######## mdc_commutator ########
Figure 1. Clock wiring as the flow saved it (mdc_commutator).
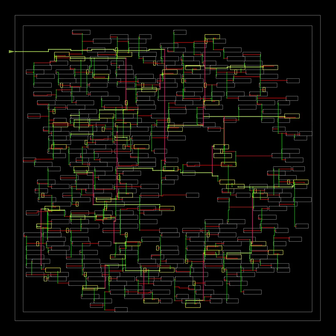

===== src/rtl/mdc_commutator.sv =====
// mdc_commutator: radix-2 MDC delay commutator (bottom delay, 2x2 swap, top delay).
// Optional drain port flush is enabled by defining MDC_COMMUTATOR_FLUSH_EN.
module mdc_commutator #(
  parameter int DW    = 16,
  parameter int DELAY = 4
) (
  input  logic          clk,
  input  logic          rst,
  input  logic          valid_in,
`ifdef MDC_COMMUTATOR_FLUSH_EN
  input  logic          flush,
`endif
  input  logic [DW-1:0] x0_re,
  input  logic [DW-1:0] x0_im,
  input  logic [DW-1:0] x1_re,
  input  logic [DW-1:0] x1_im,
  output logic          valid_out,
  output logic [DW-1:0] y0_re,
  output logic [DW-1:0] y0_im,
  output logic [DW-1:0] y1_re,
  output logic [DW-1:0] y1_im,
  output logic          primed
);
  localparam int LD = $clog2(DELAY);
  localparam int CW = LD + 1;
  logic            acc, sel;
  logic [CW-1:0]   cnt_q, cnt_d;
  logic            primed_q, primed_d, valid_q, valid_d;
  logic [2*DW-1:0] a_in, b_in, b_dly, t_dly, top_s, bot_s;
  logic [2*DW-1:0] y0_q, y0_d, y1_q, y1_d;
  logic [2*DW-1:0] dlb_q [DELAY];
  logic [2*DW-1:0] dlt_q [DELAY];
`ifdef MDC_COMMUTATOR_FLUSH_EN
  // a flush cycle behaves as an accepted zero pair
  assign acc  = valid_in | flush;
  assign a_in = valid_in ? {x0_re, x0_im} : '0;
  assign b_in = valid_in ? {x1_re, x1_im} : '0;
`else
  assign acc  = valid_in;
  assign a_in = {x0_re, x0_im};
  assign b_in = {x1_re, x1_im};
`endif
  assign sel   = cnt_q[LD];
  assign b_dly = dlb_q[DELAY-1];
  assign t_dly = dlt_q[DELAY-1];
  assign top_s = sel ? b_dly : a_in;
  assign bot_s = sel ? a_in : b_dly;
  always_comb begin
    cnt_d    = acc ? cnt_q + CW'(1) : cnt_q;
    primed_d = primed_q | (acc && cnt_q == CW'(DELAY - 1));
    valid_d  = acc & primed_q;
    y0_d     = valid_d ? t_dly : y0_q;
    y1_d     = valid_d ? bot_s : y1_q;
  end
  always_ff @(posedge clk) begin
    if (rst) begin
      cnt_q    <= '0;
      primed_q <= 1'b0;
      valid_q  <= 1'b0;
      y0_q     <= '0;
      y1_q     <= '0;
    end else begin
      cnt_q    <= cnt_d;
      primed_q <= primed_d;
      valid_q  <= valid_d;
      y0_q     <= y0_d;
      y1_q     <= y1_d;
    end
  end
  // delay contents are never emitted before refill, so they carry no reset
  always_ff @(posedge clk) begin
    if (acc) begin
      dlb_q[0] <= b_in;
      dlt_q[0] <= top_s;
      for (int i = 1; i < DELAY; i++) begin
        dlb_q[i] <= dlb_q[i-1];
        dlt_q[i] <= dlt_q[i-1];
      end
    end
  end
  assign valid_out = valid_q;
  assign primed    = primed_q;
  assign {y0_re, y0_im} = y0_q;
  assign {y1_re, y1_im} = y1_q;
endmodule


===== config.mk =====
export PLATFORM = sky130hd
export DESIGN_NAME = mdc_commutator
export DESIGN_NICKNAME = d
export VERILOG_FILES = /design/src/rtl/mdc_commutator.sv
export SDC_FILE = /design/constraint.sdc
export NUM_CORES = 1
export LEC_CHECK = 0
export CAP_MARGIN = 20
export CELL_PAD_IN_SITES_DETAIL_PLACEMENT = 1
export CELL_PAD_IN_SITES_GLOBAL_PLACEMENT = 2
export CORE_MARGIN = 5
export CORE_UTILIZATION = 35
export CTS_CLUSTER_SIZE = 8
export DETAILED_ROUTE_END_ITERATION = 12
export GPL_TIMING_DRIVEN = 1
export MAX_ROUTING_LAYER = met4
export PLACE_DENSITY = 0.8
export SYNTH_ARGS = -nofsm -noshare
export SYNTH_HDL_FRONTEND = slang
export SYNTH_SLANG_ARGS = --single-unit

===== constraint.sdc =====
create_clock -name clk -period 1.48 [get_ports clk]
set_input_delay 0.444 -clock clk [delete_from_list [all_inputs] [get_ports clk]]
set_output_delay 0.444 -clock clk [all_outputs]
set_load 0.02 [all_outputs]

######## serial_alu ########
===== src/rtl/alu_pkg.sv =====
`default_nettype none
// +-----------------------------------------------------------------------+
// | Package  : alu_pkg                                                    |
// | Purpose  : Opcode encoding and FSM state encoding shared by the       |
// |            serial ALU and the decode stage.                           |
// | Contents : OP_* opcode localparams, opcode_t, state_t (IDLE, RUN)     |
// | Revision : 1.0  initial release                                       |
// +-----------------------------------------------------------------------+
package alu_pkg;

  typedef logic [2:0] opcode_t;

  localparam opcode_t OP_PASS_A = 3'b000;
  localparam opcode_t OP_PASS_B = 3'b001;
  localparam opcode_t OP_NOT_A  = 3'b010;
  localparam opcode_t OP_NOT_B  = 3'b011;
  localparam opcode_t OP_AND    = 3'b100;
  localparam opcode_t OP_OR     = 3'b101;
  localparam opcode_t OP_XOR    = 3'b110;
  localparam opcode_t OP_ADD    = 3'b111;

  typedef enum logic [0:0] {
    IDLE = 1'b0,
    RUN  = 1'b1
  } state_t;

endpackage : alu_pkg
`default_nettype wire


===== src/rtl/alu_digit.sv =====
`default_nettype none
// +-----------------------------------------------------------------------+
// | Module   : alu_digit                                                  |
// | Purpose  : Combinational DIGIT-bit ALU slice.                         |
// | Ports    : a, b  (in,  DIGIT) operand digits                          |
// |            op    (in,  3)     opcode                                  |
// |            cin   (in,  1)     carry in (add only)                     |
// |            c     (out, DIGIT) result digit                            |
// |            cout  (out, 1)     carry out, 0 for non-add ops            |
// | Revision : 1.0  initial release                                       |
// +-----------------------------------------------------------------------+
module alu_digit
  import alu_pkg::*;
#(
  parameter int DIGIT = 2
) (
  input  logic [DIGIT-1:0] a,
  input  logic [DIGIT-1:0] b,
  input  opcode_t          op,
  input  logic             cin,
  output logic [DIGIT-1:0] c,
  output logic             cout
);

  logic [DIGIT:0] sum;

  assign sum = {1'b0, a} + {1'b0, b} + {{DIGIT{1'b0}}, cin};

  always_comb begin
    c    = '0;
    cout = 1'b0;
    case (op)
      OP_PASS_A: c = a;
      OP_PASS_B: c = b;
      OP_NOT_A:  c = ~a;
      OP_NOT_B:  c = ~b;
      OP_AND:    c = a & b;
      OP_OR:     c = a | b;
      OP_XOR:    c = a ^ b;
      OP_ADD: begin
        c    = sum[DIGIT-1:0];
        cout = sum[DIGIT];
      end
      default: c = '0;
    endcase
  end

endmodule : alu_digit
`default_nettype wire


===== src/rtl/serial_alu.sv =====
`default_nettype none
// +-----------------------------------------------------------------------+
// | Module   : serial_alu                                                 |
// | Purpose  : Multi-cycle ALU, DIGIT bits per clock, start/busy/done.    |
// | Ports    : clk, rst (async, active high)                              |
// |            start, op[2:0], a, b [WIDTH], cin  -- request              |
// |            busy, done (1-cycle pulse)                                 |
// |            c [WIDTH], cout, zero, ovf -- registered, held until the   |
// |            next completion                                            |
// | Revision : 1.0  initial release                                       |
// +-----------------------------------------------------------------------+
module serial_alu
  import alu_pkg::*;
#(
  parameter int WIDTH = 8,
  parameter int DIGIT = 2
) (
  input  logic             clk,
  input  logic             rst,
  input  logic             start,
  input  opcode_t          op,
  input  logic [WIDTH-1:0] a,
  input  logic [WIDTH-1:0] b,
  input  logic             cin,
  output logic             busy,
  output logic             done,
  output logic [WIDTH-1:0] c,
  output logic             cout,
  output logic             zero,
  output logic             ovf
);

  localparam int N  = WIDTH / DIGIT;
  localparam int CW = (N > 1) ? $clog2(N) : 1;
  localparam logic [CW-1:0] LAST = CW'(N - 1);

  state_t           state, state_next;
  logic [WIDTH-1:0] a_sr, b_sr, res_sr, res_next;
  opcode_t          op_r;
  logic             carry_r, a_msb, b_msb, zacc;
  logic [CW-1:0]    count;
  logic [DIGIT-1:0] dig_c;
  logic             dig_cout;
  logic             last_edge;

  alu_digit #(.DIGIT(DIGIT)) u_digit (
    .a    (a_sr[DIGIT-1:0]),
    .b    (b_sr[DIGIT-1:0]),
    .op   (op_r),
    .cin  (carry_r),
    .c    (dig_c),
    .cout (dig_cout)
  );

  // New digit enters at the top; after N shifts the first digit sits at bit 0.
  generate
    if (DIGIT == WIDTH) begin : g_single
      assign res_next = dig_c;
    end else begin : g_shift
      assign res_next = {dig_c, res_sr[WIDTH-1:DIGIT]};
    end
  endgenerate

  assign last_edge = (state == RUN) && (count == LAST);
  assign busy      = (state == RUN);

  always_ff @(posedge clk or posedge rst) begin
    if (rst) state <= IDLE;
    else     state <= state_next;
  end

  always_comb begin
    state_next = state;
    case (state)
      IDLE:    if (start) state_next = RUN;
      RUN:     if (count == LAST) state_next = IDLE;
      default: state_next = IDLE;
    endcase
  end

  always_ff @(posedge clk or posedge rst) begin
    if (rst) begin
      a_sr    <= '0;
      b_sr    <= '0;
      res_sr  <= '0;
      op_r    <= OP_PASS_A;
      carry_r <= 1'b0;
      a_msb   <= 1'b0;
      b_msb   <= 1'b0;
      zacc    <= 1'b0;
      count   <= '0;
      done    <= 1'b0;
      c       <= '0;
      cout    <= 1'b0;
      zero    <= 1'b0;
      ovf     <= 1'b0;
    end else begin
      done <= 1'b0;
      if (state == IDLE) begin
        if (start) begin
          a_sr    <= a;
          b_sr    <= b;
          op_r    <= op;
          carry_r <= cin;
          a_msb   <= a[WIDTH-1];
          b_msb   <= b[WIDTH-1];
          res_sr  <= '0;
          zacc    <= 1'b0;
          count   <= '0;
        end
      end else begin
        a_sr    <= a_sr >> DIGIT;
        b_sr    <= b_sr >> DIGIT;
        res_sr  <= res_next;
        carry_r <= dig_cout;  // slice forces 0 for non-add ops
        zacc    <= zacc | (|dig_c);
        count   <= count + 1'b1;
        if (last_edge) begin
          c    <= res_next;
          cout <= dig_cout;
          zero <= ~(zacc | (|dig_c));
          ovf  <= (op_r == OP_ADD) && (a_msb == b_msb) &&
                  (res_next[WIDTH-1] != a_msb);
          done <= 1'b1;
        end
      end
    end
  end

endmodule : serial_alu
`default_nettype wire


===== config.mk =====
export PLATFORM = sky130hd
export DESIGN_NAME = serial_alu
export DESIGN_NICKNAME = d
export VERILOG_FILES = /design/src/rtl/alu_pkg.sv /design/src/rtl/alu_digit.sv /design/src/rtl/serial_alu.sv
export SDC_FILE = /design/constraint.sdc
export NUM_CORES = 1
export LEC_CHECK = 0
export CORE_ASPECT_RATIO = 1.75
export CORE_MARGIN = 2
export CORE_UTILIZATION = 25
export CTS_CLUSTER_SIZE = 10
export DETAILED_ROUTE_END_ITERATION = 6
export HOLD_SLACK_MARGIN = 0.12
export PLACE_DENSITY = 0.45
export SYNTH_ARGS = -nofsm -noshare
export SYNTH_HDL_FRONTEND = slang
export SYNTH_SLANG_ARGS = --single-unit

===== constraint.sdc =====
create_clock -name clk -period 3.3 [get_ports clk]
set_input_delay 0.66 -clock clk [delete_from_list [all_inputs] [get_ports clk]]
set_output_delay 0.66 -clock clk [all_outputs]
set_load 0.03 [all_outputs]


==> layout pictures side by side <==
Clock distribution.
image #1
Scale bar: 20 µm.
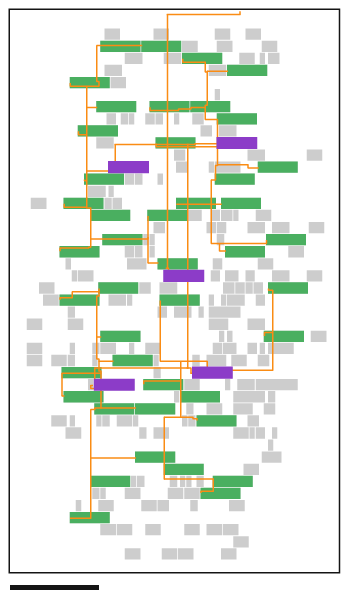
image #2
Scale bar: 50 µm.
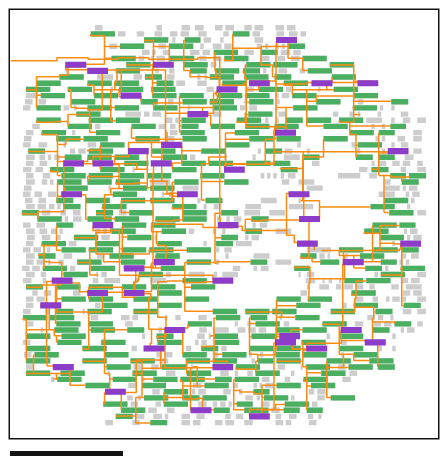
Of these, largest die: image #2
Image #1 is serial_alu.
Image #2 is mdc_commutator.

Figure 2. Clock wiring as the flow saved it (serial_alu).
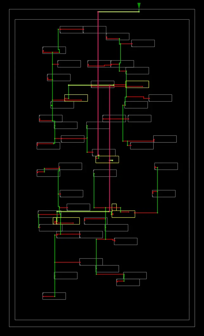
Latency at later pin: 0.28 ns
Clock Buffer Count: 6
clk_skew: 0.00409 ns
Clock group: 0.476 mW
CTS Sinks: 44

==> reports/qor.csv, serial_alu <==
metric,value,unit
status,"finished, final reports clean",
fp.dieArea,9360,µm²
slowest_delay,0.79,ns
tightest_slew,0.601,ns
power_density,900,nW/µm²
numPortBuffers,35,
slew_viol_final,0,
comb.multi_input.count,127,
cts_hold_buf,0,
max_slew_margin,59.9,%
cp-endpoint,busy,
logic_family,multiplexers,
synth-seq-cells,44,
synthTopCellsByCount,"44 x dfrtp_1, 23 x nand2_1, 18 x mux2i_1, 18 x o21ai_0, 16 x mux2_2",
most-common-layout-cells,"44 x dfrtp_1, 35 x clkdlybuf4s50_1, 23 x nand2_1",
serial_alu: tightest hold or removal path, cell delays in order, from the launching register on:
cell and delay [ns]:
dfrtp_1 0.34, nand2_1 0.05, o21ai_0 0.06
serial_alu: layer usage:
| metal | up-vias | wire [µm] | global-route usage, % |
|---|---|---|---|
| li1 | 717 | - | - |
| met1 | 689 | 1940 | 13.7 |
| met2 | 21 | 2360 | 17.9 |
| met3 | 5 | 105 | 1.99 |
| met4 | 0 | 107 | 4.81 |
| met5 | - | 0 | 0 |
serial_alu: power by group:
part / internal (mW) / total (mW) / switching [mW]
combinational: 0.489 / 1.01 / 0.522
clock: 0.275 / 0.476 / 0.200
sequential: 0.762 / 0.984 / 0.222
serial_alu: logic make-up (layout without fill, tap and decap cells):
kind of cell	Yosys count	in the layout
flops	44	44
simple gates	55	55
buf+inv	18	53
compound gates	31	31
fa+ha+maj	7	7
mux	34	34
serial_alu: through the flow:
| step | instances | util (%) |
|---|---|---|
| after global routing | 339 | 33.0 |
| final | 339 | 33.0 |
| after global placement | 332 | 31.4 |
| after detailed placement | 332 | 31.4 |
| after floorplan | 189 | - |
| after CTS | 339 | 33.0 |
Figure 3. Selected gate families (mdc_commutator).
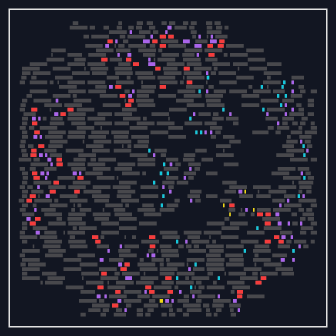
| family | colour | cells |
|---|---|---|
| inverting AOI/OAI gates | purple | 98 |
| multiplexers | red | 65 |
| NAND gates | cyan | 32 |
| NOR gates | yellow | 5 |
Comb/total area: 12.4%
non-filler cells, final: 1228
Commonest Layout Cell: edfxtp_1

## Picture notes: Figure 1
Clock Buffer Count: 83
Latency at later pin: 0.55 ns
CTS Sinks: 325
cts bufs inserted: 46

==> reports/qor.csv, mdc_commutator <==
metric,value,unit
setup_violations,0,
place_area,13300,µm²
largest_class,flip-flops and latches,
netlist-cell-type-count,22,
arrival,1.01,ns
wl,22300,µm
status,"finished, final reports clean",
netlist_instances,604,
yosys_area,11200,µm²
hold_viol_final,0,
gr-total-overflow,0,
final_nets,857,
finalPower,21.2,mW
synth-edff-count,256,
async_reset_ff_share,0,%
die_h,189,µm
io_pins,133,
first_iter_violations,225,
netlist_area,11200,µm²
drive_above_1_share,35.0,%
comb.multi_input.count,236,
crit_slowest_cell,dfxtp_2,
==> mdc_commutator: where the power goes <==
group,internal (mW),leakage (nW),switching [mW]
sequential,10.4,3.09,0.158
combinational,0.440,1.44,0.432
clock,5.97,0.648,3.75
==> mdc_commutator: layer usage <==
metal,global-route usage [%],part of all wire (%),vias up,wire (µm)
li1,-,-,2711,-
met1,16.9,47,2874,10400
met2,20.1,47,139,10500
met3,3.13,4.7,41,1040
met4,3.84,2.0,0,451
met5,-,0,-,0
==> mdc_commutator: repair_timing <==
item | in CTS | in global routing
buffers inserted | 1 | 4
hold buffers | 0 | 0
endpoints found under the setup margin | 66 | 50
gates resized | 339 | 41
gates cloned | 0 | 0
==> mdc_commutator: cell families after synthesis <==
family | synth area share [%]
AOI/OAI and AO/OA | 8.26
DFF | 81.2
buffers and inverters | 2.42
muxes | 6.18
xor gates and xnor gates | 0.0784
and+or+nand+nor | 1.68
adders and majority gates | 0.224
==> mdc_commutator: sequential cells by signal, indices dropped and copies added, names as in the netlist <==
register   cells
primed         1
dlt_q        128
dlb_q        128
valid_out      1
y1_q          32
y0_q          32
cnt_q          3

######## fifo_fill_ctrl ########
Figure 4. Clock distribution (fifo_fill_ctrl).
Scale bar: 20 µm.
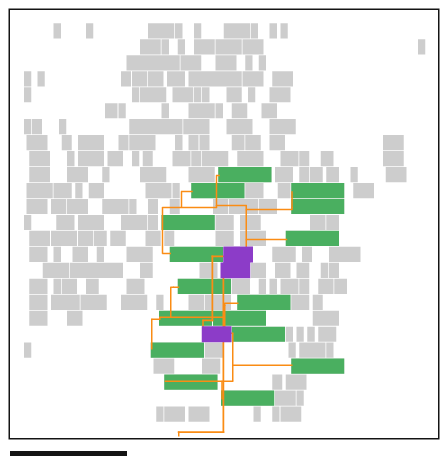

===== config.mk =====
export PLATFORM = sky130hd
export DESIGN_NAME = fifo_fill_ctrl
export DESIGN_NICKNAME = d
export VERILOG_FILES = /design/src/rtl/fifo_fill_ctrl.sv
export SDC_FILE = /design/constraint.sdc
export NUM_CORES = 1
export LEC_CHECK = 0
export ABC_AREA = 0
export ABC_CLOCK_PERIOD_IN_PS = 2700
export CORE_MARGIN = 2
export CORE_UTILIZATION = 30
export CTS_CLUSTER_SIZE = 25
export DETAILED_ROUTE_END_ITERATION = 8
export PLACE_DENSITY = 0.67
export SETUP_SLACK_MARGIN = 0.2
export SLEW_MARGIN = 25
export SYNTH_ARGS = -nofsm -noshare
export SYNTH_HDL_FRONTEND = slang
export SYNTH_SLANG_ARGS = --single-unit
export TNS_END_PERCENT = 100

===== constraint.sdc =====
create_clock -name iClk -period 2.7 [get_ports iClk]
set_input_delay 0.54 -clock iClk [delete_from_list [all_inputs] [get_ports iClk]]
set_output_delay 0.54 -clock iClk [all_outputs]
set_load 0.005 [all_outputs]

===== src/rtl/fifo_fill_ctrl.sv =====
// FIFO refill controller: IDLE/FILL/HOLD hysteresis between low and high watermarks,
// with stall detection. Define FIFO_FILL_CTRL_BURST_CNT_EN to build the FILL-entry counter.
module fifo_fill_ctrl #(
    parameter int LVL_W     = 8,
    parameter int STALL_LIM = 16,
    parameter int CNT_W     = 16
) (
    input  logic             iClk,
    input  logic             iRst,
    input  logic             iEnable,
    input  logic             iEmpty,
    input  logic             iFull,
    input  logic [LVL_W-1:0] iLevel,
    input  logic [LVL_W-1:0] iLowMark,
    input  logic [LVL_W-1:0] iHighMark,
    input  logic             iClrStall,
    output logic             oFIFO_WR_EN,
    output logic [1:0]       oState,
    output logic             oStall,
    output logic             oCfgErr,
    output logic [CNT_W-1:0] oBurstCnt
);

    localparam int SC_W = $clog2(STALL_LIM + 1);
    localparam logic [SC_W-1:0] STALL_LIM_C = SC_W'(STALL_LIM);

    typedef enum logic [1:0] {
        IDLE    = 2'b00,
        FILL    = 2'b01,
        HOLD    = 2'b10,
        ILLEGAL = 2'b11
    } state_t;

    state_t           state_r;
    state_t           nextState_s;
    logic [SC_W-1:0]  stallCnt_r;
    logic [SC_W-1:0]  stallCntNext_s;
    logic [LVL_W-1:0] prevLevel_r;
    logic             stall_r;
    logic             stallHit_s;
    logic             refillReq_s;
    logic             cfgErr_s;

    // Watermark sanity and the shared "FIFO wants refilling" condition.
    always_comb begin
        cfgErr_s    = (iLowMark >= iHighMark);
        refillReq_s = !iFull && (iEmpty || (iLevel <= iLowMark));
    end

    // Stall run length: counts FILL cycles whose level matches the previous sample.
    always_comb begin
        stallCntNext_s = {SC_W{1'b0}};
        if (state_r == FILL) begin
            if (iLevel == prevLevel_r) begin
                if (stallCnt_r != STALL_LIM_C) begin
                    stallCntNext_s = stallCnt_r + SC_W'(1);
                end else begin
                    stallCntNext_s = stallCnt_r;
                end
            end else begin
                stallCntNext_s = {SC_W{1'b0}};
            end
        end else begin
            stallCntNext_s = {SC_W{1'b0}};
        end
        stallHit_s = (state_r == FILL) && (stallCntNext_s == STALL_LIM_C);
    end

    // Next-state logic; disable and misconfiguration override everything else.
    always_comb begin
        nextState_s = IDLE;
        if (!iEnable || cfgErr_s) begin
            nextState_s = IDLE;
        end else begin
            case (state_r)
                IDLE:    nextState_s = refillReq_s ? FILL : IDLE;
                FILL:    nextState_s = (iFull || (iLevel >= iHighMark) || stallHit_s) ? HOLD : FILL;
                HOLD:    nextState_s = refillReq_s ? FILL : HOLD;
                default: nextState_s = IDLE;
            endcase
        end
    end

    // State register.
    always_ff @(posedge iClk or posedge iRst) begin
        if (iRst) begin
            state_r <= IDLE;
        end else begin
            state_r <= nextState_s;
        end
    end

    // Stall counter, previous-level sample and sticky stall flag (set beats clear).
    always_ff @(posedge iClk or posedge iRst) begin
        if (iRst) begin
            stallCnt_r  <= {SC_W{1'b0}};
            prevLevel_r <= {LVL_W{1'b0}};
            stall_r     <= 1'b0;
        end else begin
            stallCnt_r  <= stallCntNext_s;
            prevLevel_r <= iLevel;
            if (stallHit_s) begin
                stall_r <= 1'b1;
            end else if (iClrStall) begin
                stall_r <= 1'b0;
            end else begin
                stall_r <= stall_r;
            end
        end
    end

`ifdef FIFO_FILL_CTRL_BURST_CNT_EN
    logic [CNT_W-1:0] burstCnt_r;
    logic             enterFill_s;

    // A burst starts whenever FILL is entered from IDLE or HOLD.
    always_comb begin
        enterFill_s = (nextState_s == FILL) && ((state_r == IDLE) || (state_r == HOLD));
    end

    // Saturating burst counter.
    always_ff @(posedge iClk or posedge iRst) begin
        if (iRst) begin
            burstCnt_r <= {CNT_W{1'b0}};
        end else if (enterFill_s && !(&burstCnt_r)) begin
            burstCnt_r <= burstCnt_r + CNT_W'(1);
        end else begin
            burstCnt_r <= burstCnt_r;
        end
    end

    assign oBurstCnt = burstCnt_r;
`else
    assign oBurstCnt = {CNT_W{1'b0}};
`endif

    // Write enable is gated by iFull directly so it drops in the very cycle the FIFO fills.
    assign oFIFO_WR_EN = (state_r == FILL) && !iFull;
    assign oState      = state_r;
    assign oStall      = stall_r;
    assign oCfgErr     = cfgErr_s;

endmodule


######## pc_fetch_unit ########
## src/rtl/fetch_pkg.sv

```systemverilog
// Shared types and constants for the PC fetch unit.
package fetch_pkg;

   localparam int INSTR_W = 32;
   localparam logic [INSTR_W-1:0] FETCH_RESET_PC = 32'h0000_0000;

   typedef enum logic [1:0] {
      S_IDLE,
      S_FETCH,
      S_ISSUE,
      S_HALT
   } fetch_state_e;

endpackage

```

## src/rtl/pc_reg.sv

```systemverilog
// Architectural PC register. It has a load enable, and every loaded value is
// word-aligned by clearing bits [1:0].
module pc_reg
   import fetch_pkg::*;
#(
   parameter logic [INSTR_W-1:0] RESET_PC = FETCH_RESET_PC
) (
   input  logic               clk,
   input  logic               rst_n,
   input  logic               ld,
   input  logic [INSTR_W-1:0] d,
   output logic [INSTR_W-1:0] q
);

   always_ff @(posedge clk or negedge rst_n) begin
      if (!rst_n)  q <= RESET_PC;
      else if (ld) q <= d & ~32'h3;
   end

endmodule

```

## src/rtl/pc_fetch_unit.sv

```systemverilog
// PC holder and single-outstanding instruction fetcher (FETCH -> ISSUE loop).
// Define FETCH_STATS_EN to add the fetch_count output (count of accepted fetches).
module pc_fetch_unit
   import fetch_pkg::*;
#(
   parameter logic [INSTR_W-1:0] RESET_PC = FETCH_RESET_PC
) (
   input  logic               clk,
   input  logic               rst_n,
   input  logic [INSTR_W-1:0] pc_next,
   input  logic               instr_take,
   input  logic               halt,
   output logic               imem_req,
   output logic [INSTR_W-1:0] imem_addr,
   input  logic               imem_ack,
   input  logic [INSTR_W-1:0] imem_rdata,
   output logic [INSTR_W-1:0] pc,
   output logic [INSTR_W-1:0] pc_plus_4,
   output logic [INSTR_W-1:0] instr,
   output logic               instr_valid,
   output logic               halted,
`ifdef FETCH_STATS_EN
   output logic [INSTR_W-1:0] fetch_count,
`endif
   output logic               misalign
);

   fetch_state_e state_q, state_d;
   logic         ack_fire;
   logic         take_fire;

   // Inputs are only honoured in the state that expects them.
   assign ack_fire  = (state_q == S_FETCH) && imem_ack;
   assign take_fire = (state_q == S_ISSUE) && instr_take;

   always_ff @(posedge clk or negedge rst_n) begin
      if (!rst_n) state_q <= S_IDLE;
      else        state_q <= state_d;
   end

   always_comb begin
      state_d  = state_q;
      imem_req = 1'b0;
      halted   = 1'b0;
      unique case (state_q)
         S_IDLE:  state_d = S_FETCH;
         S_FETCH: begin
            imem_req = 1'b1;
            if (imem_ack) state_d = S_ISSUE;
         end
         S_ISSUE: begin
            if (instr_take) state_d = halt ? S_HALT : S_FETCH;
         end
         S_HALT:  halted = 1'b1;
         default: state_d = S_IDLE;
      endcase
   end

   pc_reg #(.RESET_PC(RESET_PC)) u_pc_reg (
      .clk   (clk),
      .rst_n (rst_n),
      .ld    (take_fire),
      .d     (pc_next),
      .q     (pc)
   );

   assign imem_addr = pc;
   assign pc_plus_4 = pc + 32'd4;

   always_ff @(posedge clk or negedge rst_n) begin
      if (!rst_n) begin
         instr       <= '0;
         instr_valid <= 1'b0;
         misalign    <= 1'b0;
      end else begin
         if (ack_fire) begin
            instr       <= imem_rdata;
            instr_valid <= 1'b1;
         end else if (take_fire) begin
            instr_valid <= 1'b0;
         end
         if (take_fire && (pc_next[1:0] != 2'b00)) misalign <= 1'b1;
      end
   end

`ifdef FETCH_STATS_EN
   always_ff @(posedge clk or negedge rst_n) begin
      if (!rst_n)        fetch_count <= '0;
      else if (ack_fire) fetch_count <= fetch_count + 32'd1;
   end
`endif

endmodule

```

## config.mk

```make
export PLATFORM = sky130hd
export DESIGN_NAME = pc_fetch_unit
export DESIGN_NICKNAME = d
export VERILOG_FILES = /design/src/rtl/fetch_pkg.sv /design/src/rtl/pc_reg.sv /design/src/rtl/pc_fetch_unit.sv
export SDC_FILE = /design/constraint.sdc
export NUM_CORES = 1
export LEC_CHECK = 0
export CAP_MARGIN = 15
export CORE_ASPECT_RATIO = 0.9
export CORE_MARGIN = 2
export CORE_UTILIZATION = 34
export CTS_CLUSTER_SIZE = 14
export DETAILED_ROUTE_END_ITERATION = 7
export GPL_TIMING_DRIVEN = 0
export HOLD_SLACK_MARGIN = 0.06
export PLACE_DENSITY = 0.85
export SYNTH_ARGS = -nofsm -noshare
export SYNTH_HDL_FRONTEND = slang
export SYNTH_SLANG_ARGS = --single-unit
```

## constraint.sdc

```tcl
create_clock -name clk -period 1.7 [get_ports clk]
set_clock_uncertainty 0.15 [all_clocks]
set_input_delay 0.17 -clock clk [delete_from_list [all_inputs] [get_ports clk]]
set_output_delay 0.17 -clock clk [all_outputs]
set_load 0.02 [all_outputs]
```

######## mem_a_loader_flat ########
### src/rtl/mem_a_loader_if.sv
// Row input channel of the A-matrix loader.
// The producer (master) offers one signed A row per transfer; the loader
// (slave) takes it when valid and ready are both high at a rising edge.
interface mem_a_loader_if #(
  parameter int BITS_AB = 8,
  parameter int DIM     = 8
);
  logic                      in_valid;
  logic                      in_ready;
  logic signed [BITS_AB-1:0] in_row [DIM-1:0];

  modport master (
    output in_valid,
    output in_row,
    input  in_ready
  );

  modport slave (
    input  in_valid,
    input  in_row,
    output in_ready
  );
endinterface

### src/rtl/mem_a_loader.sv
// A-matrix loader: collects DIM signed rows over a valid/ready channel,
// writes each one into the skew buffer (Ain/Arow/WrEn), then on go holds
// the buffer shift enable for 2*DIM-1 cycles so every row, including the
// full skew, is pushed into the systolic array. Pulses done at the end.
module mem_a_loader #(
  parameter  int BITS_AB = 8,
  parameter  int DIM     = 8,
  localparam int ROW_W   = $clog2(DIM)
) (
  input  logic                      clk,
  input  logic                      rst_n,
  mem_a_loader_if.slave             in_if,
  input  logic                      go,
  input  logic                      clr,
  output logic signed [BITS_AB-1:0] Ain [DIM-1:0],
  output logic [ROW_W-1:0]          Arow,
  output logic                      WrEn,
  output logic                      en,
  output logic                      busy,
  output logic                      done
);

  // Stream counter must reach 2*DIM-2.
  localparam int STRM_W = $clog2(2 * DIM);

  localparam logic [ROW_W-1:0]  ROW_LAST  = ROW_W'(DIM - 1);
  localparam logic [STRM_W-1:0] STRM_LAST = STRM_W'(2 * DIM - 2);

  localparam logic [1:0] ST_IDLE   = 2'd0;
  localparam logic [1:0] ST_LOAD   = 2'd1;
  localparam logic [1:0] ST_LOADED = 2'd2;
  localparam logic [1:0] ST_STREAM = 2'd3;

  logic [1:0]        state_reg;
  logic [ROW_W-1:0]  row_cnt_reg;
  logic [STRM_W-1:0] strm_cnt_reg;
  logic              in_ready_int;
  logic              accept;
  logic              last_row;
  logic              strm_last;

  // Rows are only taken while collecting a matrix; LOADED/STREAM ignore in_valid.
  assign in_ready_int   = (state_reg == ST_IDLE) || (state_reg == ST_LOAD);
  assign in_if.in_ready = in_ready_int;
  assign accept         = in_if.in_valid & in_ready_int;
  assign last_row       = (row_cnt_reg == ROW_LAST);
  assign strm_last      = (strm_cnt_reg == STRM_LAST);
  assign busy           = (state_reg != ST_IDLE);

  // Sequencer state and row/stream counters; clr beats accept and go.
  always_ff @(posedge clk or negedge rst_n) begin
    if (!rst_n) begin
      state_reg    <= ST_IDLE;
      row_cnt_reg  <= '0;
      strm_cnt_reg <= '0;
    end else if (clr) begin
      state_reg    <= ST_IDLE;
      row_cnt_reg  <= '0;
      strm_cnt_reg <= '0;
    end else begin
      case (state_reg)
        ST_IDLE, ST_LOAD: begin
          // DIM >= 2, so the first accept from IDLE can never be the last row.
          if (accept) begin
            if (last_row) begin
              row_cnt_reg <= '0;
              state_reg   <= ST_LOADED;
            end else begin
              row_cnt_reg <= row_cnt_reg + ROW_W'(1);
              state_reg   <= ST_LOAD;
            end
          end
        end
        ST_LOADED: begin
          if (go) begin
            strm_cnt_reg <= '0;
            state_reg    <= ST_STREAM;
          end
        end
        ST_STREAM: begin
          if (strm_last) begin
            strm_cnt_reg <= '0;
            state_reg    <= ST_IDLE;
          end else begin
            strm_cnt_reg <= strm_cnt_reg + STRM_W'(1);
          end
        end
        default: begin
          state_reg    <= ST_IDLE;
          row_cnt_reg  <= '0;
          strm_cnt_reg <= '0;
        end
      endcase
    end
  end

  // Write strobe: one cycle after each accepted row, never held.
  always_ff @(posedge clk or negedge rst_n) begin
    if (!rst_n) begin
      WrEn <= 1'b0;
    end else if (clr) begin
      WrEn <= 1'b0;
    end else begin
      WrEn <= accept;
    end
  end

  // Row index and row data follow each accept; they hold otherwise (also on clr).
  always_ff @(posedge clk or negedge rst_n) begin
    if (!rst_n) begin
      Arow <= '0;
      for (int c = 0; c < DIM; c++) begin
        Ain[c] <= '0;
      end
    end else if (accept && !clr) begin
      Arow <= row_cnt_reg;
      for (int c = 0; c < DIM; c++) begin
        Ain[c] <= in_if.in_row[c];
      end
    end
  end

  // Shift enable rises on go in LOADED and falls with a one-cycle done pulse.
  always_ff @(posedge clk or negedge rst_n) begin
    if (!rst_n) begin
      en   <= 1'b0;
      done <= 1'b0;
    end else if (clr) begin
      en   <= 1'b0;
      done <= 1'b0;
    end else begin
      done <= 1'b0;
      if (state_reg == ST_LOADED && go) begin
        en <= 1'b1;
      end else if (state_reg == ST_STREAM && strm_last) begin
        en   <= 1'b0;
        done <= 1'b1;
      end
    end
  end

endmodule

### src/flat_wrapper.sv
// flat-port wrapper written by rule: the top's interface ports become plain ports
module mem_a_loader_flat 
#(
  parameter  int BITS_AB = 8,
  parameter  int DIM     = 8,
  localparam int ROW_W   = $clog2(DIM)
)
  (clk, rst_n, go, clr, Ain, Arow, WrEn, en, busy, done, in_if_in_valid, in_if_in_row, in_if_in_ready);
  mem_a_loader_if #(.BITS_AB(BITS_AB), .DIM(DIM)) in_if_i ();
  input  logic clk;
  input  logic rst_n;
  input  logic go;
  input  logic clr;
  output logic signed [BITS_AB-1:0] Ain[DIM-1:0];
  output logic [ROW_W-1:0] Arow;
  output logic WrEn;
  output logic en;
  output logic busy;
  output logic done;
  input wire logic [$bits(in_if_i.in_valid)-1:0] in_if_in_valid;
  input wire logic [$bits(in_if_i.in_row)-1:0] in_if_in_row;
  output wire logic [$bits(in_if_i.in_ready)-1:0] in_if_in_ready;
  assign in_if_i.in_valid = in_if_in_valid;
  assign in_if_i.in_row = {>>{in_if_in_row}};
  assign in_if_in_ready = in_if_i.in_ready;
  mem_a_loader #(.BITS_AB(BITS_AB), .DIM(DIM)) u_core (.clk(clk), .rst_n(rst_n), .in_if(in_if_i), .go(go), .clr(clr), .Ain(Ain), .Arow(Arow), .WrEn(WrEn), .en(en), .busy(busy), .done(done));
endmodule
### config.mk
export PLATFORM = sky130hd
export DESIGN_NAME = mem_a_loader_flat
export DESIGN_NICKNAME = d
export VERILOG_FILES = /design/src/rtl/mem_a_loader_if.sv /design/src/rtl/mem_a_loader.sv /design/src/flat_wrapper.sv
export SDC_FILE = /design/constraint.sdc
export NUM_CORES = 1
export LEC_CHECK = 0
export CORE_MARGIN = 10
export CORE_UTILIZATION = 43
export CTS_BUF_LIST = sky130_fd_sc_hd__clkbuf_8
export CTS_CLUSTER_SIZE = 40
export DETAILED_ROUTE_END_ITERATION = 16
export PLACE_DENSITY = 0.82
export REMOVE_ABC_BUFFERS = 1
export SYNTH_ARGS = -nofsm -noshare
export SYNTH_HDL_FRONTEND = slang
export SYNTH_SLANG_ARGS = --single-unit
### constraint.sdc
create_clock -name clk -period 1.6 [get_ports clk]
set_input_delay 0.4 -clock clk [delete_from_list [all_inputs] [get_ports clk]]
set_output_delay 0.4 -clock clk [all_outputs]
set_load 0.1 [all_outputs]
Figure 5. Clock wiring as the flow saved it (pc_fetch_unit).
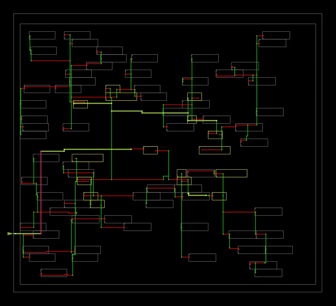
CTS Sinks: 66
seq_cells: 66

==> reports/qor.csv, pc_fetch_unit <==
metric,value,unit
hold_viol_final,0,
synth_seq_share,48.6,%
most-common-layout-cells,"101 x buf_4, 95 x clkdlybuf4s50_1, 62 x mux2_2",
fin_ws,-0.556,ns
netlist_area,3400,µm²
clk_latency,0.34,ns
fp.dieArea,10800,µm²
status,"complete, but fails checks",
cts_buffers,9,
rr_startpoint,state_q[0],
crit_type,flip-flop to output pin,
async_reset_ff_share,100,%
grt.total_usage,19.7,%
cp_max_fo,5,
drc,0,
power_sequential,3.13,mW
dp_hpwl,7430,µm
antenna_found_initial,0,
path_cells,nand4_1 -> buf_6 -> buf_4 -> nor2_4 -> buf_4 -> nand4_4 -> xnor2_4 -> buf_6,
setup_violations,26,
violations,setup timing,
crit_path_start_kind,flip-flop,
cts.clk_slew.worst_paths,0.08,ns
peakVddDrop,1.13,mV
netlist_instances,270,
xor_area_share,7.22,%
ys_sh_mux,20.6,%
netlist-cell-type-count,31,
timing.rr.end,instr[21],
setup_tns,-10.32,ns
cts_tree,done,
min_to,instr[31],
timing.hold.ws,0.286,ns
power_density,2020,nW/µm²
maxCapViolations,0,
logic_family,multiplexers,
[pc_fetch_unit: state kept, by name, indices dropped and copies added (netlist names)]
name / flops
instr: 32
instr_valid: 1
misalign: 1
state_q: 2
u_pc_reg.q: 30
[pc_fetch_unit: metal layers]
| layer | global-route usage [%] | vias up | routed length (µm) |
|---|---|---|---|
| li1 | - | 1442 | - |
| met1 | 21.6 | 1513 | 4150 |
| met2 | 36.8 | 128 | 6300 |
| met3 | 6.81 | 8 | 812 |
| met4 | 3.70 | 0 | 108 |
| met5 | 0 | - | 0 |
[pc_fetch_unit: layout make-up]
class                           instances  area [µm²]
Buffer                                 43         360
Tap cell                              126         158
Clock buffer                           10         138
Clock inverter                          6         138
Fill cell                             695        2980
Inverter                                3        11.3
Sequential cell                        66        1690
Timing Repair Buffer                  258        2380
Multi-Input combinational cell        163        1850
[pc_fetch_unit: timing repair]
action,in CTS,in global routing
resized,266,71
endpoints found under the hold margin,66,0
setup buffers,46,17
cloned,1,0
endpoints found under the setup margin,149,116
pin swaps,17,21
hold buffers,1,0
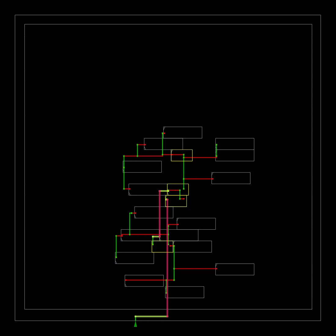
Figure 6: fifo_fill_ctrl, clock wiring as the flow saved it.
Clock group: 0.203 mW
clk_skew: 0.00205 ns
cts bufs inserted: 3
Latency at later pin: 0.24 ns
seq_cells: 16

About Figure 4:
[cells driving clock nets] purple | count: 3
[flip-flops] green | count: 16
[clock wires] orange | length: 184 µm
routed clock nets: 4

==> reports/qor.csv, fifo_fill_ctrl <==
metric,value,unit
status,"finished, final reports clean",
fp.dieArea,5320,µm²
cts_setup_buffers,0,
hold_path_depth,2,
die_h,72.9,µm
reg2reg_setup_slack,0.46,ns
critPathBufInv,2,
grt.total_usage,12.0,%
arrival,1.86,ns
grt_pass1_wl,5070,µm
drc,0,
ys_sh_adder,22.8,%
timing.hold.ws,0.542,ns
crit_path_start_kind,primary input,
cts_hold_buf,0,
cts.clk_slew.worst_paths,0.06,ns
instances_no_fill,262,
netlist_instances,156,
lay_top_count,clkdlybuf4s50_1,
==> fifo_fill_ctrl: repair_timing <==
action	4_1_cts	5_1_grt
gates resized	13	11
pin swaps	3	5
hold endpoints to repair	0	0
setup endpoints to repair	1	1
==> fifo_fill_ctrl: routing by layer <==
layer	share of wire, %	GRT usage, %	routed length [µm]	up-vias
li1	-	-	-	606
met1	43	15.2	1230	549
met2	52	21.5	1460	28
met3	3.6	1.10	101	4
met4	1.3	3.70	38	0
met5	0	0	0	-
==> fifo_fill_ctrl: cell type report <==
cell class	count	share of cell area, %
clock buffers	4	2.74
inverters	21	3.92
multi-input cells	118	47.7
flip-flops and latches	16	19.9
well taps	54	3.36
repair buffers	49	22.4
==> fifo_fill_ctrl: synthesized netlist by cell type, drive strengths merged (2+ instances only) <==
library cell   n  area, µm²
a211oi         2       15.0
a21o           2       15.0
a21oi         10       53.8
and4           2       17.5
buf           16        120
dfrtp         16        400
ha            26        325
inv           21       78.8
nand2          4       15.0
nand2b         6       37.5
nand3          4       20.0
nand4          3       25.0
nor2           9       33.8
nor2b          3       18.8
o21ai          7       35.0
xnor2          2       17.5
xor2           9       78.8
Figure 7. Placement by cell class (mem_a_loader_flat).
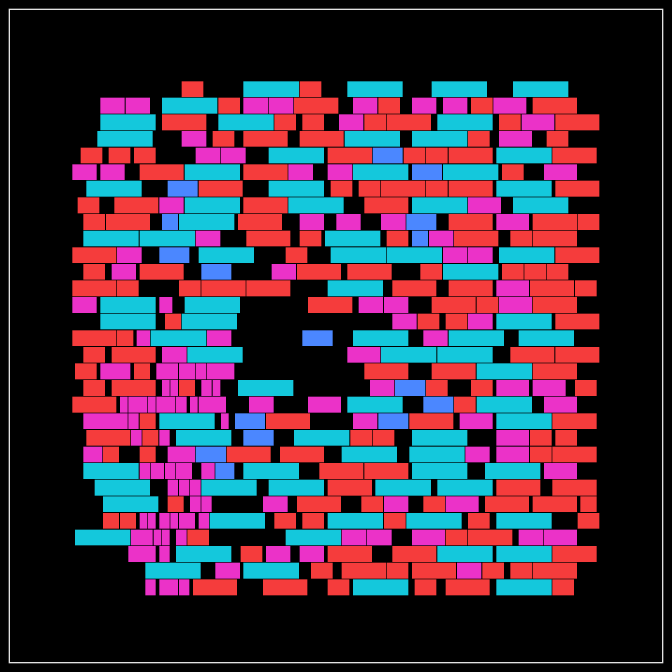
| class | colour | cells | share of their area |
|---|---|---|---|
| other buffers and delay cells | red | 155 | 41% |
| all other logic | magenta | 117 | 21% |
| clock drivers and dummy loads | blue | 16 | 3.6% |
| flip-flops | cyan | 79 | 35% |
# rows: 31
cell area after layout: 5730 µm²
fin util: 78.6%
flop share of the area: 34.5%

Figure 8. Clock distribution (mem_a_loader_flat).
Scale bar: 20 µm.
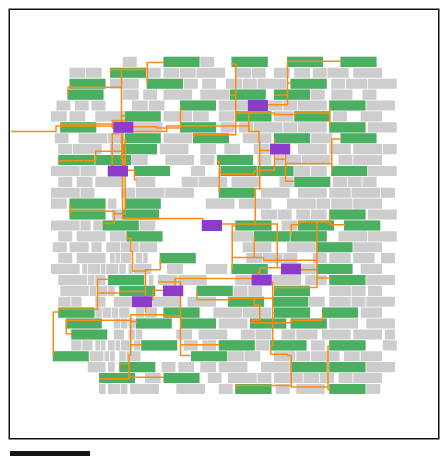
[flip-flops] green | count: 79
[cells driving clock nets] purple | count: 9
[clock wires] orange | length: 970 µm
routed clock nets: 10

==> reports/qor.csv, mem_a_loader_flat <==
metric,value,unit
antenna_left,0,
vias,2295,
synth.top_cell.area_share,61.0,%
htreeDepth,3,
drc,0,
drtPass1Iterations,4,
drive_above_1_share,47.4,%
synth_warnings,0,
status,"finished, final reports clean",
fp.dieArea,11400,µm²
comb.multi_input.count,114,
cts_buffers,9,
power_density,1350,nW/µm²
n_all_buffers,155,
slowest_delay,0.40,ns
[mem_a_loader_flat: routing by layer]
metal	share of wire [%]	vias up	GRT usage [%]
met1	38	1143	18.6
met3	7.9	6	6.71
met5	0	-	0
met2	54	109	29.1
met4	0.44	0	3.77
li1	-	1037	-
[mem_a_loader_flat: stage by stage]
stage	setup slack, ns	TNS [ns]	power, mW	hold WS (ns)
2_1_floorplan	-0.255	-15.93	4.68	0.104
3_3_place_gp	-0.255	-16.93	6.27	0.328
6_report	0.0279	0	7.76	0.493
5_1_grt	-0.0479	-0.783	7.99	0.502
4_1_cts	0.0166	0	7.81	0.490
3_5_place_dp	-0.308	-19.76	6.34	0.331
[mem_a_loader_flat: worst max path at each step]
stage                                   start             end  slack (ns)  cells after the start
after floorplan           u_core.state_reg[1]   u_core.Ain[0]       -0.25                      3
after global placement         in_if_in_valid  u_core.Ain[25]       -0.25                      5
after detailed placement       in_if_in_valid  u_core.Ain[59]       -0.31                      5
after CTS                 u_core.state_reg[1]  in_if_in_ready        0.02                      3
after global routing      u_core.state_reg[1]  u_core.Ain[35]       -0.05                      5
final                     u_core.state_reg[1]  u_core.Ain[25]        0.03                      5

######## regbank_sequencer_flat ########
Figure 9. Clock wiring as the flow saved it (regbank_sequencer_flat).
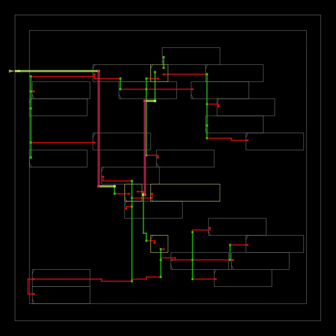

File: src/rtl/regbank_pkg.sv
`default_nettype none
// ============================================================================
// Module      : regbank_pkg
// Description : Shared encodings for the register-bank sequencer. Holds the
//               register-bank command codes, the decoder op codes and the
//               sequencer state encoding.
// Revision    : 1.0 - initial release
// ============================================================================
package regbank_pkg;

  // Register-bank command codes
  localparam logic [2:0] CTRL_DEFAULT = 3'd0;
  localparam logic [2:0] CTRL_ALU     = 3'd1;
  localparam logic [2:0] CTRL_LOAD    = 3'd3;
  localparam logic [2:0] CTRL_TRAP    = 3'd4;
  localparam logic [2:0] CTRL_RETURN  = 3'd5;
  localparam logic [2:0] CTRL_CPXR    = 3'd6;

  // Decoder op codes (4 and 7 are illegal)
  localparam logic [2:0] OP_NOP    = 3'd0;
  localparam logic [2:0] OP_ALU    = 3'd1;
  localparam logic [2:0] OP_SWI    = 3'd2;
  localparam logic [2:0] OP_LOAD   = 3'd3;
  localparam logic [2:0] OP_RETURN = 3'd5;
  localparam logic [2:0] OP_CPXR   = 3'd6;

  typedef enum logic [0:0] {
    IDLE      = 1'b0,
    LOAD_WAIT = 1'b1
  } state_e;

endpackage
`default_nettype wire

File: src/rtl/regbank_sequencer_if.sv
`default_nettype none
// ============================================================================
// Module      : regbank_sequencer_if
// Description : Decoder/memory-side request signals and register-bank command
//               signals of the sequencer.
//   master : drives instr_valid/op/rd, branch_taken, mem_ready, irq;
//            observes instr_ready and the command outputs.
//   slave  : the sequencer itself (mirror of master).
// Revision    : 1.0 - initial release
// ============================================================================
interface regbank_sequencer_if;
  import regbank_pkg::*;

  logic       instr_valid;
  logic [2:0] instr_op;
  logic [3:0] instr_rd;
  logic       branch_taken;
  logic       mem_ready;
  logic       irq;
  logic       instr_ready;
  logic       bank_enable;
  logic [2:0] bank_control;
  logic [3:0] bank_dest;
  logic       should_branch;
  logic       privileged;
  logic       mem_fault;

  modport master (
    output instr_valid, instr_op, instr_rd, branch_taken, mem_ready, irq,
    input  instr_ready, bank_enable, bank_control, bank_dest, should_branch,
           privileged, mem_fault
  );

  modport slave (
    input  instr_valid, instr_op, instr_rd, branch_taken, mem_ready, irq,
    output instr_ready, bank_enable, bank_control, bank_dest, should_branch,
           privileged, mem_fault
  );

endinterface
`default_nettype wire

File: src/rtl/regbank_load_timer.sv
`default_nettype none
// ============================================================================
// Module      : regbank_load_timer
// Description : Load-wait cycle counter with synchronous clear and count
//               enable; terminal_o flags the final allowed wait cycle.
//   slow_clock : clock, rising edge
//   reset      : asynchronous active-low reset
//   clear_i    : force count to zero (has priority over enable_i)
//   enable_i   : increment count
//   terminal_o : count == MEM_TIMEOUT-1
// Revision    : 1.0 - initial release
// ============================================================================
module regbank_load_timer
  import regbank_pkg::*;
#(
  parameter int MEM_TIMEOUT = 16,
  parameter int CNT_WIDTH   = 5
) (
  input  wire logic slow_clock,
  input  wire logic reset,
  input  wire logic clear_i,
  input  wire logic enable_i,
  output logic      terminal_o
);

  localparam logic [CNT_WIDTH-1:0] C_LAST = CNT_WIDTH'(MEM_TIMEOUT - 1);

  logic [CNT_WIDTH-1:0] count_q, count_d;

  always_comb begin
    count_d = count_q;
    if (clear_i) begin
      count_d = '0;
    end else if (enable_i) begin
      count_d = count_q + CNT_WIDTH'(1);
    end
  end

  always_ff @(posedge slow_clock or negedge reset) begin
    if (!reset) begin
      count_q <= '0;
    end else begin
      count_q <= count_d;
    end
  end

  assign terminal_o = (count_q == C_LAST);

endmodule
`default_nettype wire

File: src/rtl/regbank_sequencer.sv
`default_nettype none
// ============================================================================
// Module      : regbank_sequencer
// Description : Turns decoded instructions, load completions and interrupts
//               into at most one registered register-bank command per cycle
//               and owns the privileged-mode flag.
//   slow_clock : clock, rising edge
//   reset      : asynchronous active-low reset
//   bus        : request inputs / command outputs (slave modport)
// Revision    : 1.0 - initial release
// ============================================================================
module regbank_sequencer
  import regbank_pkg::*;
#(
  parameter int MEM_TIMEOUT = 16,
  parameter int CNT_WIDTH   = 5
) (
  input  wire logic          slow_clock,
  input  wire logic          reset,
  regbank_sequencer_if.slave bus
);

  state_e     state_q, state_d;
  logic [3:0] rd_q, rd_d;
  logic       pend_q, pend_d;
  logic       priv_q, priv_d;
  logic       en_q, en_d;
  logic [2:0] ctrl_q, ctrl_d;
  logic [3:0] dest_q, dest_d;
  logic       br_q, br_d;
  logic       fault_q, fault_d;
  logic       w_terminal;
  logic       w_irq_trap;

  // Counter sits at zero outside LOAD_WAIT, so each load starts a fresh window.
  regbank_load_timer #(
    .MEM_TIMEOUT (MEM_TIMEOUT),
    .CNT_WIDTH   (CNT_WIDTH)
  ) u_timer (
    .slow_clock (slow_clock),
    .reset      (reset),
    .clear_i    (state_q != LOAD_WAIT),
    .enable_i   ((state_q == LOAD_WAIT) && !bus.mem_ready),
    .terminal_o (w_terminal)
  );

  // A pending interrupt is only serviceable from user mode.
  assign w_irq_trap = pend_q && !priv_q;

  always_comb begin
    state_d = state_q;
    rd_d    = rd_q;
    // irq sets pending on every cycle it is high, even the cycle the trap fires.
    pend_d  = pend_q | bus.irq;
    priv_d  = priv_q;
    en_d    = 1'b0;
    ctrl_d  = CTRL_DEFAULT;
    dest_d  = '0;
    br_d    = 1'b0;
    fault_d = 1'b0;

    case (state_q)
      IDLE: begin
        if (w_irq_trap) begin
          en_d   = 1'b1;
          ctrl_d = CTRL_TRAP;
          priv_d = 1'b1;
          pend_d = bus.irq;
        end else if (bus.instr_valid) begin
          case (bus.instr_op)
            OP_ALU: begin
              en_d   = 1'b1;
              ctrl_d = CTRL_ALU;
              dest_d = bus.instr_rd;
              br_d   = bus.branch_taken;
            end
            OP_NOP: begin
              en_d   = 1'b1;
              ctrl_d = CTRL_DEFAULT;
            end
            OP_LOAD: begin
              rd_d    = bus.instr_rd;
              state_d = LOAD_WAIT;
            end
            OP_RETURN: begin
              en_d = 1'b1;
              if (priv_q) begin
                ctrl_d = CTRL_RETURN;
                priv_d = 1'b0;
              end else begin
                ctrl_d = CTRL_TRAP;
                priv_d = 1'b1;
              end
            end
            OP_CPXR: begin
              en_d = 1'b1;
              if (priv_q) begin
                ctrl_d = CTRL_CPXR;
                dest_d = bus.instr_rd;
              end else begin
                ctrl_d = CTRL_TRAP;
                priv_d = 1'b1;
              end
            end
            // SWI and illegal ops both enter the trap handler.
            default: begin
              en_d   = 1'b1;
              ctrl_d = CTRL_TRAP;
              priv_d = 1'b1;
            end
          endcase
        end
      end

      LOAD_WAIT: begin
        // Data arriving on the timeout cycle still wins over the fault.
        if (bus.mem_ready) begin
          en_d    = 1'b1;
          ctrl_d  = CTRL_LOAD;
          dest_d  = rd_q;
          state_d = IDLE;
        end else if (w_terminal) begin
          en_d    = 1'b1;
          ctrl_d  = CTRL_TRAP;
          priv_d  = 1'b1;
          fault_d = 1'b1;
          state_d = IDLE;
        end
      end

      default: state_d = IDLE;
    endcase
  end

  always_ff @(posedge slow_clock or negedge reset) begin
    if (!reset) begin
      state_q <= IDLE;
      rd_q    <= '0;
      pend_q  <= 1'b0;
      priv_q  <= 1'b0;
      en_q    <= 1'b0;
      ctrl_q  <= CTRL_DEFAULT;
      dest_q  <= '0;
      br_q    <= 1'b0;
      fault_q <= 1'b0;
    end else begin
      state_q <= state_d;
      rd_q    <= rd_d;
      pend_q  <= pend_d;
      priv_q  <= priv_d;
      en_q    <= en_d;
      ctrl_q  <= ctrl_d;
      dest_q  <= dest_d;
      br_q    <= br_d;
      fault_q <= fault_d;
    end
  end

  assign bus.instr_ready   = (state_q == IDLE) && !w_irq_trap;
  assign bus.bank_enable   = en_q;
  assign bus.bank_control  = ctrl_q;
  assign bus.bank_dest     = dest_q;
  assign bus.should_branch = br_q;
  assign bus.privileged    = priv_q;
  assign bus.mem_fault     = fault_q;

endmodule
`default_nettype wire

File: src/flat_wrapper.sv
// flat-port wrapper written by rule: the top's interface ports become plain ports
module regbank_sequencer_flat import regbank_pkg::*;
#(
  parameter int MEM_TIMEOUT = 16,
  parameter int CNT_WIDTH   = 5
)
  (slow_clock, reset, bus_instr_valid, bus_instr_op, bus_instr_rd, bus_branch_taken, bus_mem_ready, bus_irq, bus_instr_ready, bus_bank_enable, bus_bank_control, bus_bank_dest, bus_should_branch, bus_privileged, bus_mem_fault);
  regbank_sequencer_if bus_i ();
  input  wire logic slow_clock;
  input  wire logic reset;
  input wire logic [$bits(bus_i.instr_valid)-1:0] bus_instr_valid;
  input wire logic [$bits(bus_i.instr_op)-1:0] bus_instr_op;
  input wire logic [$bits(bus_i.instr_rd)-1:0] bus_instr_rd;
  input wire logic [$bits(bus_i.branch_taken)-1:0] bus_branch_taken;
  input wire logic [$bits(bus_i.mem_ready)-1:0] bus_mem_ready;
  input wire logic [$bits(bus_i.irq)-1:0] bus_irq;
  output wire logic [$bits(bus_i.instr_ready)-1:0] bus_instr_ready;
  output wire logic [$bits(bus_i.bank_enable)-1:0] bus_bank_enable;
  output wire logic [$bits(bus_i.bank_control)-1:0] bus_bank_control;
  output wire logic [$bits(bus_i.bank_dest)-1:0] bus_bank_dest;
  output wire logic [$bits(bus_i.should_branch)-1:0] bus_should_branch;
  output wire logic [$bits(bus_i.privileged)-1:0] bus_privileged;
  output wire logic [$bits(bus_i.mem_fault)-1:0] bus_mem_fault;
  assign bus_i.instr_valid = bus_instr_valid;
  assign bus_i.instr_op = bus_instr_op;
  assign bus_i.instr_rd = bus_instr_rd;
  assign bus_i.branch_taken = bus_branch_taken;
  assign bus_i.mem_ready = bus_mem_ready;
  assign bus_i.irq = bus_irq;
  assign bus_instr_ready = bus_i.instr_ready;
  assign bus_bank_enable = bus_i.bank_enable;
  assign bus_bank_control = bus_i.bank_control;
  assign bus_bank_dest = bus_i.bank_dest;
  assign bus_should_branch = bus_i.should_branch;
  assign bus_privileged = bus_i.privileged;
  assign bus_mem_fault = bus_i.mem_fault;
  regbank_sequencer #(.MEM_TIMEOUT(MEM_TIMEOUT), .CNT_WIDTH(CNT_WIDTH)) u_core (.slow_clock(slow_clock), .reset(reset), .bus(bus_i));
endmodule
File: config.mk
export PLATFORM = sky130hd
export DESIGN_NAME = regbank_sequencer_flat
export DESIGN_NICKNAME = d
export VERILOG_FILES = /design/src/rtl/regbank_pkg.sv /design/src/rtl/regbank_sequencer_if.sv /design/src/rtl/regbank_load_timer.sv /design/src/rtl/regbank_sequencer.sv /design/src/flat_wrapper.sv
export SDC_FILE = /design/constraint.sdc
export NUM_CORES = 1
export LEC_CHECK = 0
export ABC_AREA = 1
export CORE_MARGIN = 2
export CORE_UTILIZATION = 51
export CTS_CLUSTER_SIZE = 24
export DETAILED_ROUTE_END_ITERATION = 16
export PLACE_DENSITY = 0.82
export SKIP_CTS_REPAIR_TIMING = 1
export SLEW_MARGIN = 20
export SYNTH_ARGS = -nofsm -noshare
export SYNTH_HDL_FRONTEND = slang
export SYNTH_SLANG_ARGS = --single-unit
export TNS_END_PERCENT = 1
File: constraint.sdc
create_clock -name slow_clock -period 2 [get_ports slow_clock]
set_input_delay 0.2 -clock slow_clock [delete_from_list [all_inputs] [get_ports slow_clock]]
set_output_delay 0.2 -clock slow_clock [all_outputs]
set_load 0.02 [all_outputs]
######## shift_rows_pipe_flat ########
$ cat src/rtl/shift_rows_if.sv
// shift_rows_if: valid/ready beat bus into and out of the ShiftRows pipeline
interface shift_rows_if #(
  parameter int NUM_STATES = 4,
  parameter int TAG_W      = 8
);
  logic                      in_valid;
  logic                      in_ready;
  logic                      in_inv;
  logic [TAG_W-1:0]          in_tag;
  logic [128*NUM_STATES-1:0] in_data;
  logic                      out_valid;
  logic                      out_ready;
  logic [TAG_W-1:0]          out_tag;
  logic [128*NUM_STATES-1:0] out_data;
  modport master (
    output in_valid, in_inv, in_tag, in_data, out_ready,
    input  in_ready, out_valid, out_tag, out_data
  );
  modport slave (
    input  in_valid, in_inv, in_tag, in_data, out_ready,
    output in_ready, out_valid, out_tag, out_data
  );
endinterface

$ cat src/rtl/shift_rows_pipe.sv
// shift_rows_pipe: elastic pipelined ShiftRows/InvShiftRows over NUM_STATES AES states
module shift_rows_pipe #(
  parameter int NUM_STATES = 4,
  parameter int STAGES     = 2,
  parameter int TAG_W      = 8
) (
  input  logic         clk,
  input  logic         rst_n,
  input  logic         flush,
  output logic         busy,
  shift_rows_if.slave  sr
);
  localparam int W = 128 * NUM_STATES;
  // Row r is rotated by r bytes; the inverse reads from the opposite direction.
  function automatic logic [127:0] perm(input logic [127:0] s, input logic inv);
    perm = '0;
    for (int r = 0; r < 4; r++)
      for (int c = 0; c < 4; c++)
        perm[127-32*r-8*c -: 8] = s[127-32*r-8*((inv ? c + 4 - r : c + r) % 4) -: 8];
  endfunction
  logic [STAGES-1:0] v;
  logic [STAGES-1:0] en;
  logic [STAGES:0]   ld;
  logic [W-1:0]      pd;
  logic [W-1:0]      d  [STAGES];
  logic [W-1:0]      nd [STAGES];
  logic [TAG_W-1:0]  t  [STAGES];
  logic [TAG_W-1:0]  nt [STAGES];
  for (genvar s = 0; s < NUM_STATES; s++) begin : g_lane
    assign pd[128*s +: 128] = perm(sr.in_data[128*s +: 128], sr.in_inv);
  end
  assign nd[0] = pd;
  assign nt[0] = sr.in_tag;
  for (genvar g = 1; g < STAGES; g++) begin : g_fwd
    assign nd[g] = d[g-1];
    assign nt[g] = t[g-1];
  end
  // Ready ripples back from the consumer: ld[k+1] means stage k hands its beat on.
  always_comb begin
    ld = '0;
    en = '0;
    ld[STAGES] = v[STAGES-1] && sr.out_ready;
    for (int k = STAGES - 1; k > 0; k--) begin
      en[k] = !v[k] || ld[k+1];
      ld[k] = v[k-1] && en[k];
    end
    en[0] = !v[0] || ld[1];
    ld[0] = sr.in_valid && !flush && en[0];
  end
  assign sr.in_ready  = !flush && en[0];
  assign sr.out_valid = v[STAGES-1];
  assign sr.out_data  = d[STAGES-1];
  assign sr.out_tag   = t[STAGES-1];
  assign busy         = |v;
  // Stage registers: valid tracks occupancy, payload moves only on a load.
  always_ff @(posedge clk or negedge rst_n)
    if (!rst_n) begin
      v <= '0;
      for (int k = 0; k < STAGES; k++) begin
        d[k] <= '0;
        t[k] <= '0;
      end
    end else
      for (int k = 0; k < STAGES; k++) begin
        v[k] <= !flush && (ld[k] || (v[k] && !ld[k+1]));
        if (ld[k]) begin
          d[k] <= nd[k];
          t[k] <= nt[k];
        end
      end
endmodule

$ cat src/flat_wrapper.sv
// flat-port wrapper written by rule: the top's interface ports become plain ports
module shift_rows_pipe_flat 
#(
  parameter int NUM_STATES = 4,
  parameter int STAGES     = 2,
  parameter int TAG_W      = 8
)
  (clk, rst_n, flush, busy, sr_in_valid, sr_in_inv, sr_in_tag, sr_in_data, sr_out_ready, sr_in_ready, sr_out_valid, sr_out_tag, sr_out_data);
  shift_rows_if #(.NUM_STATES(NUM_STATES), .TAG_W(TAG_W)) sr_i ();
  input  logic clk;
  input  logic rst_n;
  input  logic flush;
  output logic busy;
  input wire logic [$bits(sr_i.in_valid)-1:0] sr_in_valid;
  input wire logic [$bits(sr_i.in_inv)-1:0] sr_in_inv;
  input wire logic [$bits(sr_i.in_tag)-1:0] sr_in_tag;
  input wire logic [$bits(sr_i.in_data)-1:0] sr_in_data;
  input wire logic [$bits(sr_i.out_ready)-1:0] sr_out_ready;
  output wire logic [$bits(sr_i.in_ready)-1:0] sr_in_ready;
  output wire logic [$bits(sr_i.out_valid)-1:0] sr_out_valid;
  output wire logic [$bits(sr_i.out_tag)-1:0] sr_out_tag;
  output wire logic [$bits(sr_i.out_data)-1:0] sr_out_data;
  assign sr_i.in_valid = sr_in_valid;
  assign sr_i.in_inv = sr_in_inv;
  assign sr_i.in_tag = sr_in_tag;
  assign sr_i.in_data = sr_in_data;
  assign sr_i.out_ready = sr_out_ready;
  assign sr_in_ready = sr_i.in_ready;
  assign sr_out_valid = sr_i.out_valid;
  assign sr_out_tag = sr_i.out_tag;
  assign sr_out_data = sr_i.out_data;
  shift_rows_pipe #(.NUM_STATES(NUM_STATES), .STAGES(STAGES), .TAG_W(TAG_W)) u_core (.clk(clk), .rst_n(rst_n), .flush(flush), .busy(busy), .sr(sr_i));
endmodule
$ cat config.mk
export PLATFORM = sky130hd
export DESIGN_NAME = shift_rows_pipe_flat
export DESIGN_NICKNAME = d
export VERILOG_FILES = /design/src/rtl/shift_rows_if.sv /design/src/rtl/shift_rows_pipe.sv /design/src/flat_wrapper.sv
export SDC_FILE = /design/constraint.sdc
export NUM_CORES = 1
export LEC_CHECK = 0
export CAP_MARGIN = 25
export CORE_AREA = 10 10 396 398
export CTS_BUF_LIST = sky130_fd_sc_hd__clkbuf_4 sky130_fd_sc_hd__clkbuf_8 sky130_fd_sc_hd__clkbuf_16
export DETAILED_ROUTE_END_ITERATION = 12
export DIE_AREA = 0 0 406 408
export SLEW_MARGIN = 10
export SYNTH_ARGS = -nofsm -noshare
export SYNTH_HDL_FRONTEND = slang
export SYNTH_SLANG_ARGS = --single-unit
$ cat constraint.sdc
create_clock -name clk -period 2.2 [get_ports clk]
set_clock_uncertainty 0.2 [all_clocks]
set_input_delay 0.33 -clock clk [delete_from_list [all_inputs] [get_ports clk]]
set_output_delay 0.33 -clock clk [all_outputs]
set_load 0.02 [all_outputs]
Figure 10. Selected gate families (regbank_sequencer_flat).
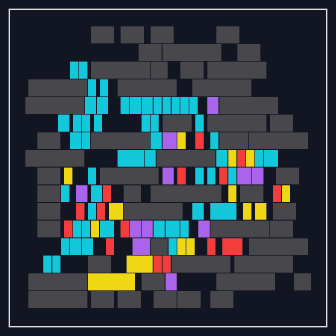
| family | colour | cells |
|---|---|---|
| NOR gates | yellow | 14 |
| NAND gates | cyan | 51 |
| inverting AOI/OAI gates | purple | 11 |
| inverters | red | 15 |
non-filler cells, final: 171
Comb/total area: 29.5%
Commonest Layout Cell: nand2_1

Figure 11. Placement by cell class (regbank_sequencer_flat).
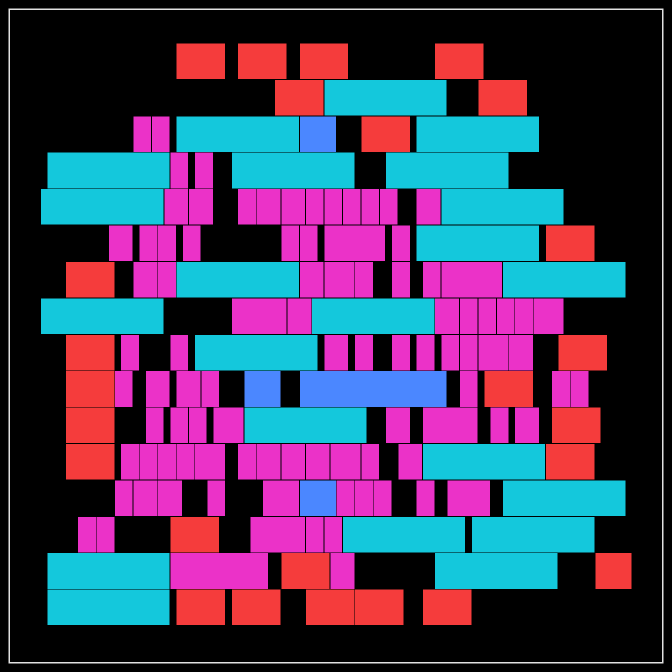
| class | colour | cells | share of their area |
|---|---|---|---|
| clock drivers and dummy loads | blue | 4 | 4.0% |
| other buffers and delay cells | red | 25 | 19% |
| all other logic | magenta | 93 | 35% |
| flip-flops | cyan | 22 | 42% |

Notes on Figure 9 above:
CTS Sinks: 22
clk_skew: 0.00423 ns
Clock Buffer Count: 3
Clock group: 0.340 mW

==> reports/qor.csv, regbank_sequencer_flat <==
metric,value,unit
crit_slowest_cell,clkdlybuf4s50_1,
synth.top_cell.area_share,54.0,%
antenna_found_initial,0,
avgSynthCellArea,8.79,µm²
gp_congestion,0.767,
grt_max_degree,23,
finalInstanceArea,1340,µm²
vias,851,
io_pins,25,
cts_max_path_buffers,2,
timing.rr.end,u_core.bus.privileged,
fin_crit,1.88,ns
yosys_area,1020,µm²
die_x,48.7,µm
root_buffer,clkbuf_4,
wl,2050,µm
synth-seq-cells,22,
crit_path_start_kind,flip-flop,
cts.clk_slew.worst_paths,0.12,ns
die_h,48.7,µm
synth_seq_share,54.0,%
area_leaders,"dfrtp_1 54%, nand2_1 12%, nand3_1 6.9%",
fin_ws,0.123,ns
num_antenna_cells,0,
status,"finished, final reports clean",
-- regbank_sequencer_flat: per-layer routing --
layer  vias to the layer above  share of wire [%]  track usage, %  routed length, µm
li1                        429                  -               -                  -
met3                         4                2.8            2.78                 57
met5                         -                  0               0                  0
met4                         0                1.6            10.0                 33
met1                       400                 45            23.5                926
met2                        18                 50            32.4               1030
-- regbank_sequencer_flat: power breakdown --
part | leakage [nW] | total (mW) | internal, mW | switching (mW)
registers | 0.288 | 0.583 | 0.525 | 0.0578
clock network | 0.0279 | 0.340 | 0.203 | 0.137
logic | 0.370 | 0.399 | 0.171 | 0.229
-- regbank_sequencer_flat: area by class of cell --
cell class,count,area [µm²],area share (%)
multi-input combinational,78,397,29.5
clock buffer,3,22.5,1.68
tap,27,33.8,2.52
inverter,15,61.3,4.57
sequential,22,551,41.0
timing repair buffer,25,248,18.5
clock inverter,1,30.0,2.24
-- regbank_sequencer_flat: through the flow --
stage          power (mW)  hold WS [ns]
2_1_floorplan       0.823       -0.0956
3_3_place_gp        0.977         0.455
3_5_place_dp        0.989         0.460
4_1_cts              1.33         0.248
5_1_grt              1.39         0.254
6_report             1.32         0.232
Figure 12. Clock wiring as the flow saved it (shift_rows_pipe_flat).
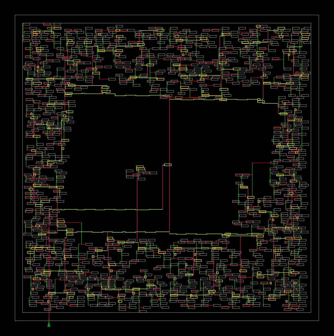
seq_cells: 1042
CTS Sinks: 1042
Clock Buffer Count: 163

==> reports/qor.csv, shift_rows_pipe_flat <==
metric,value,unit
wl_per_cell,23.9,µm
most-common-layout-cells,"1042 x dfrtp_1, 779 x mux2_2, 523 x clkdlybuf4s50_1",
htreeDepth,3,
max_slew_margin,41.7,%
lay_top_count,dfrtp_1,
wl_met1,56300,µm
grt_max_degree,59,
synth-seq-cells,1042,
grt.total_usage,16.8,%
tool_warnings,29,
cts_hold_buf,238,
die_h,408,µm
path_cells,and3b_2 -> nor3b_4 -> buf_6 -> buf_12 -> buf_12 -> buf_16 -> buf_12 -> buf_8 -> mux2_4,
status,"complete, but fails checks",
n_all_inverters,2,
ctsResizeCount,748,
synthMostInstantiatedCell,dfrtp_1,
top_area_cell,dfrtp_1,
fin_ws,-0.110,ns
async_reset_ff_share,100,%
area_growth,40.4,%
min_period_over_period,105,%
setup_tns,-5.70,ns
cts_buffers,114,
core,149000,µm²
buf_share,24.9,%
setup_violations,133,
finish.utilization,43.3,%
violations,setup timing,
cts_tree,done,
numPortBuffers,1048,
clk_latency,0.70,ns
taps,1944,
fp_nets,3530,
cts_setup_buffers,38,
rr_startpoint,u_core.v[1],
vias,26900,
worstHoldStart,sr_in_data[189],
num_antenna_cells,21,
antenna_found_initial,32,
crit_top_cell,buf_12,
comb_area_share,24.5,%
[shift_rows_pipe_flat: kinds of logic after synthesis]
| family | after synthesis | share of synthesized area [%] |
|---|---|---|
| AND-OR/OR-AND | 2 | 0.0218 |
| multiplexers | 1296 | 31.8 |
| flip-flops | 1042 | 56.7 |
| buffers and inverters | 657 | 11.4 |
| AND/OR/NAND/NOR | 7 | 0.0925 |
[shift_rows_pipe_flat: how the worst min path moves through the flow]
stage | cells past startpoint | to
after floorplan | 0 | u_core.d[1000]
after global placement | 1 | u_core.d[723]
after detailed placement | 1 | u_core.d[724]
after CTS | 2 | u_core.d[692]
after global routing | 2 | u_core.d[692]
final | 2 | u_core.d[685]
[shift_rows_pipe_flat: sequential cells by signal, summed over array words and instances (netlist names)]
| signal | count |
|---|---|
| u_core.sr.out_tag | 8 |
| u_core.d | 512 |
| u_core.v | 2 |
| u_core.nt | 8 |
| u_core.sr.out_data | 512 |
[shift_rows_pipe_flat: where the power goes]
group / switching, mW / total [mW] / internal (mW) / leakage (nW)
sequential: 2.33 / 25.7 / 23.4 / 12.3
clock: 8.14 / 20.2 / 12.1 / 2.03
combinational: 8.54 / 16.8 / 8.31 / 14.2
total: 19.0 / 62.8 / 43.8 / 28.5

######## pwm_width_capture ########
Figure 13. Clock distribution (pwm_width_capture).
Scale bar: 50 µm.
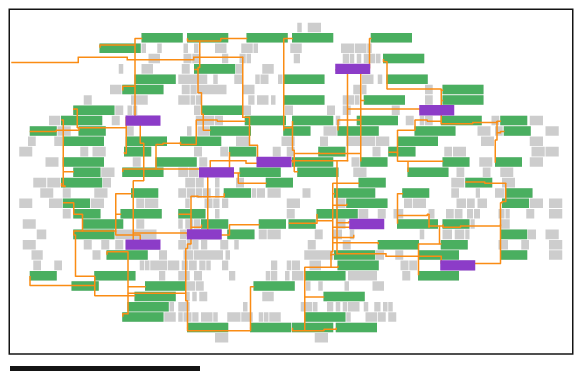

==> src/rtl/pwm_width_capture.sv <==
// Multi-channel PWM high-cycle window capture with a round-robin valid/ready result stream.
// Optional macro PWM_CAPTURE_PERIOD_EN adds a per-window period count on out_period.
`timescale 1ns/1ps

module pwm_width_capture #(
    parameter int CHANNELS = 2,
    parameter int CNT_BITS = 16,
    parameter int CH_BITS  = (CHANNELS > 1) ? $clog2(CHANNELS) : 1
) (
    input  logic                clk,
    input  logic                rst_n,
    input  logic                en,
    input  logic [CHANNELS-1:0] pwm_in,
    input  logic [CHANNELS-1:0] toggle_in,
    output logic                out_valid,
    input  logic                out_ready,
    output logic [CH_BITS-1:0]  out_chan,
    output logic [CNT_BITS-1:0] out_width,
    output logic                out_sat,
`ifdef PWM_CAPTURE_PERIOD_EN
    output logic [CNT_BITS-1:0] out_period,
`endif
    output logic [CHANNELS-1:0] overrun,
    input  logic                clear_overrun
);

    localparam logic [CNT_BITS-1:0] CNT_MAX = '1;
    localparam logic [CH_BITS:0]    CH_CNT  = (CH_BITS+1)'(CHANNELS);

    logic [CHANNELS-1:0] r_last_tog;
    logic [CHANNELS-1:0] r_tog_evt;
    logic [CHANNELS-1:0] r_sat;
    logic [CHANNELS-1:0] r_armed;
    logic [CHANNELS-1:0] r_pending;
    logic [CHANNELS-1:0] r_hold_sat;
    logic [CHANNELS-1:0] r_overrun;
    logic [CNT_BITS-1:0] r_acc    [CHANNELS];
    logic [CNT_BITS-1:0] r_hold_w [CHANNELS];
`ifdef PWM_CAPTURE_PERIOD_EN
    logic [CHANNELS-1:0] r_per_sat;
    logic [CNT_BITS-1:0] r_per    [CHANNELS];
    logic [CNT_BITS-1:0] r_hold_p [CHANNELS];
    logic [CNT_BITS-1:0] r_out_period;
`endif

    logic                r_out_valid;
    logic [CH_BITS-1:0]  r_out_chan;
    logic [CNT_BITS-1:0] r_out_width;
    logic                r_out_sat;
    logic [CH_BITS-1:0]  r_rr_ptr;

    logic [CHANNELS-1:0] w_capture;
    logic [CHANNELS-1:0] w_take;
    logic [CHANNELS-1:0] w_rot;
    logic                w_load;
    logic                w_found;
    logic [CH_BITS-1:0]  w_off;
    logic [CH_BITS:0]    w_sum;
    logic [CH_BITS:0]    w_wrap;
    logic [CH_BITS-1:0]  w_sel;
    logic [CH_BITS-1:0]  w_nxt;

    // Output handshake: a result transfers on any clk edge where out_valid && out_ready;
    // the register reloads only when empty or transferring, so outputs hold while stalled.
    assign w_load    = !r_out_valid || out_ready;
    assign w_capture = {CHANNELS{en}} & r_tog_evt & r_armed;

    always_comb begin
        w_rot   = CHANNELS'({r_pending, r_pending} >> r_rr_ptr);
        w_found = 1'b0;
        w_off   = '0;
        // Descending scan leaves the lowest offset from rr_ptr as the winner.
        for (int k = CHANNELS - 1; k >= 0; k--) begin
            if (w_rot[k]) begin
                w_found = 1'b1;
                w_off   = CH_BITS'(k);
            end
        end
        w_sum  = {1'b0, r_rr_ptr} + {1'b0, w_off};
        w_wrap = (w_sum >= CH_CNT) ? (w_sum - CH_CNT) : w_sum;
        w_sel  = w_wrap[CH_BITS-1:0];
        w_nxt  = (({1'b0, w_sel} + 1'b1) == CH_CNT) ? '0 : (w_sel + 1'b1);
        w_take = '0;
        for (int ch = 0; ch < CHANNELS; ch++) begin
            if (w_load && w_found && (w_sel == CH_BITS'(ch))) w_take[ch] = 1'b1;
        end
    end

    always_ff @(posedge clk) begin
        if (!rst_n) begin
            r_last_tog <= '0;
            r_tog_evt  <= '0;
            r_sat      <= '0;
            r_armed    <= '0;
            r_pending  <= '0;
            r_hold_sat <= '0;
            r_overrun  <= '0;
            for (int ch = 0; ch < CHANNELS; ch++) begin
                r_acc[ch]    <= '0;
                r_hold_w[ch] <= '0;
`ifdef PWM_CAPTURE_PERIOD_EN
                r_per[ch]     <= '0;
                r_hold_p[ch]  <= '0;
                r_per_sat[ch] <= 1'b0;
`endif
            end
        end else begin
            for (int ch = 0; ch < CHANNELS; ch++) begin
                r_last_tog[ch] <= toggle_in[ch];
                r_tog_evt[ch]  <= toggle_in[ch] ^ r_last_tog[ch];
                if (en) begin
                    if (r_tog_evt[ch]) begin
                        // The first event after reset closes a partial window: arm only.
                        if (r_armed[ch]) begin
                            r_hold_w[ch] <= r_acc[ch];
`ifdef PWM_CAPTURE_PERIOD_EN
                            r_hold_p[ch]   <= r_per[ch];
                            r_hold_sat[ch] <= r_sat[ch] | r_per_sat[ch];
`else
                            r_hold_sat[ch] <= r_sat[ch];
`endif
                        end
                        r_acc[ch]   <= CNT_BITS'(pwm_in[ch]);
                        r_sat[ch]   <= 1'b0;
                        r_armed[ch] <= 1'b1;
`ifdef PWM_CAPTURE_PERIOD_EN
                        r_per[ch]     <= CNT_BITS'(1);
                        r_per_sat[ch] <= 1'b0;
`endif
                    end else begin
                        if (pwm_in[ch] && (r_acc[ch] != CNT_MAX)) r_acc[ch] <= r_acc[ch] + 1'b1;
                        if (pwm_in[ch] && (r_acc[ch] == CNT_MAX)) r_sat[ch] <= 1'b1;
`ifdef PWM_CAPTURE_PERIOD_EN
                        if (r_per[ch] != CNT_MAX) r_per[ch] <= r_per[ch] + 1'b1;
                        else                      r_per_sat[ch] <= 1'b1;
`endif
                    end
                end
                if (w_capture[ch])   r_pending[ch] <= 1'b1;
                else if (w_take[ch]) r_pending[ch] <= 1'b0;
                // A same-cycle take drains the old hold, so the new capture is not an overrun.
                r_overrun[ch] <= (r_overrun[ch] & ~clear_overrun)
                               | (w_capture[ch] & r_pending[ch] & ~w_take[ch]);
            end
        end
    end

    always_ff @(posedge clk) begin
        if (!rst_n) begin
            r_out_valid <= 1'b0;
            r_out_chan  <= '0;
            r_out_width <= '0;
            r_out_sat   <= 1'b0;
            r_rr_ptr    <= '0;
`ifdef PWM_CAPTURE_PERIOD_EN
            r_out_period <= '0;
`endif
        end else if (w_load) begin
            r_out_valid <= w_found;
            if (w_found) begin
                r_out_chan  <= w_sel;
                r_out_width <= r_hold_w[w_sel];
                r_out_sat   <= r_hold_sat[w_sel];
                r_rr_ptr    <= w_nxt;
`ifdef PWM_CAPTURE_PERIOD_EN
                r_out_period <= r_hold_p[w_sel];
`endif
            end
        end
    end

    assign out_valid = r_out_valid;
    assign out_chan  = r_out_chan;
    assign out_width = r_out_width;
    assign out_sat   = r_out_sat;
    assign overrun   = r_overrun;
`ifdef PWM_CAPTURE_PERIOD_EN
    assign out_period = r_out_period;
`endif

endmodule

==> config.mk <==
export PLATFORM = sky130hd
export DESIGN_NAME = pwm_width_capture
export DESIGN_NICKNAME = d
export VERILOG_FILES = /design/src/rtl/pwm_width_capture.sv
export SDC_FILE = /design/constraint.sdc
export NUM_CORES = 1
export LEC_CHECK = 0
export CAP_MARGIN = 20
export CORE_ASPECT_RATIO = 0.6
export CORE_MARGIN = 2
export CORE_UTILIZATION = 35
export DETAILED_ROUTE_END_ITERATION = 8
export GPL_ROUTABILITY_DRIVEN = 1
export PLACE_DENSITY = 0.52
export SYNTH_ARGS = -nofsm -noshare
export SYNTH_HDL_FRONTEND = slang
export SYNTH_SLANG_ARGS = --single-unit
==> constraint.sdc <==
create_clock -name clk -period 4.18 [get_ports clk]
set_input_delay 0.627 -clock clk [delete_from_list [all_inputs] [get_ports clk]]
set_output_delay 0.627 -clock clk [all_outputs]
set_load 0.02 [all_outputs]
######## key_press_classifier ########
$ cat config.mk
export PLATFORM = sky130hd
export DESIGN_NAME = key_press_classifier
export DESIGN_NICKNAME = d
export VERILOG_FILES = /design/src/rtl/key_pkg.sv /design/src/rtl/key_edge_detect.sv /design/src/rtl/key_press_classifier.sv
export SDC_FILE = /design/constraint.sdc
export NUM_CORES = 1
export LEC_CHECK = 0
export CAP_MARGIN = 20
export CORE_MARGIN = 8
export CORE_UTILIZATION = 41
export DETAILED_ROUTE_END_ITERATION = 8
export PLACE_DENSITY_LB_ADDON = 0.3
export SYNTH_ARGS = -nofsm -noshare
export SYNTH_HDL_FRONTEND = slang
export SYNTH_HIERARCHICAL = 1
export SYNTH_SLANG_ARGS = --single-unit
$ cat constraint.sdc
create_clock -name iClock -period 1.9 [get_ports iClock]
set_input_delay 0.285 -clock iClock [delete_from_list [all_inputs] [get_ports iClock]]
set_output_delay 0.285 -clock iClock [all_outputs]
set_load 0.01 [all_outputs]
$ cat src/rtl/key_pkg.sv
// Shared types and constants for the key press classifier.
package key_pkg;

  typedef enum logic [2:0] {
    IDLE,
    PRESSED,
    LONG_HELD,
    WAIT_SECOND,
    SECOND_PRESSED
  } keyState_t;

  localparam int unsigned DEF_LONG_TICKS   = 16;
  localparam int unsigned DEF_DOUBLE_TICKS = 8;
  localparam int unsigned DEF_REPEAT_TICKS = 4;
  localparam int unsigned DEF_CNT_W        = 8;

  localparam int unsigned MIN_LONG_TICKS   = 2;
  localparam int unsigned MIN_DOUBLE_TICKS = 1;
  localparam int unsigned MIN_REPEAT_TICKS = 1;

  function automatic int unsigned atLeast(input int unsigned v, input int unsigned lo);
    return (v < lo) ? lo : v;
  endfunction

  function automatic int unsigned maxOf3(input int unsigned a, input int unsigned b,
                                         input int unsigned c);
    int unsigned m;
    m = (a > b) ? a : b;
    return (m > c) ? m : c;
  endfunction

endpackage

$ cat src/rtl/key_edge_detect.sv
// Previous-sample register for the debounced key, with rise/fall strobes.
module key_edge_detect (
  input  logic iClock,
  input  logic iReset,
  input  logic iKey,
  output logic oRise,
  output logic oFall
);

  logic kPrev;

  always_ff @(posedge iClock or posedge iReset) begin
    if (iReset) kPrev <= 1'b0;
    else        kPrev <= iKey;
  end

  assign oRise = iKey & ~kPrev;
  assign oFall = ~iKey & kPrev;

endmodule

$ cat src/rtl/key_press_classifier.sv
// Classifies debounced key gestures into press/short/long/double pulses.
// Optional auto-repeat while long-held is enabled by defining KEY_AUTOREPEAT_EN.
module key_press_classifier
  import key_pkg::*;
#(
  parameter int unsigned LONG_TICKS   = DEF_LONG_TICKS,
  parameter int unsigned DOUBLE_TICKS = DEF_DOUBLE_TICKS,
  parameter int unsigned REPEAT_TICKS = DEF_REPEAT_TICKS,
  parameter int unsigned CNT_W        = DEF_CNT_W
) (
  input  logic iClock,
  input  logic iReset,
  input  logic iKey,
  output logic oPress,
  output logic oShort,
  output logic oLong,
  output logic oDouble,
  output logic oRepeat,
  output logic oHeld
);

  localparam int unsigned LongEff   = atLeast(LONG_TICKS, MIN_LONG_TICKS);
  localparam int unsigned DoubleEff = atLeast(DOUBLE_TICKS, MIN_DOUBLE_TICKS);
  localparam int unsigned RepeatEff = atLeast(REPEAT_TICKS, MIN_REPEAT_TICKS);
  localparam int unsigned NeedW     = $clog2(maxOf3(LongEff, DoubleEff, RepeatEff) + 1);
  localparam int unsigned CntWEff   = (CNT_W > NeedW) ? CNT_W : NeedW;

  // The entering edge is itself the first sample of a run, so thresholds sit two
  // below the tick count: one for that edge, one because the counter starts at 0.
  localparam logic [CntWEff-1:0] LongLast   = CntWEff'(LongEff - 2);
  localparam logic [CntWEff-1:0] DoubleLast = CntWEff'((DoubleEff >= 2) ? DoubleEff - 2 : 0);

  keyState_t          state;
  logic [CntWEff-1:0] cnt;
  logic [CntWEff-1:0] cntInc;
  logic               rise;
  logic               fall;

  key_edge_detect uEdge (
    .iClock (iClock),
    .iReset (iReset),
    .iKey   (iKey),
    .oRise  (rise),
    .oFall  (fall)
  );

  assign cntInc = (cnt == '1) ? cnt : cnt + 1'b1;

`ifdef KEY_AUTOREPEAT_EN
  localparam logic [CntWEff-1:0] RepeatLast = CntWEff'(RepeatEff - 1);
  logic repeatQ;
  assign oRepeat = repeatQ;
`else
  assign oRepeat = 1'b0;
`endif

  always_ff @(posedge iClock or posedge iReset) begin
    if (iReset) begin
      state   <= IDLE;
      cnt     <= '0;
      oPress  <= 1'b0;
      oShort  <= 1'b0;
      oLong   <= 1'b0;
      oDouble <= 1'b0;
      oHeld   <= 1'b0;
`ifdef KEY_AUTOREPEAT_EN
      repeatQ <= 1'b0;
`endif
    end else begin
      oPress  <= rise;
      oShort  <= 1'b0;
      oLong   <= 1'b0;
      oDouble <= 1'b0;
`ifdef KEY_AUTOREPEAT_EN
      repeatQ <= 1'b0;
`endif
      case (state)
        IDLE: begin
          if (rise) begin
            state <= PRESSED;
            cnt   <= '0;
            oHeld <= 1'b1;
          end
        end
        PRESSED: begin
          if (fall) begin
            state <= WAIT_SECOND;
            cnt   <= '0;
            oHeld <= 1'b0;
          end else if (cnt >= LongLast) begin
            state <= LONG_HELD;
            cnt   <= '0;
            oLong <= 1'b1;
          end else begin
            cnt <= cntInc;
          end
        end
        LONG_HELD: begin
          if (fall) begin
            state <= IDLE;
            cnt   <= '0;
            oHeld <= 1'b0;
`ifdef KEY_AUTOREPEAT_EN
          end else if (cnt >= RepeatLast) begin
            cnt     <= '0;
            repeatQ <= 1'b1;
`endif
          end else begin
            cnt <= cntInc;
          end
        end
        WAIT_SECOND: begin
          if (rise) begin
            state <= SECOND_PRESSED;
            cnt   <= '0;
            oHeld <= 1'b1;
          end else if (cnt >= DoubleLast) begin
            state  <= IDLE;
            cnt    <= '0;
            oShort <= 1'b1;
          end else begin
            cnt <= cntInc;
          end
        end
        SECOND_PRESSED: begin
          if (fall) begin
            state   <= IDLE;
            cnt     <= '0;
            oDouble <= 1'b1;
            oHeld   <= 1'b0;
          end else if (cnt >= LongLast) begin
            state <= LONG_HELD;
            cnt   <= '0;
            oLong <= 1'b1;
          end else begin
            cnt <= cntInc;
          end
        end
        default: begin
          state <= IDLE;
          cnt   <= '0;
          oHeld <= 1'b0;
        end
      endcase
    end
  end

endmodule
######## sdram_arbiter_flat ########
$ cat config.mk
export PLATFORM = sky130hd
export DESIGN_NAME = sdram_arbiter_flat
export DESIGN_NICKNAME = d
export VERILOG_FILES = /design/src/rtl/sdram_arbiter_if.sv /design/src/rtl/sdram_arbiter.sv /design/src/flat_wrapper.sv
export SDC_FILE = /design/constraint.sdc
export NUM_CORES = 1
export LEC_CHECK = 0
export CAP_MARGIN = 20
export CORE_UTILIZATION = 36
export DETAILED_ROUTE_END_ITERATION = 16
export PLACE_DENSITY = 0.83
export SLEW_MARGIN = 40
export SYNTH_ARGS = -nofsm -noshare
export SYNTH_HDL_FRONTEND = slang
export SYNTH_SLANG_ARGS = --single-unit
$ cat constraint.sdc
create_clock -name i_f14m -period 1.7 [get_ports i_f14m]
set_input_delay 0.34 -clock i_f14m [delete_from_list [all_inputs] [get_ports i_f14m]]
set_output_delay 0.34 -clock i_f14m [all_outputs]
set_load 0.1 [all_outputs]
$ cat src/rtl/sdram_arbiter_if.sv
// rtl/sdram_arbiter_if.sv - requester, sdram and grant signals shared by the sdram arbiter
interface sdram_arbiter_if #(
  parameter int AW = 25
);
  logic          dl_req;
  logic [AW-1:0] dl_addr;
  logic [7:0]    dl_din;
  logic          dl_ack;
  logic          vid_req;
  logic [AW-1:0] vid_addr;
  logic          vid_ack;
  logic [7:0]    vid_dout;
  logic          cpu_req;
  logic          cpu_we;
  logic [AW-1:0] cpu_addr;
  logic [7:0]    cpu_din;
  logic          cpu_ack;
  logic [7:0]    cpu_dout;
  logic [AW-1:0] sd_addr;
  logic [7:0]    sd_din;
  logic          sd_we;
  logic          sd_oe;
  logic [7:0]    sd_dout;
  logic [1:0]    grant;

  modport slave (
    input  dl_req, dl_addr, dl_din, vid_req, vid_addr,
    input  cpu_req, cpu_we, cpu_addr, cpu_din, sd_dout,
    output dl_ack, vid_ack, vid_dout, cpu_ack, cpu_dout,
    output sd_addr, sd_din, sd_we, sd_oe, grant
  );

  modport master (
    output dl_req, dl_addr, dl_din, vid_req, vid_addr,
    output cpu_req, cpu_we, cpu_addr, cpu_din, sd_dout,
    input  dl_ack, vid_ack, vid_dout, cpu_ack, cpu_dout,
    input  sd_addr, sd_din, sd_we, sd_oe, grant
  );
endinterface

$ cat src/rtl/sdram_arbiter.sv
// rtl/sdram_arbiter.sv - shares the 8-bit sdram port between download, video and cpu
// Each access is a fixed slot: IDLE (arbitrate) -> ACCESS (strobe) -> DONE (ack).
module sdram_arbiter #(
  parameter int AW            = 25,
  parameter int ACCESS_CYCLES = 4,
  parameter int CPU_MAX_WAIT  = 2
) (
  input  logic           i_f14m,
  input  logic           i_reset,
  sdram_arbiter_if.slave bus
);
  typedef enum logic [1:0] {S_IDLE, S_ACCESS, S_DONE} state_t;

  localparam logic [1:0] G_NONE   = 2'd0;
  localparam logic [1:0] G_DL     = 2'd1;
  localparam logic [1:0] G_VID    = 2'd2;
  localparam logic [1:0] G_CPU    = 2'd3;
  localparam logic [3:0] CNT_LOAD = 4'(ACCESS_CYCLES - 1);
  localparam logic [2:0] MAX_WAIT = 3'(CPU_MAX_WAIT);

  state_t        r_state;
  state_t        w_next_state;
  logic [1:0]    w_pick;
  logic [3:0]    r_cnt;
  logic [1:0]    r_owner;
  logic          r_we;
  logic [AW-1:0] r_addr;
  logic [7:0]    r_din;
  logic [7:0]    r_vid_dout;
  logic [7:0]    r_cpu_dout;
  logic [2:0]    r_starve;

  always_ff @(posedge i_f14m) begin
    if (i_reset) begin
      r_state    <= S_IDLE;
      r_cnt      <= 4'd0;
      r_owner    <= G_NONE;
      r_we       <= 1'b0;
      r_addr     <= '0;
      r_din      <= 8'd0;
      r_vid_dout <= 8'd0;
      r_cpu_dout <= 8'd0;
      r_starve   <= 3'd0;
    end else begin
      r_state <= w_next_state;
      case (r_state)
        S_IDLE: begin
          r_owner <= w_pick;
          r_cnt   <= CNT_LOAD;
          if (w_pick == G_DL) begin
            r_addr <= bus.dl_addr;
            r_din  <= bus.dl_din;
            r_we   <= 1'b1;
          end else if (w_pick == G_VID) begin
            r_addr <= bus.vid_addr;
            r_we   <= 1'b0;
          end else if (w_pick == G_CPU) begin
            r_addr <= bus.cpu_addr;
            r_din  <= bus.cpu_din;
            r_we   <= bus.cpu_we;
          end
          // a download grant never touches the cpu starvation count
          if (w_pick == G_CPU || (w_pick != G_DL && !bus.cpu_req)) begin
            r_starve <= 3'd0;
          end else if (w_pick == G_VID && r_starve != 3'd7) begin
            r_starve <= r_starve + 3'd1;
          end
        end
        S_ACCESS: begin
          r_cnt <= r_cnt - 4'd1;
          if (r_cnt == 4'd0 && !r_we) begin
            if (r_owner == G_VID) begin
              r_vid_dout <= bus.sd_dout;
            end else if (r_owner == G_CPU) begin
              r_cpu_dout <= bus.sd_dout;
            end
          end
        end
        default: ;
      endcase
    end
  end

  always_comb begin
    w_pick = G_NONE;
    if (bus.dl_req) begin
      w_pick = G_DL;
    end else if (bus.cpu_req && (!bus.vid_req || r_starve >= MAX_WAIT)) begin
      w_pick = G_CPU;
    end else if (bus.vid_req) begin
      w_pick = G_VID;
    end

    w_next_state = r_state;
    case (r_state)
      S_IDLE:   if (w_pick != G_NONE) w_next_state = S_ACCESS;
      S_ACCESS: if (r_cnt == 4'd0) w_next_state = S_DONE;
      S_DONE:   w_next_state = S_IDLE;
      default:  w_next_state = S_IDLE;
    endcase
  end

  always_comb begin
    bus.sd_we   = 1'b0;
    bus.sd_oe   = 1'b0;
    bus.grant   = G_NONE;
    bus.dl_ack  = 1'b0;
    bus.vid_ack = 1'b0;
    bus.cpu_ack = 1'b0;
    case (r_state)
      S_ACCESS: begin
        bus.sd_we = r_we;
        bus.sd_oe = !r_we;
        bus.grant = r_owner;
      end
      S_DONE: begin
        bus.grant   = r_owner;
        bus.dl_ack  = (r_owner == G_DL);
        bus.vid_ack = (r_owner == G_VID);
        bus.cpu_ack = (r_owner == G_CPU);
      end
      default: ;
    endcase
  end

  assign bus.sd_addr  = r_addr;
  assign bus.sd_din   = r_din;
  assign bus.vid_dout = r_vid_dout;
  assign bus.cpu_dout = r_cpu_dout;
endmodule

$ cat src/flat_wrapper.sv
// flat-port wrapper written by rule: the top's interface ports become plain ports
module sdram_arbiter_flat 
#(
  parameter int AW            = 25,
  parameter int ACCESS_CYCLES = 4,
  parameter int CPU_MAX_WAIT  = 2
)
  (i_f14m, i_reset, bus_dl_req, bus_dl_addr, bus_dl_din, bus_vid_req, bus_vid_addr, bus_cpu_req, bus_cpu_we, bus_cpu_addr, bus_cpu_din, bus_sd_dout, bus_dl_ack, bus_vid_ack, bus_vid_dout, bus_cpu_ack, bus_cpu_dout, bus_sd_addr, bus_sd_din, bus_sd_we, bus_sd_oe, bus_grant);
  sdram_arbiter_if #(.AW(AW)) bus_i ();
  input  logic i_f14m;
  input  logic i_reset;
  input wire logic [$bits(bus_i.dl_req)-1:0] bus_dl_req;
  input wire logic [$bits(bus_i.dl_addr)-1:0] bus_dl_addr;
  input wire logic [$bits(bus_i.dl_din)-1:0] bus_dl_din;
  input wire logic [$bits(bus_i.vid_req)-1:0] bus_vid_req;
  input wire logic [$bits(bus_i.vid_addr)-1:0] bus_vid_addr;
  input wire logic [$bits(bus_i.cpu_req)-1:0] bus_cpu_req;
  input wire logic [$bits(bus_i.cpu_we)-1:0] bus_cpu_we;
  input wire logic [$bits(bus_i.cpu_addr)-1:0] bus_cpu_addr;
  input wire logic [$bits(bus_i.cpu_din)-1:0] bus_cpu_din;
  input wire logic [$bits(bus_i.sd_dout)-1:0] bus_sd_dout;
  output wire logic [$bits(bus_i.dl_ack)-1:0] bus_dl_ack;
  output wire logic [$bits(bus_i.vid_ack)-1:0] bus_vid_ack;
  output wire logic [$bits(bus_i.vid_dout)-1:0] bus_vid_dout;
  output wire logic [$bits(bus_i.cpu_ack)-1:0] bus_cpu_ack;
  output wire logic [$bits(bus_i.cpu_dout)-1:0] bus_cpu_dout;
  output wire logic [$bits(bus_i.sd_addr)-1:0] bus_sd_addr;
  output wire logic [$bits(bus_i.sd_din)-1:0] bus_sd_din;
  output wire logic [$bits(bus_i.sd_we)-1:0] bus_sd_we;
  output wire logic [$bits(bus_i.sd_oe)-1:0] bus_sd_oe;
  output wire logic [$bits(bus_i.grant)-1:0] bus_grant;
  assign bus_i.dl_req = bus_dl_req;
  assign bus_i.dl_addr = bus_dl_addr;
  assign bus_i.dl_din = bus_dl_din;
  assign bus_i.vid_req = bus_vid_req;
  assign bus_i.vid_addr = bus_vid_addr;
  assign bus_i.cpu_req = bus_cpu_req;
  assign bus_i.cpu_we = bus_cpu_we;
  assign bus_i.cpu_addr = bus_cpu_addr;
  assign bus_i.cpu_din = bus_cpu_din;
  assign bus_i.sd_dout = bus_sd_dout;
  assign bus_dl_ack = bus_i.dl_ack;
  assign bus_vid_ack = bus_i.vid_ack;
  assign bus_vid_dout = bus_i.vid_dout;
  assign bus_cpu_ack = bus_i.cpu_ack;
  assign bus_cpu_dout = bus_i.cpu_dout;
  assign bus_sd_addr = bus_i.sd_addr;
  assign bus_sd_din = bus_i.sd_din;
  assign bus_sd_we = bus_i.sd_we;
  assign bus_sd_oe = bus_i.sd_oe;
  assign bus_grant = bus_i.grant;
  sdram_arbiter #(.AW(AW), .ACCESS_CYCLES(ACCESS_CYCLES), .CPU_MAX_WAIT(CPU_MAX_WAIT)) u_core (.i_f14m(i_f14m), .i_reset(i_reset), .bus(bus_i));
endmodule
######## packer_fetch_arb ########
===== src/rtl/packer_fetch_arb.sv =====
// packer_fetch_arb: round-robin sharing of one 1-cycle-latency read port among NUM_REQ packers.
// Define FETCH_ARB_LOCK_EN to hold each grant on one requester until its burst ends (contiguous RdAddr).
module packer_fetch_arb #(
    parameter int NUM_REQ    = 4,
    parameter int NUM_DATA   = 32,
    parameter int DATA_WIDTH = 8,
    parameter int ADDR_WIDTH = 12,
    parameter int CNT_W      = $clog2(NUM_DATA) + 1
) (
    input  logic                          clk,
    input  logic                          rst,
    input  logic [NUM_REQ-1:0]            Sta,
    input  logic [NUM_REQ*CNT_W-1:0]      NumPacker,
    input  logic [NUM_REQ*ADDR_WIDTH-1:0] AddrBase,
    input  logic [NUM_REQ-1:0]            ReqDat,
    output logic [NUM_REQ-1:0]            ValDat,
    output logic [DATA_WIDTH-1:0]         Dat,
    input  logic                          RdRdy,
    output logic                          RdEn,
    output logic [ADDR_WIDTH-1:0]         RdAddr,
    input  logic [DATA_WIDTH-1:0]         RdDat,
    output logic                          Idle
);
    localparam int IDX_W = (NUM_REQ > 1) ? $clog2(NUM_REQ) : 1;

    logic [CNT_W-1:0]      r_rem [NUM_REQ];
    logic [ADDR_WIDTH-1:0] r_ptr [NUM_REQ];
    logic [IDX_W-1:0]      r_rr;
    logic [NUM_REQ-1:0]    r_val;
    logic                  r_inflight;
    logic [DATA_WIDTH-1:0] r_dat_last;

    logic [NUM_REQ-1:0]    w_elig;
    logic [NUM_REQ-1:0]    w_arb_elig;
    logic [NUM_REQ-1:0]    w_gnt_oh;
    logic                  w_grant;
    logic [IDX_W-1:0]      w_gnt_idx;
    logic [IDX_W-1:0]      w_rr_next;
    logic                  w_all_empty;

    // A start pulse on a requester blocks its grant in the same cycle.
    always_comb begin
        for (int i = 0; i < NUM_REQ; i++) begin
            w_elig[i] = ReqDat[i] && (r_rem[i] != '0) && !Sta[i];
        end
    end

`ifdef FETCH_ARB_LOCK_EN
    logic             r_lock_vld;
    logic [IDX_W-1:0] r_lock_id;

    always_comb begin
        w_arb_elig = w_elig;
        if (r_lock_vld && w_elig[r_lock_id]) begin
            w_arb_elig            = '0;
            w_arb_elig[r_lock_id] = 1'b1;
        end
    end

    always_ff @(posedge clk or posedge rst) begin
        if (rst) begin
            r_lock_vld <= 1'b0;
            r_lock_id  <= '0;
        end else if (w_grant) begin
            r_lock_vld <= 1'b1;
            r_lock_id  <= w_gnt_idx;
        end else if (!w_elig[r_lock_id]) begin
            r_lock_vld <= 1'b0;
        end
    end
`else
    assign w_arb_elig = w_elig;
`endif

    // NOTE: every variable gets a default at the top of always_comb so no path infers a latch.
    always_comb begin
        int idx;
        w_grant   = 1'b0;
        w_gnt_idx = '0;
        w_gnt_oh  = '0;
        idx       = 0;
        if (!rst && RdRdy) begin
            for (int k = 0; k < NUM_REQ; k++) begin
                idx = (int'(r_rr) + k) % NUM_REQ;
                if (!w_grant && w_arb_elig[idx]) begin
                    w_grant   = 1'b1;
                    w_gnt_idx = IDX_W'(idx);
                end
            end
        end
        if (w_grant) begin
            w_gnt_oh[w_gnt_idx] = 1'b1;
        end
    end

    assign w_rr_next = (w_gnt_idx == IDX_W'(NUM_REQ - 1)) ? '0 : w_gnt_idx + 1'b1;

    always_comb begin
        w_all_empty = 1'b1;
        for (int i = 0; i < NUM_REQ; i++) begin
            if (r_rem[i] != '0) begin
                w_all_empty = 1'b0;
            end
        end
    end

    // NOTE: the context arrays are reset because eligibility and Idle read them straight out of reset.
    always_ff @(posedge clk or posedge rst) begin
        if (rst) begin
            for (int i = 0; i < NUM_REQ; i++) begin
                r_rem[i] <= '0;
                r_ptr[i] <= '0;
            end
            r_rr       <= '0;
            r_val      <= '0;
            r_inflight <= 1'b0;
            r_dat_last <= '0;
        end else begin
            for (int i = 0; i < NUM_REQ; i++) begin
                if (Sta[i]) begin
                    r_rem[i] <= NumPacker[i*CNT_W +: CNT_W];
                    r_ptr[i] <= AddrBase[i*ADDR_WIDTH +: ADDR_WIDTH];
                end else if (w_gnt_oh[i]) begin
                    r_rem[i] <= r_rem[i] - 1'b1;
                    r_ptr[i] <= r_ptr[i] + 1'b1;
                end
            end
            if (w_grant) begin
                r_rr <= w_rr_next;
            end
            r_val      <= w_gnt_oh;
            r_inflight <= w_grant;
            r_dat_last <= Dat;
        end
    end

    assign RdEn   = w_grant;
    assign RdAddr = w_grant ? r_ptr[w_gnt_idx] : '0;
    assign ValDat = r_val;
    // The read port registers its data, so the word can be forwarded without another flop.
    assign Dat    = (|r_val) ? RdDat : r_dat_last;
    assign Idle   = w_all_empty && !r_inflight;

endmodule


===== config.mk =====
export PLATFORM = sky130hd
export DESIGN_NAME = packer_fetch_arb
export DESIGN_NICKNAME = d
export VERILOG_FILES = /design/src/rtl/packer_fetch_arb.sv
export SDC_FILE = /design/constraint.sdc
export NUM_CORES = 1
export LEC_CHECK = 0
export CAP_MARGIN = 20
export CORE_MARGIN = 2
export CORE_UTILIZATION = 30
export DETAILED_ROUTE_END_ITERATION = 8
export SYNTH_ARGS = -nofsm -noshare
export SYNTH_HDL_FRONTEND = slang
export SYNTH_SLANG_ARGS = --single-unit

===== constraint.sdc =====
create_clock -name clk -period 5.4 [get_ports clk]
set_input_delay 0.54 -clock clk [delete_from_list [all_inputs] [get_ports clk]]
set_output_delay 0.54 -clock clk [all_outputs]
set_load 0.02 [all_outputs]


==> layout pictures side by side <==
Placement by cell class.
picture 1
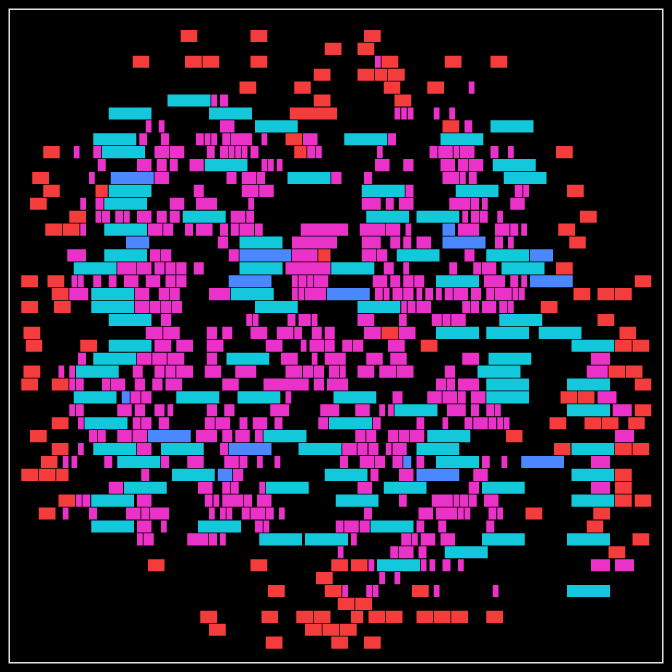
picture 2
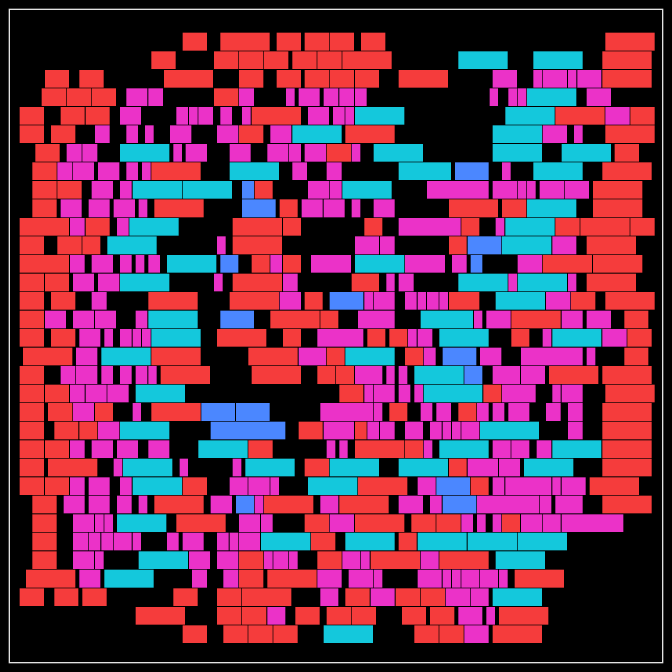
picture 3
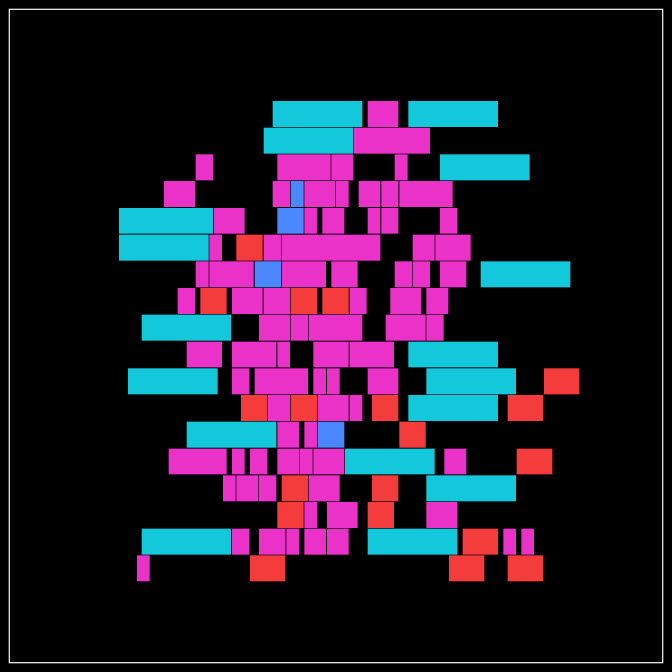
picture 4
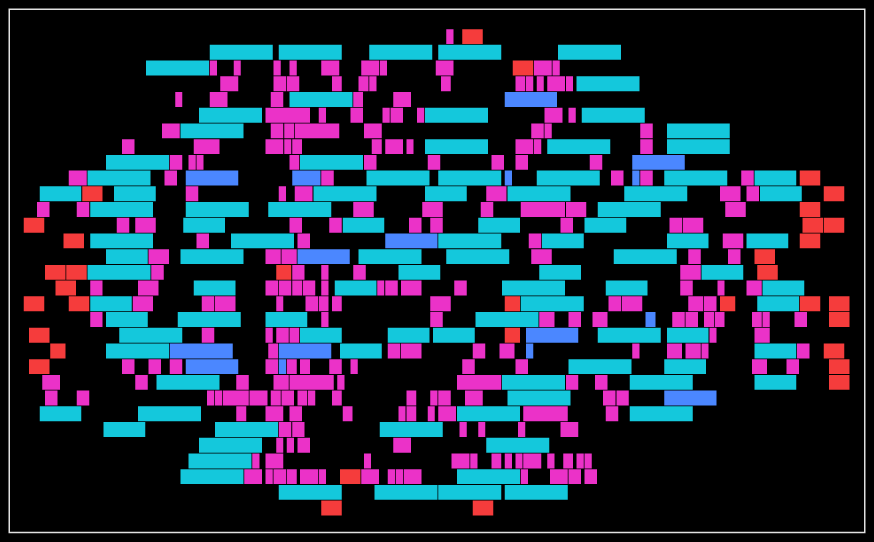
The one with the most cells is picture 1.
The one with the fewest sequential cells is picture 3.
- key_press_classifier = picture 3
- sdram_arbiter_flat = picture 2
- packer_fetch_arb = picture 1
- pwm_width_capture = picture 4

Key to picture 3:
| class | colour | cells | share of their area |
|---|---|---|---|
| other buffers and delay cells | red | 19 | 13% |
| clock drivers and dummy loads | blue | 4 | 2.2% |
| all other logic | magenta | 79 | 49% |
| flip-flops | cyan | 17 | 36% |

Figure 14. Register map, names as in the netlist (pwm_width_capture).
Other sequential cells in the stronger grey, the rest of the logic in the fainter grey.
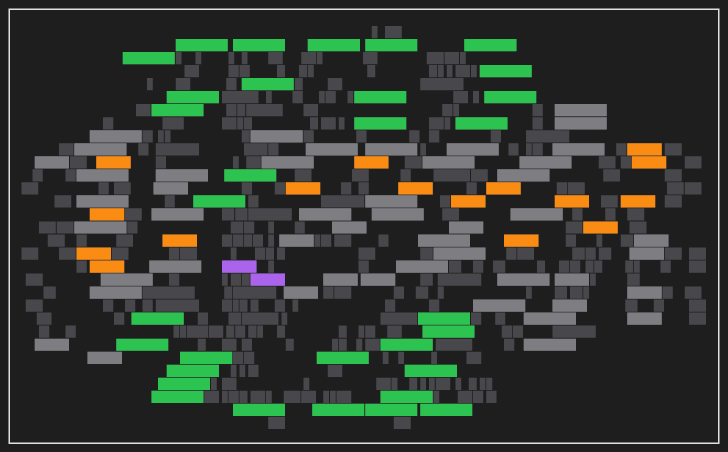
| signal | colour | placed flops |
|---|---|---|
| out_width | orange | 16 |
| r_acc | green | 32 |
| r_armed | purple | 2 |
not coloured: 48

About Figure 13:
[clock wires] orange | length: 1240 µm
[cells driving clock nets] purple | count: 9
[flip-flops] green | count: 98
routed clock nets: 10
flops lie: spread over the die

==> reports/qor.csv, pwm_width_capture <==
metric,value,unit
top_area_cell,edfxtp_1,
n_all_inverters,7,
clkCellAreaFrac,5.71,%
grt_use_met3,4.49,%
dp_hpwl,6510,µm
finish.utilization,41.9,%
antenna_found_initial,0,
first_global_vias,2657,
fin_ws,1.35,ns
wl,9370,µm
grt.total_usage,14.8,%
htreeDepth,3,
fill_cells,1149,
gp_congestion,0.775,
netlist_area,4340,µm²
maxCapViolations,0,
required,4.15,ns
status,"finished, final reports clean",
setup_tns,0,ns
ys_cells,366,
drtPass1Iterations,5,
taps,165,
ctsResizeCount,0,
routed_via_density,4.99,
synth_warnings,0,
highest-signal-layer,met4,
fp_nets,377,
tool_warnings,26,
crit_path_start_kind,primary input,
gr-total-overflow,0,
crit_top_cell,nand3_1,
core,12100,µm²
lay_top_count,edfxtp_1,
## pwm_width_capture: cells by family after synthesis
| kind of cell | after synthesis | synth area share, % |
|---|---|---|
| AOI/OAI and AO/OA | 35 | 6.63 |
| adders and majority gates | 2 | 0.576 |
| muxes | 2 | 0.461 |
| DFF | 98 | 59.9 |
| buffers and inverters | 27 | 3.11 |
| xor gates and xnor gates | 30 | 6.05 |
| and+or+nand+nor | 172 | 23.2 |
## pwm_width_capture: tightest hold or removal path, delay by kind of cell, from the launching register on
| kind | cells | cell delay, ns |
|---|---|---|
| compound gates | 1 | 0.04 |
| flops | 1 | 0.34 |
| simple gates | 1 | 0.07 |
## pwm_width_capture: final timing paths
check	startpoint	to	slack (ns)	depth (start not counted)
max	en	r_acc[1][2]	1.35	4
min reg2reg	r_sat[1]	r_sat[1]	0.48	2
min	r_sat[1]	r_sat[1]	0.48	2
max reg2reg	r_acc[1][0]	r_acc[1][2]	1.39	5
## pwm_width_capture: power by group
part | total [mW] | leakage, nW | switching, mW | internal [mW]
combinational | 0.106 | 0.620 | 0.0607 | 0.0457
clock | 0.822 | 0.141 | 0.344 | 0.478
sequential | 1.13 | 0.946 | 0.0503 | 1.08
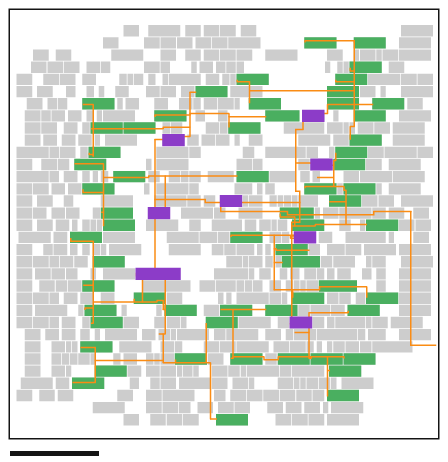
Figure 15: sdram_arbiter_flat, clock distribution.
Scale bar: 20 µm.
[clock wires] orange | length: 789 µm
[cells driving clock nets] purple | count: 9
[flip-flops] green | count: 61
flops lie: spread over the die
routed clock nets: 10
Clock group: 1.29 mW
Latency at later pin: 0.33 ns
clk_skew: 0.00730 ns

==> reports/qor.csv, sdram_arbiter_flat <==
metric,value,unit
first_global_vias,3690,
setup_violations,0,
cp_top_family,flip-flops,
critPathBufInv,2,
cts_hold_buf,0,
antenna_found_initial,0,
comb_area_share,30.7,%
cts.clk_slew.worst_paths,0.07,ns
dpl_worst_slack,-0.283,ns
synth_seq_share,38.6,%
numPortBuffers,160,
comb.multi_input.count,253,
path_cells,inv_4 -> ha_4 -> and2_4 -> buf_12,
grt_pass1_wl,17100,µm
slowest_delay,0.39,ns
fin_crit,1.68,ns
ctsResizeCount,12,
root_buffer,clkbuf_8,
maxCapViolations,0,
min_period_over_period,99.1,%
clkCellAreaFrac,3.33,%
endpoint_kind,output pin,
status,"finished, final reports clean",
power.leakage,2.31,nW
cp_max_fo,3,
yosys_area,3170,µm²
routed_via_density,5.54,
highest-signal-layer,met4,
cts_setup_buffers,0,
area_growth,90.1,%
cts_max_path_buffers,2,
met2_usage,43.9,%
arrival,1.34,ns
aoi_share,29.3,%
tightest_slew,0.325,ns
dr_wl_met3,754,µm
max_slew_margin,78.1,%
die_h,95.8,µm
[sdram_arbiter_flat: flip-flops by register name, indices dropped and copies added (netlist names)]
name / cells
u_core.r_starve: 3
u_core.r_state: 2
u_core.r_we: 1
u_core.bus.sd_addr: 25
u_core.r_cnt: 4
u_core.bus.vid_dout: 8
u_core.bus.cpu_dout: 8
u_core.r_owner: 2
u_core.bus.sd_din: 8
[sdram_arbiter_flat: where the power goes]
part | internal (mW) | switching (mW)
Combinational | 1.48 | 2.06
Sequential | 1.65 | 0.252
Clock | 0.711 | 0.582
[sdram_arbiter_flat: final timing paths]
kind                          start                     end  slack [ns]  cells past startpoint
max               u_core.r_state[0]            bus_grant[1]        0.02                      4
min          u_core.bus.sd_addr[15]  u_core.bus.sd_addr[15]        0.48                      2
max reg2reg       u_core.r_state[0]  u_core.bus.sd_addr[19]        0.03                      8
min reg2reg  u_core.bus.sd_addr[15]  u_core.bus.sd_addr[15]        0.48                      2
[sdram_arbiter_flat: through the flow]
stage	hold WS, ns	cell area, µm²	utilization (%)
after floorplan	0.462	3210	-
after global placement	0.471	5650	67.4
after detailed placement	0.478	5650	67.4
after CTS	0.480	5870	70.1
after global routing	0.506	6020	71.8
final	0.484	6020	71.8
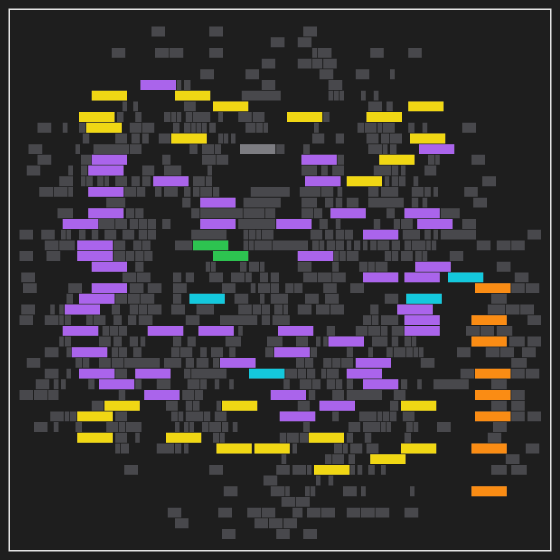
Figure 16: packer_fetch_arb, register map, names as in the netlist.
Other sequential cells in the stronger grey, the rest of the logic in the fainter grey.
| signal | colour | placed flops |
|---|---|---|
| r_rr | green | 2 |
| r_ptr | purple | 48 |
| ValDat | cyan | 4 |
| r_dat_last | orange | 8 |
| r_rem | yellow | 24 |
not coloured: 1

==> reports/qor.csv, packer_fetch_arb <==
metric,value,unit
drive_above_1_share,7.83,%
maxCapViolations,0,
hold_class,flip-flop to flip-flop,
power_sequential,0.798,mW
avgSynthCellArea,9.52,µm²
path_cells,inv_1 -> ha_1 -> a311oi_1 -> a221oi_2 -> o22ai_2 -> mux2i_1 -> o22ai_1 -> clkdlybuf4s50_1,
lay_top_count,clkdlybuf4s50_1,
vias,4368,
gr-total-overflow,0,
critPathBufInv,2,
crit_slowest_cell,clkdlybuf4s50_1,
required,4.86,ns
critPathLaunch,r_rem[18],
most-common-layout-cells,"116 x clkdlybuf4s50_1, 87 x dfrtp_1, 74 x nand2_1",
initial_core_util,30.8,%
antenna_left,0,
htreeDepth,3,
synth_warnings,0,
min_to,r_dat_last[3],
aoi_share,11.9,%
crit_path_start_kind,flip-flop,
timing.rr.end,r_ptr[11],
setup_tns,0,ns
finalPower,1.92,mW
first_iter_violations,253,
antenna_found_initial,0,
fmax,0.235,GHz
seqPwrFrac,41.5,%
drtPass1Iterations,4,
root_buffer,clkbuf_16,
fp_nets,667,
arrival,3.71,ns
crit_type,flip-flop to output pin,
cts.sinks,87,
grt_max_degree,88,
tightest_slew,0.843,ns
cp-endpoint,RdAddr[3],
async_reset_ff_share,100,%
status,"finished, final reports clean",
num_antenna_cells,0,
netlist_instances,561,
rsz0062_at_grt,no,
-- packer_fetch_arb: stage by stage --
| stage | utilization [%] | cells | setup WS [ns] | hold WS (ns) |
|---|---|---|---|---|
| 2_1_floorplan | - | 561 | 1.02 | 0.528 |
| 3_3_place_gp | 38.0 | 872 | 1.29 | 0.476 |
| 3_5_place_dp | 38.0 | 872 | 1.21 | 0.482 |
| 4_1_cts | 39.8 | 888 | 1.17 | 0.497 |
| 5_1_grt | 39.9 | 889 | 0.973 | 0.509 |
| 6_report | 39.9 | 889 | 1.15 | 0.495 |
-- packer_fetch_arb: layout make-up --
class	count	area (µm²)
tap	225	282
inverter	23	87.6
fill	1695	10400
clock buffer	11	253
sequential	87	2180
timing repair buffer	123	1230
multi-input combinational	415	2840
clock inverter	5	56.3
-- packer_fetch_arb: registers in the layout (all words and copies together), names as in the netlist --
register	cells
r_ptr	48
r_rem	24
r_dat_last	8
ValDat	4
r_rr	2
r_inflight	1
-- packer_fetch_arb: routing by layer --
layer	share of wire, %	vias up	GRT usage (%)
met2	48	123	26.6
met1	46	2068	21.2
met5	0	-	0
met4	0.78	0	4.01
met3	5.3	12	3.53
li1	-	2165	-
Figure 17. Register map, names as in the netlist (key_press_classifier).
Other sequential cells in the stronger grey, the rest of the logic in the fainter grey.
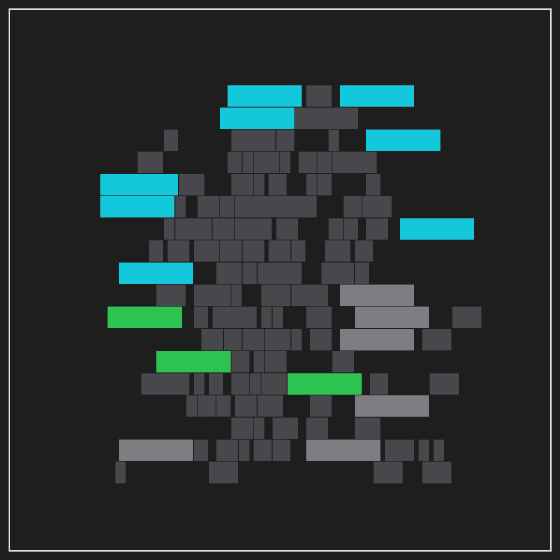
| signal | colour | placed flops |
|---|---|---|
| state | green | 3 |
| cnt | cyan | 8 |
flop share of the area: 34.5%
flip-flop and latch power: 0.549 mW
fin util: 50.9%
Reg area: 427 µm²

==> reports/qor.csv, key_press_classifier <==
metric,value,unit
cts_hold_buf,0,
comb_power_share,48.3,%
synth-edff-count,0,
endpoint_kind,flip-flop,
drtPass1Iterations,4,
maxCapViolations,0,
num_rows,18,
met2WireLength,1020,µm
async_reset_ff_share,100,%
grt_use_met3,1.36,%
die_x,66.3,µm
die_h,66.3,µm
cp_top_family,flip-flops,
hold_class,primary input to asynchronous set/reset pin,
drc,0,
seqPwrFrac,38.3,%
arrival,1.95,ns
vias,830,
final_nets,125,
first_global_vias,796,
tool_warnings,27,
grt_pass1_wl,3740,µm
tightest_slew,0.643,ns
met2_usage,16.4,%
numPortBuffers,7,
cts_setup_buffers,0,
min_period_over_period,93.6,%
synth_warnings,6,
initial_core_util,42.7,%
netlist-cell-type-count,42,
power_clock,0.193,mW
fp.dieArea,4400,µm²
top_area_cell,dfrtp_1,
wl_per_cell,14.8,µm
num_antenna_cells,0,
hold_viol_final,0,
highest-signal-layer,met4,
status,"finished, final reports clean",
dpl.cell_count,145,
fin_crit,1.78,ns
simple_gate_share,26.0,%
routed_via_density,5.57,
wl,2210,µm
[key_press_classifier: through the flow]
step	setup TNS [ns]	power, mW
after floorplan	0	0.992
after global placement	-0.181	1.20
after detailed placement	-0.443	1.22
after CTS	0	1.42
after global routing	0	1.56
final	0	1.43
[key_press_classifier: state kept, by name, indices dropped and copies added, names as in the netlist]
name         flops
cnt              8
oPress           1
state            3
oHeld            1
oDouble          1
oShort           1
uEdge/kPrev      1
oLong            1
[key_press_classifier: worst reg2reg max path, stage by stage, from the launching register on]
cell and delay (ns):
dfrtp_1 0.39, buf_4 0.15, ha_1 0.27, and4_1 0.30, a211oi_1 0.33, xnor2_1 0.17, a21oi_1 0.06
[key_press_classifier: layout make-up]
cell class                      instances  area (µm²)
Tap cell                               30        37.5
Inverter                                6        22.5
Sequential cell                        17         427
Clock buffer                            4        26.3
Fill cell                             240        1190
Multi-Input combinational cell         73         564
Timing Repair Buffer                   19         160
[key_press_classifier: layout by cell type, fill, tap and decap left out, types with 3 or more instances in the layout]
cell and n:
dfrtp_1 16, buf_4 12, a21oi_1 8, nor2_1 7
clkdlybuf4s50_1 7, nand3_1 6, inv_1 6, nand2_1 5
xnor2_1 4, mux2i_1 3, clkbuf_4 3


==> gallery <==
Register map, names as in the netlist.
Other sequential cells in the stronger grey, the rest of the logic in the fainter grey.
Plate I
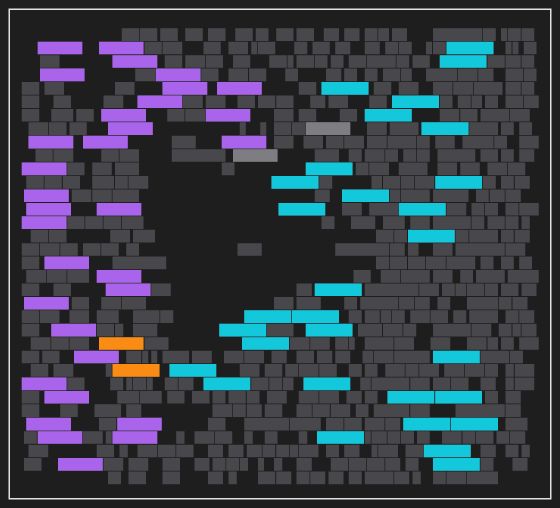
Plate II
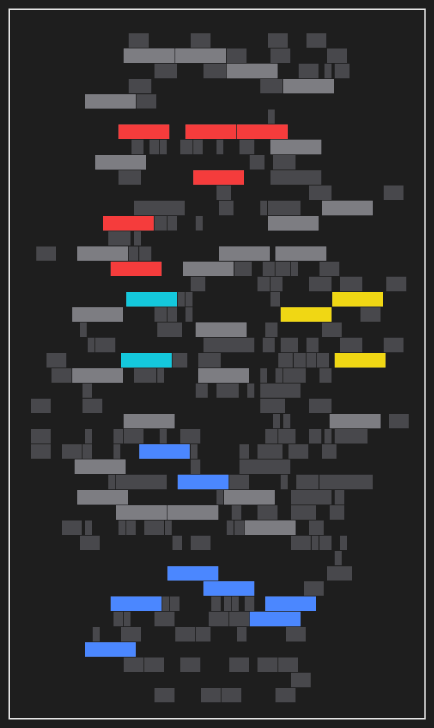
Plate III
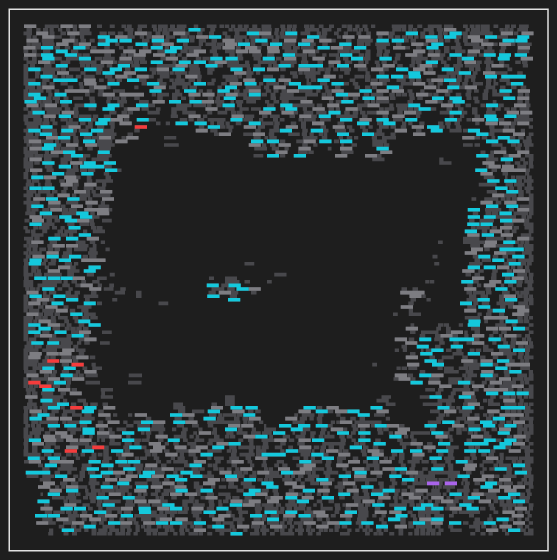
Plate IV
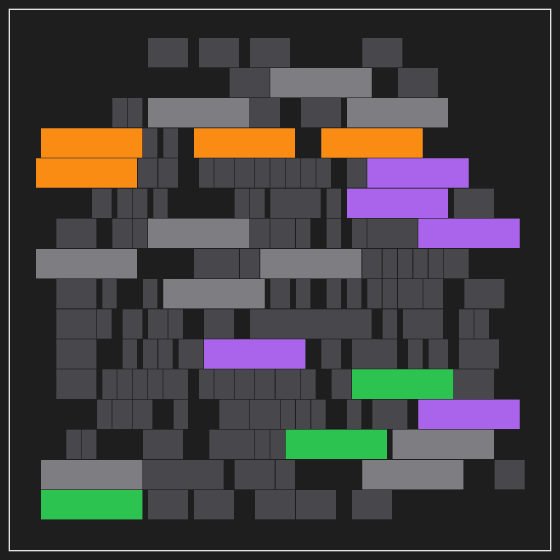
Plate V
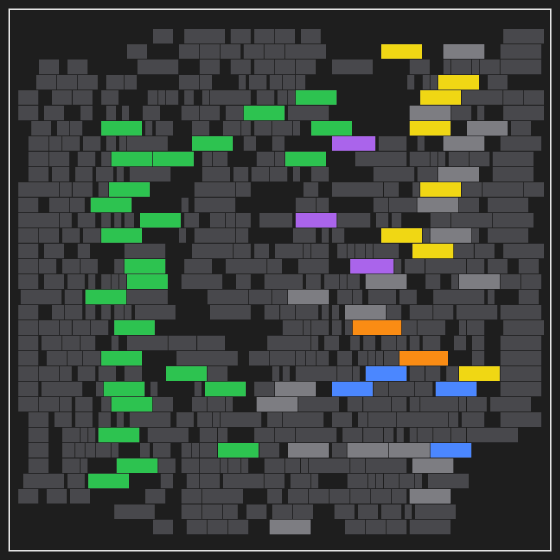
Plate VI
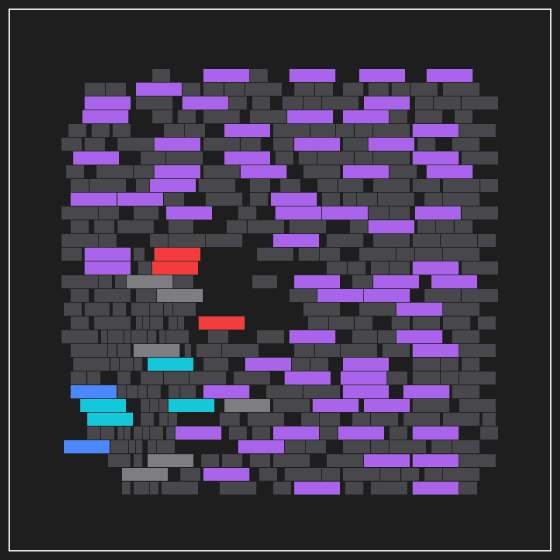
The one with the fewest cells is Plate IV.
The one with the fewest sequential cells is Plate IV.
regbank_sequencer_flat is Plate IV.
pc_fetch_unit is Plate I.
shift_rows_pipe_flat is Plate III.
serial_alu is Plate II.
mem_a_loader_flat is Plate VI.
sdram_arbiter_flat is Plate V.


==> screenshots <==
Clock wiring as the flow saved it.
panel A
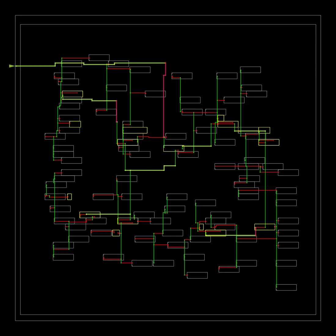
panel B
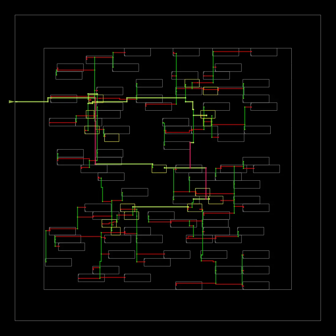
panel C
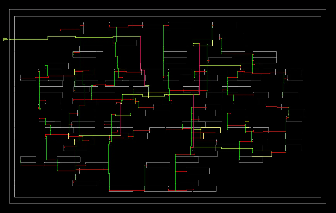
panel D
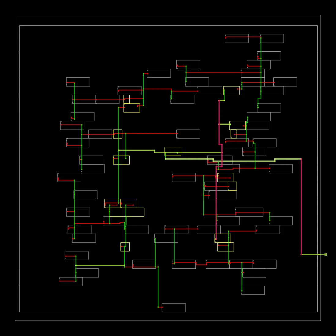
panel E
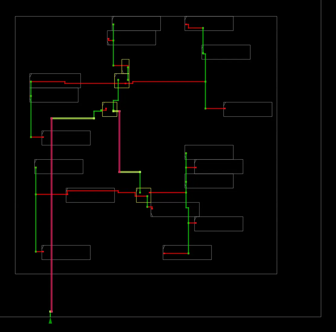
The one with the fewest clock buffers is panel E.
The one with the fewest sequential cells is panel E.
- panel D = sdram_arbiter_flat
- panel A = packer_fetch_arb
- panel B = mem_a_loader_flat
- panel C = pwm_width_capture
- panel E = key_press_classifier

Power figures rest on the tool's default switching activity, not on a simulated workload.
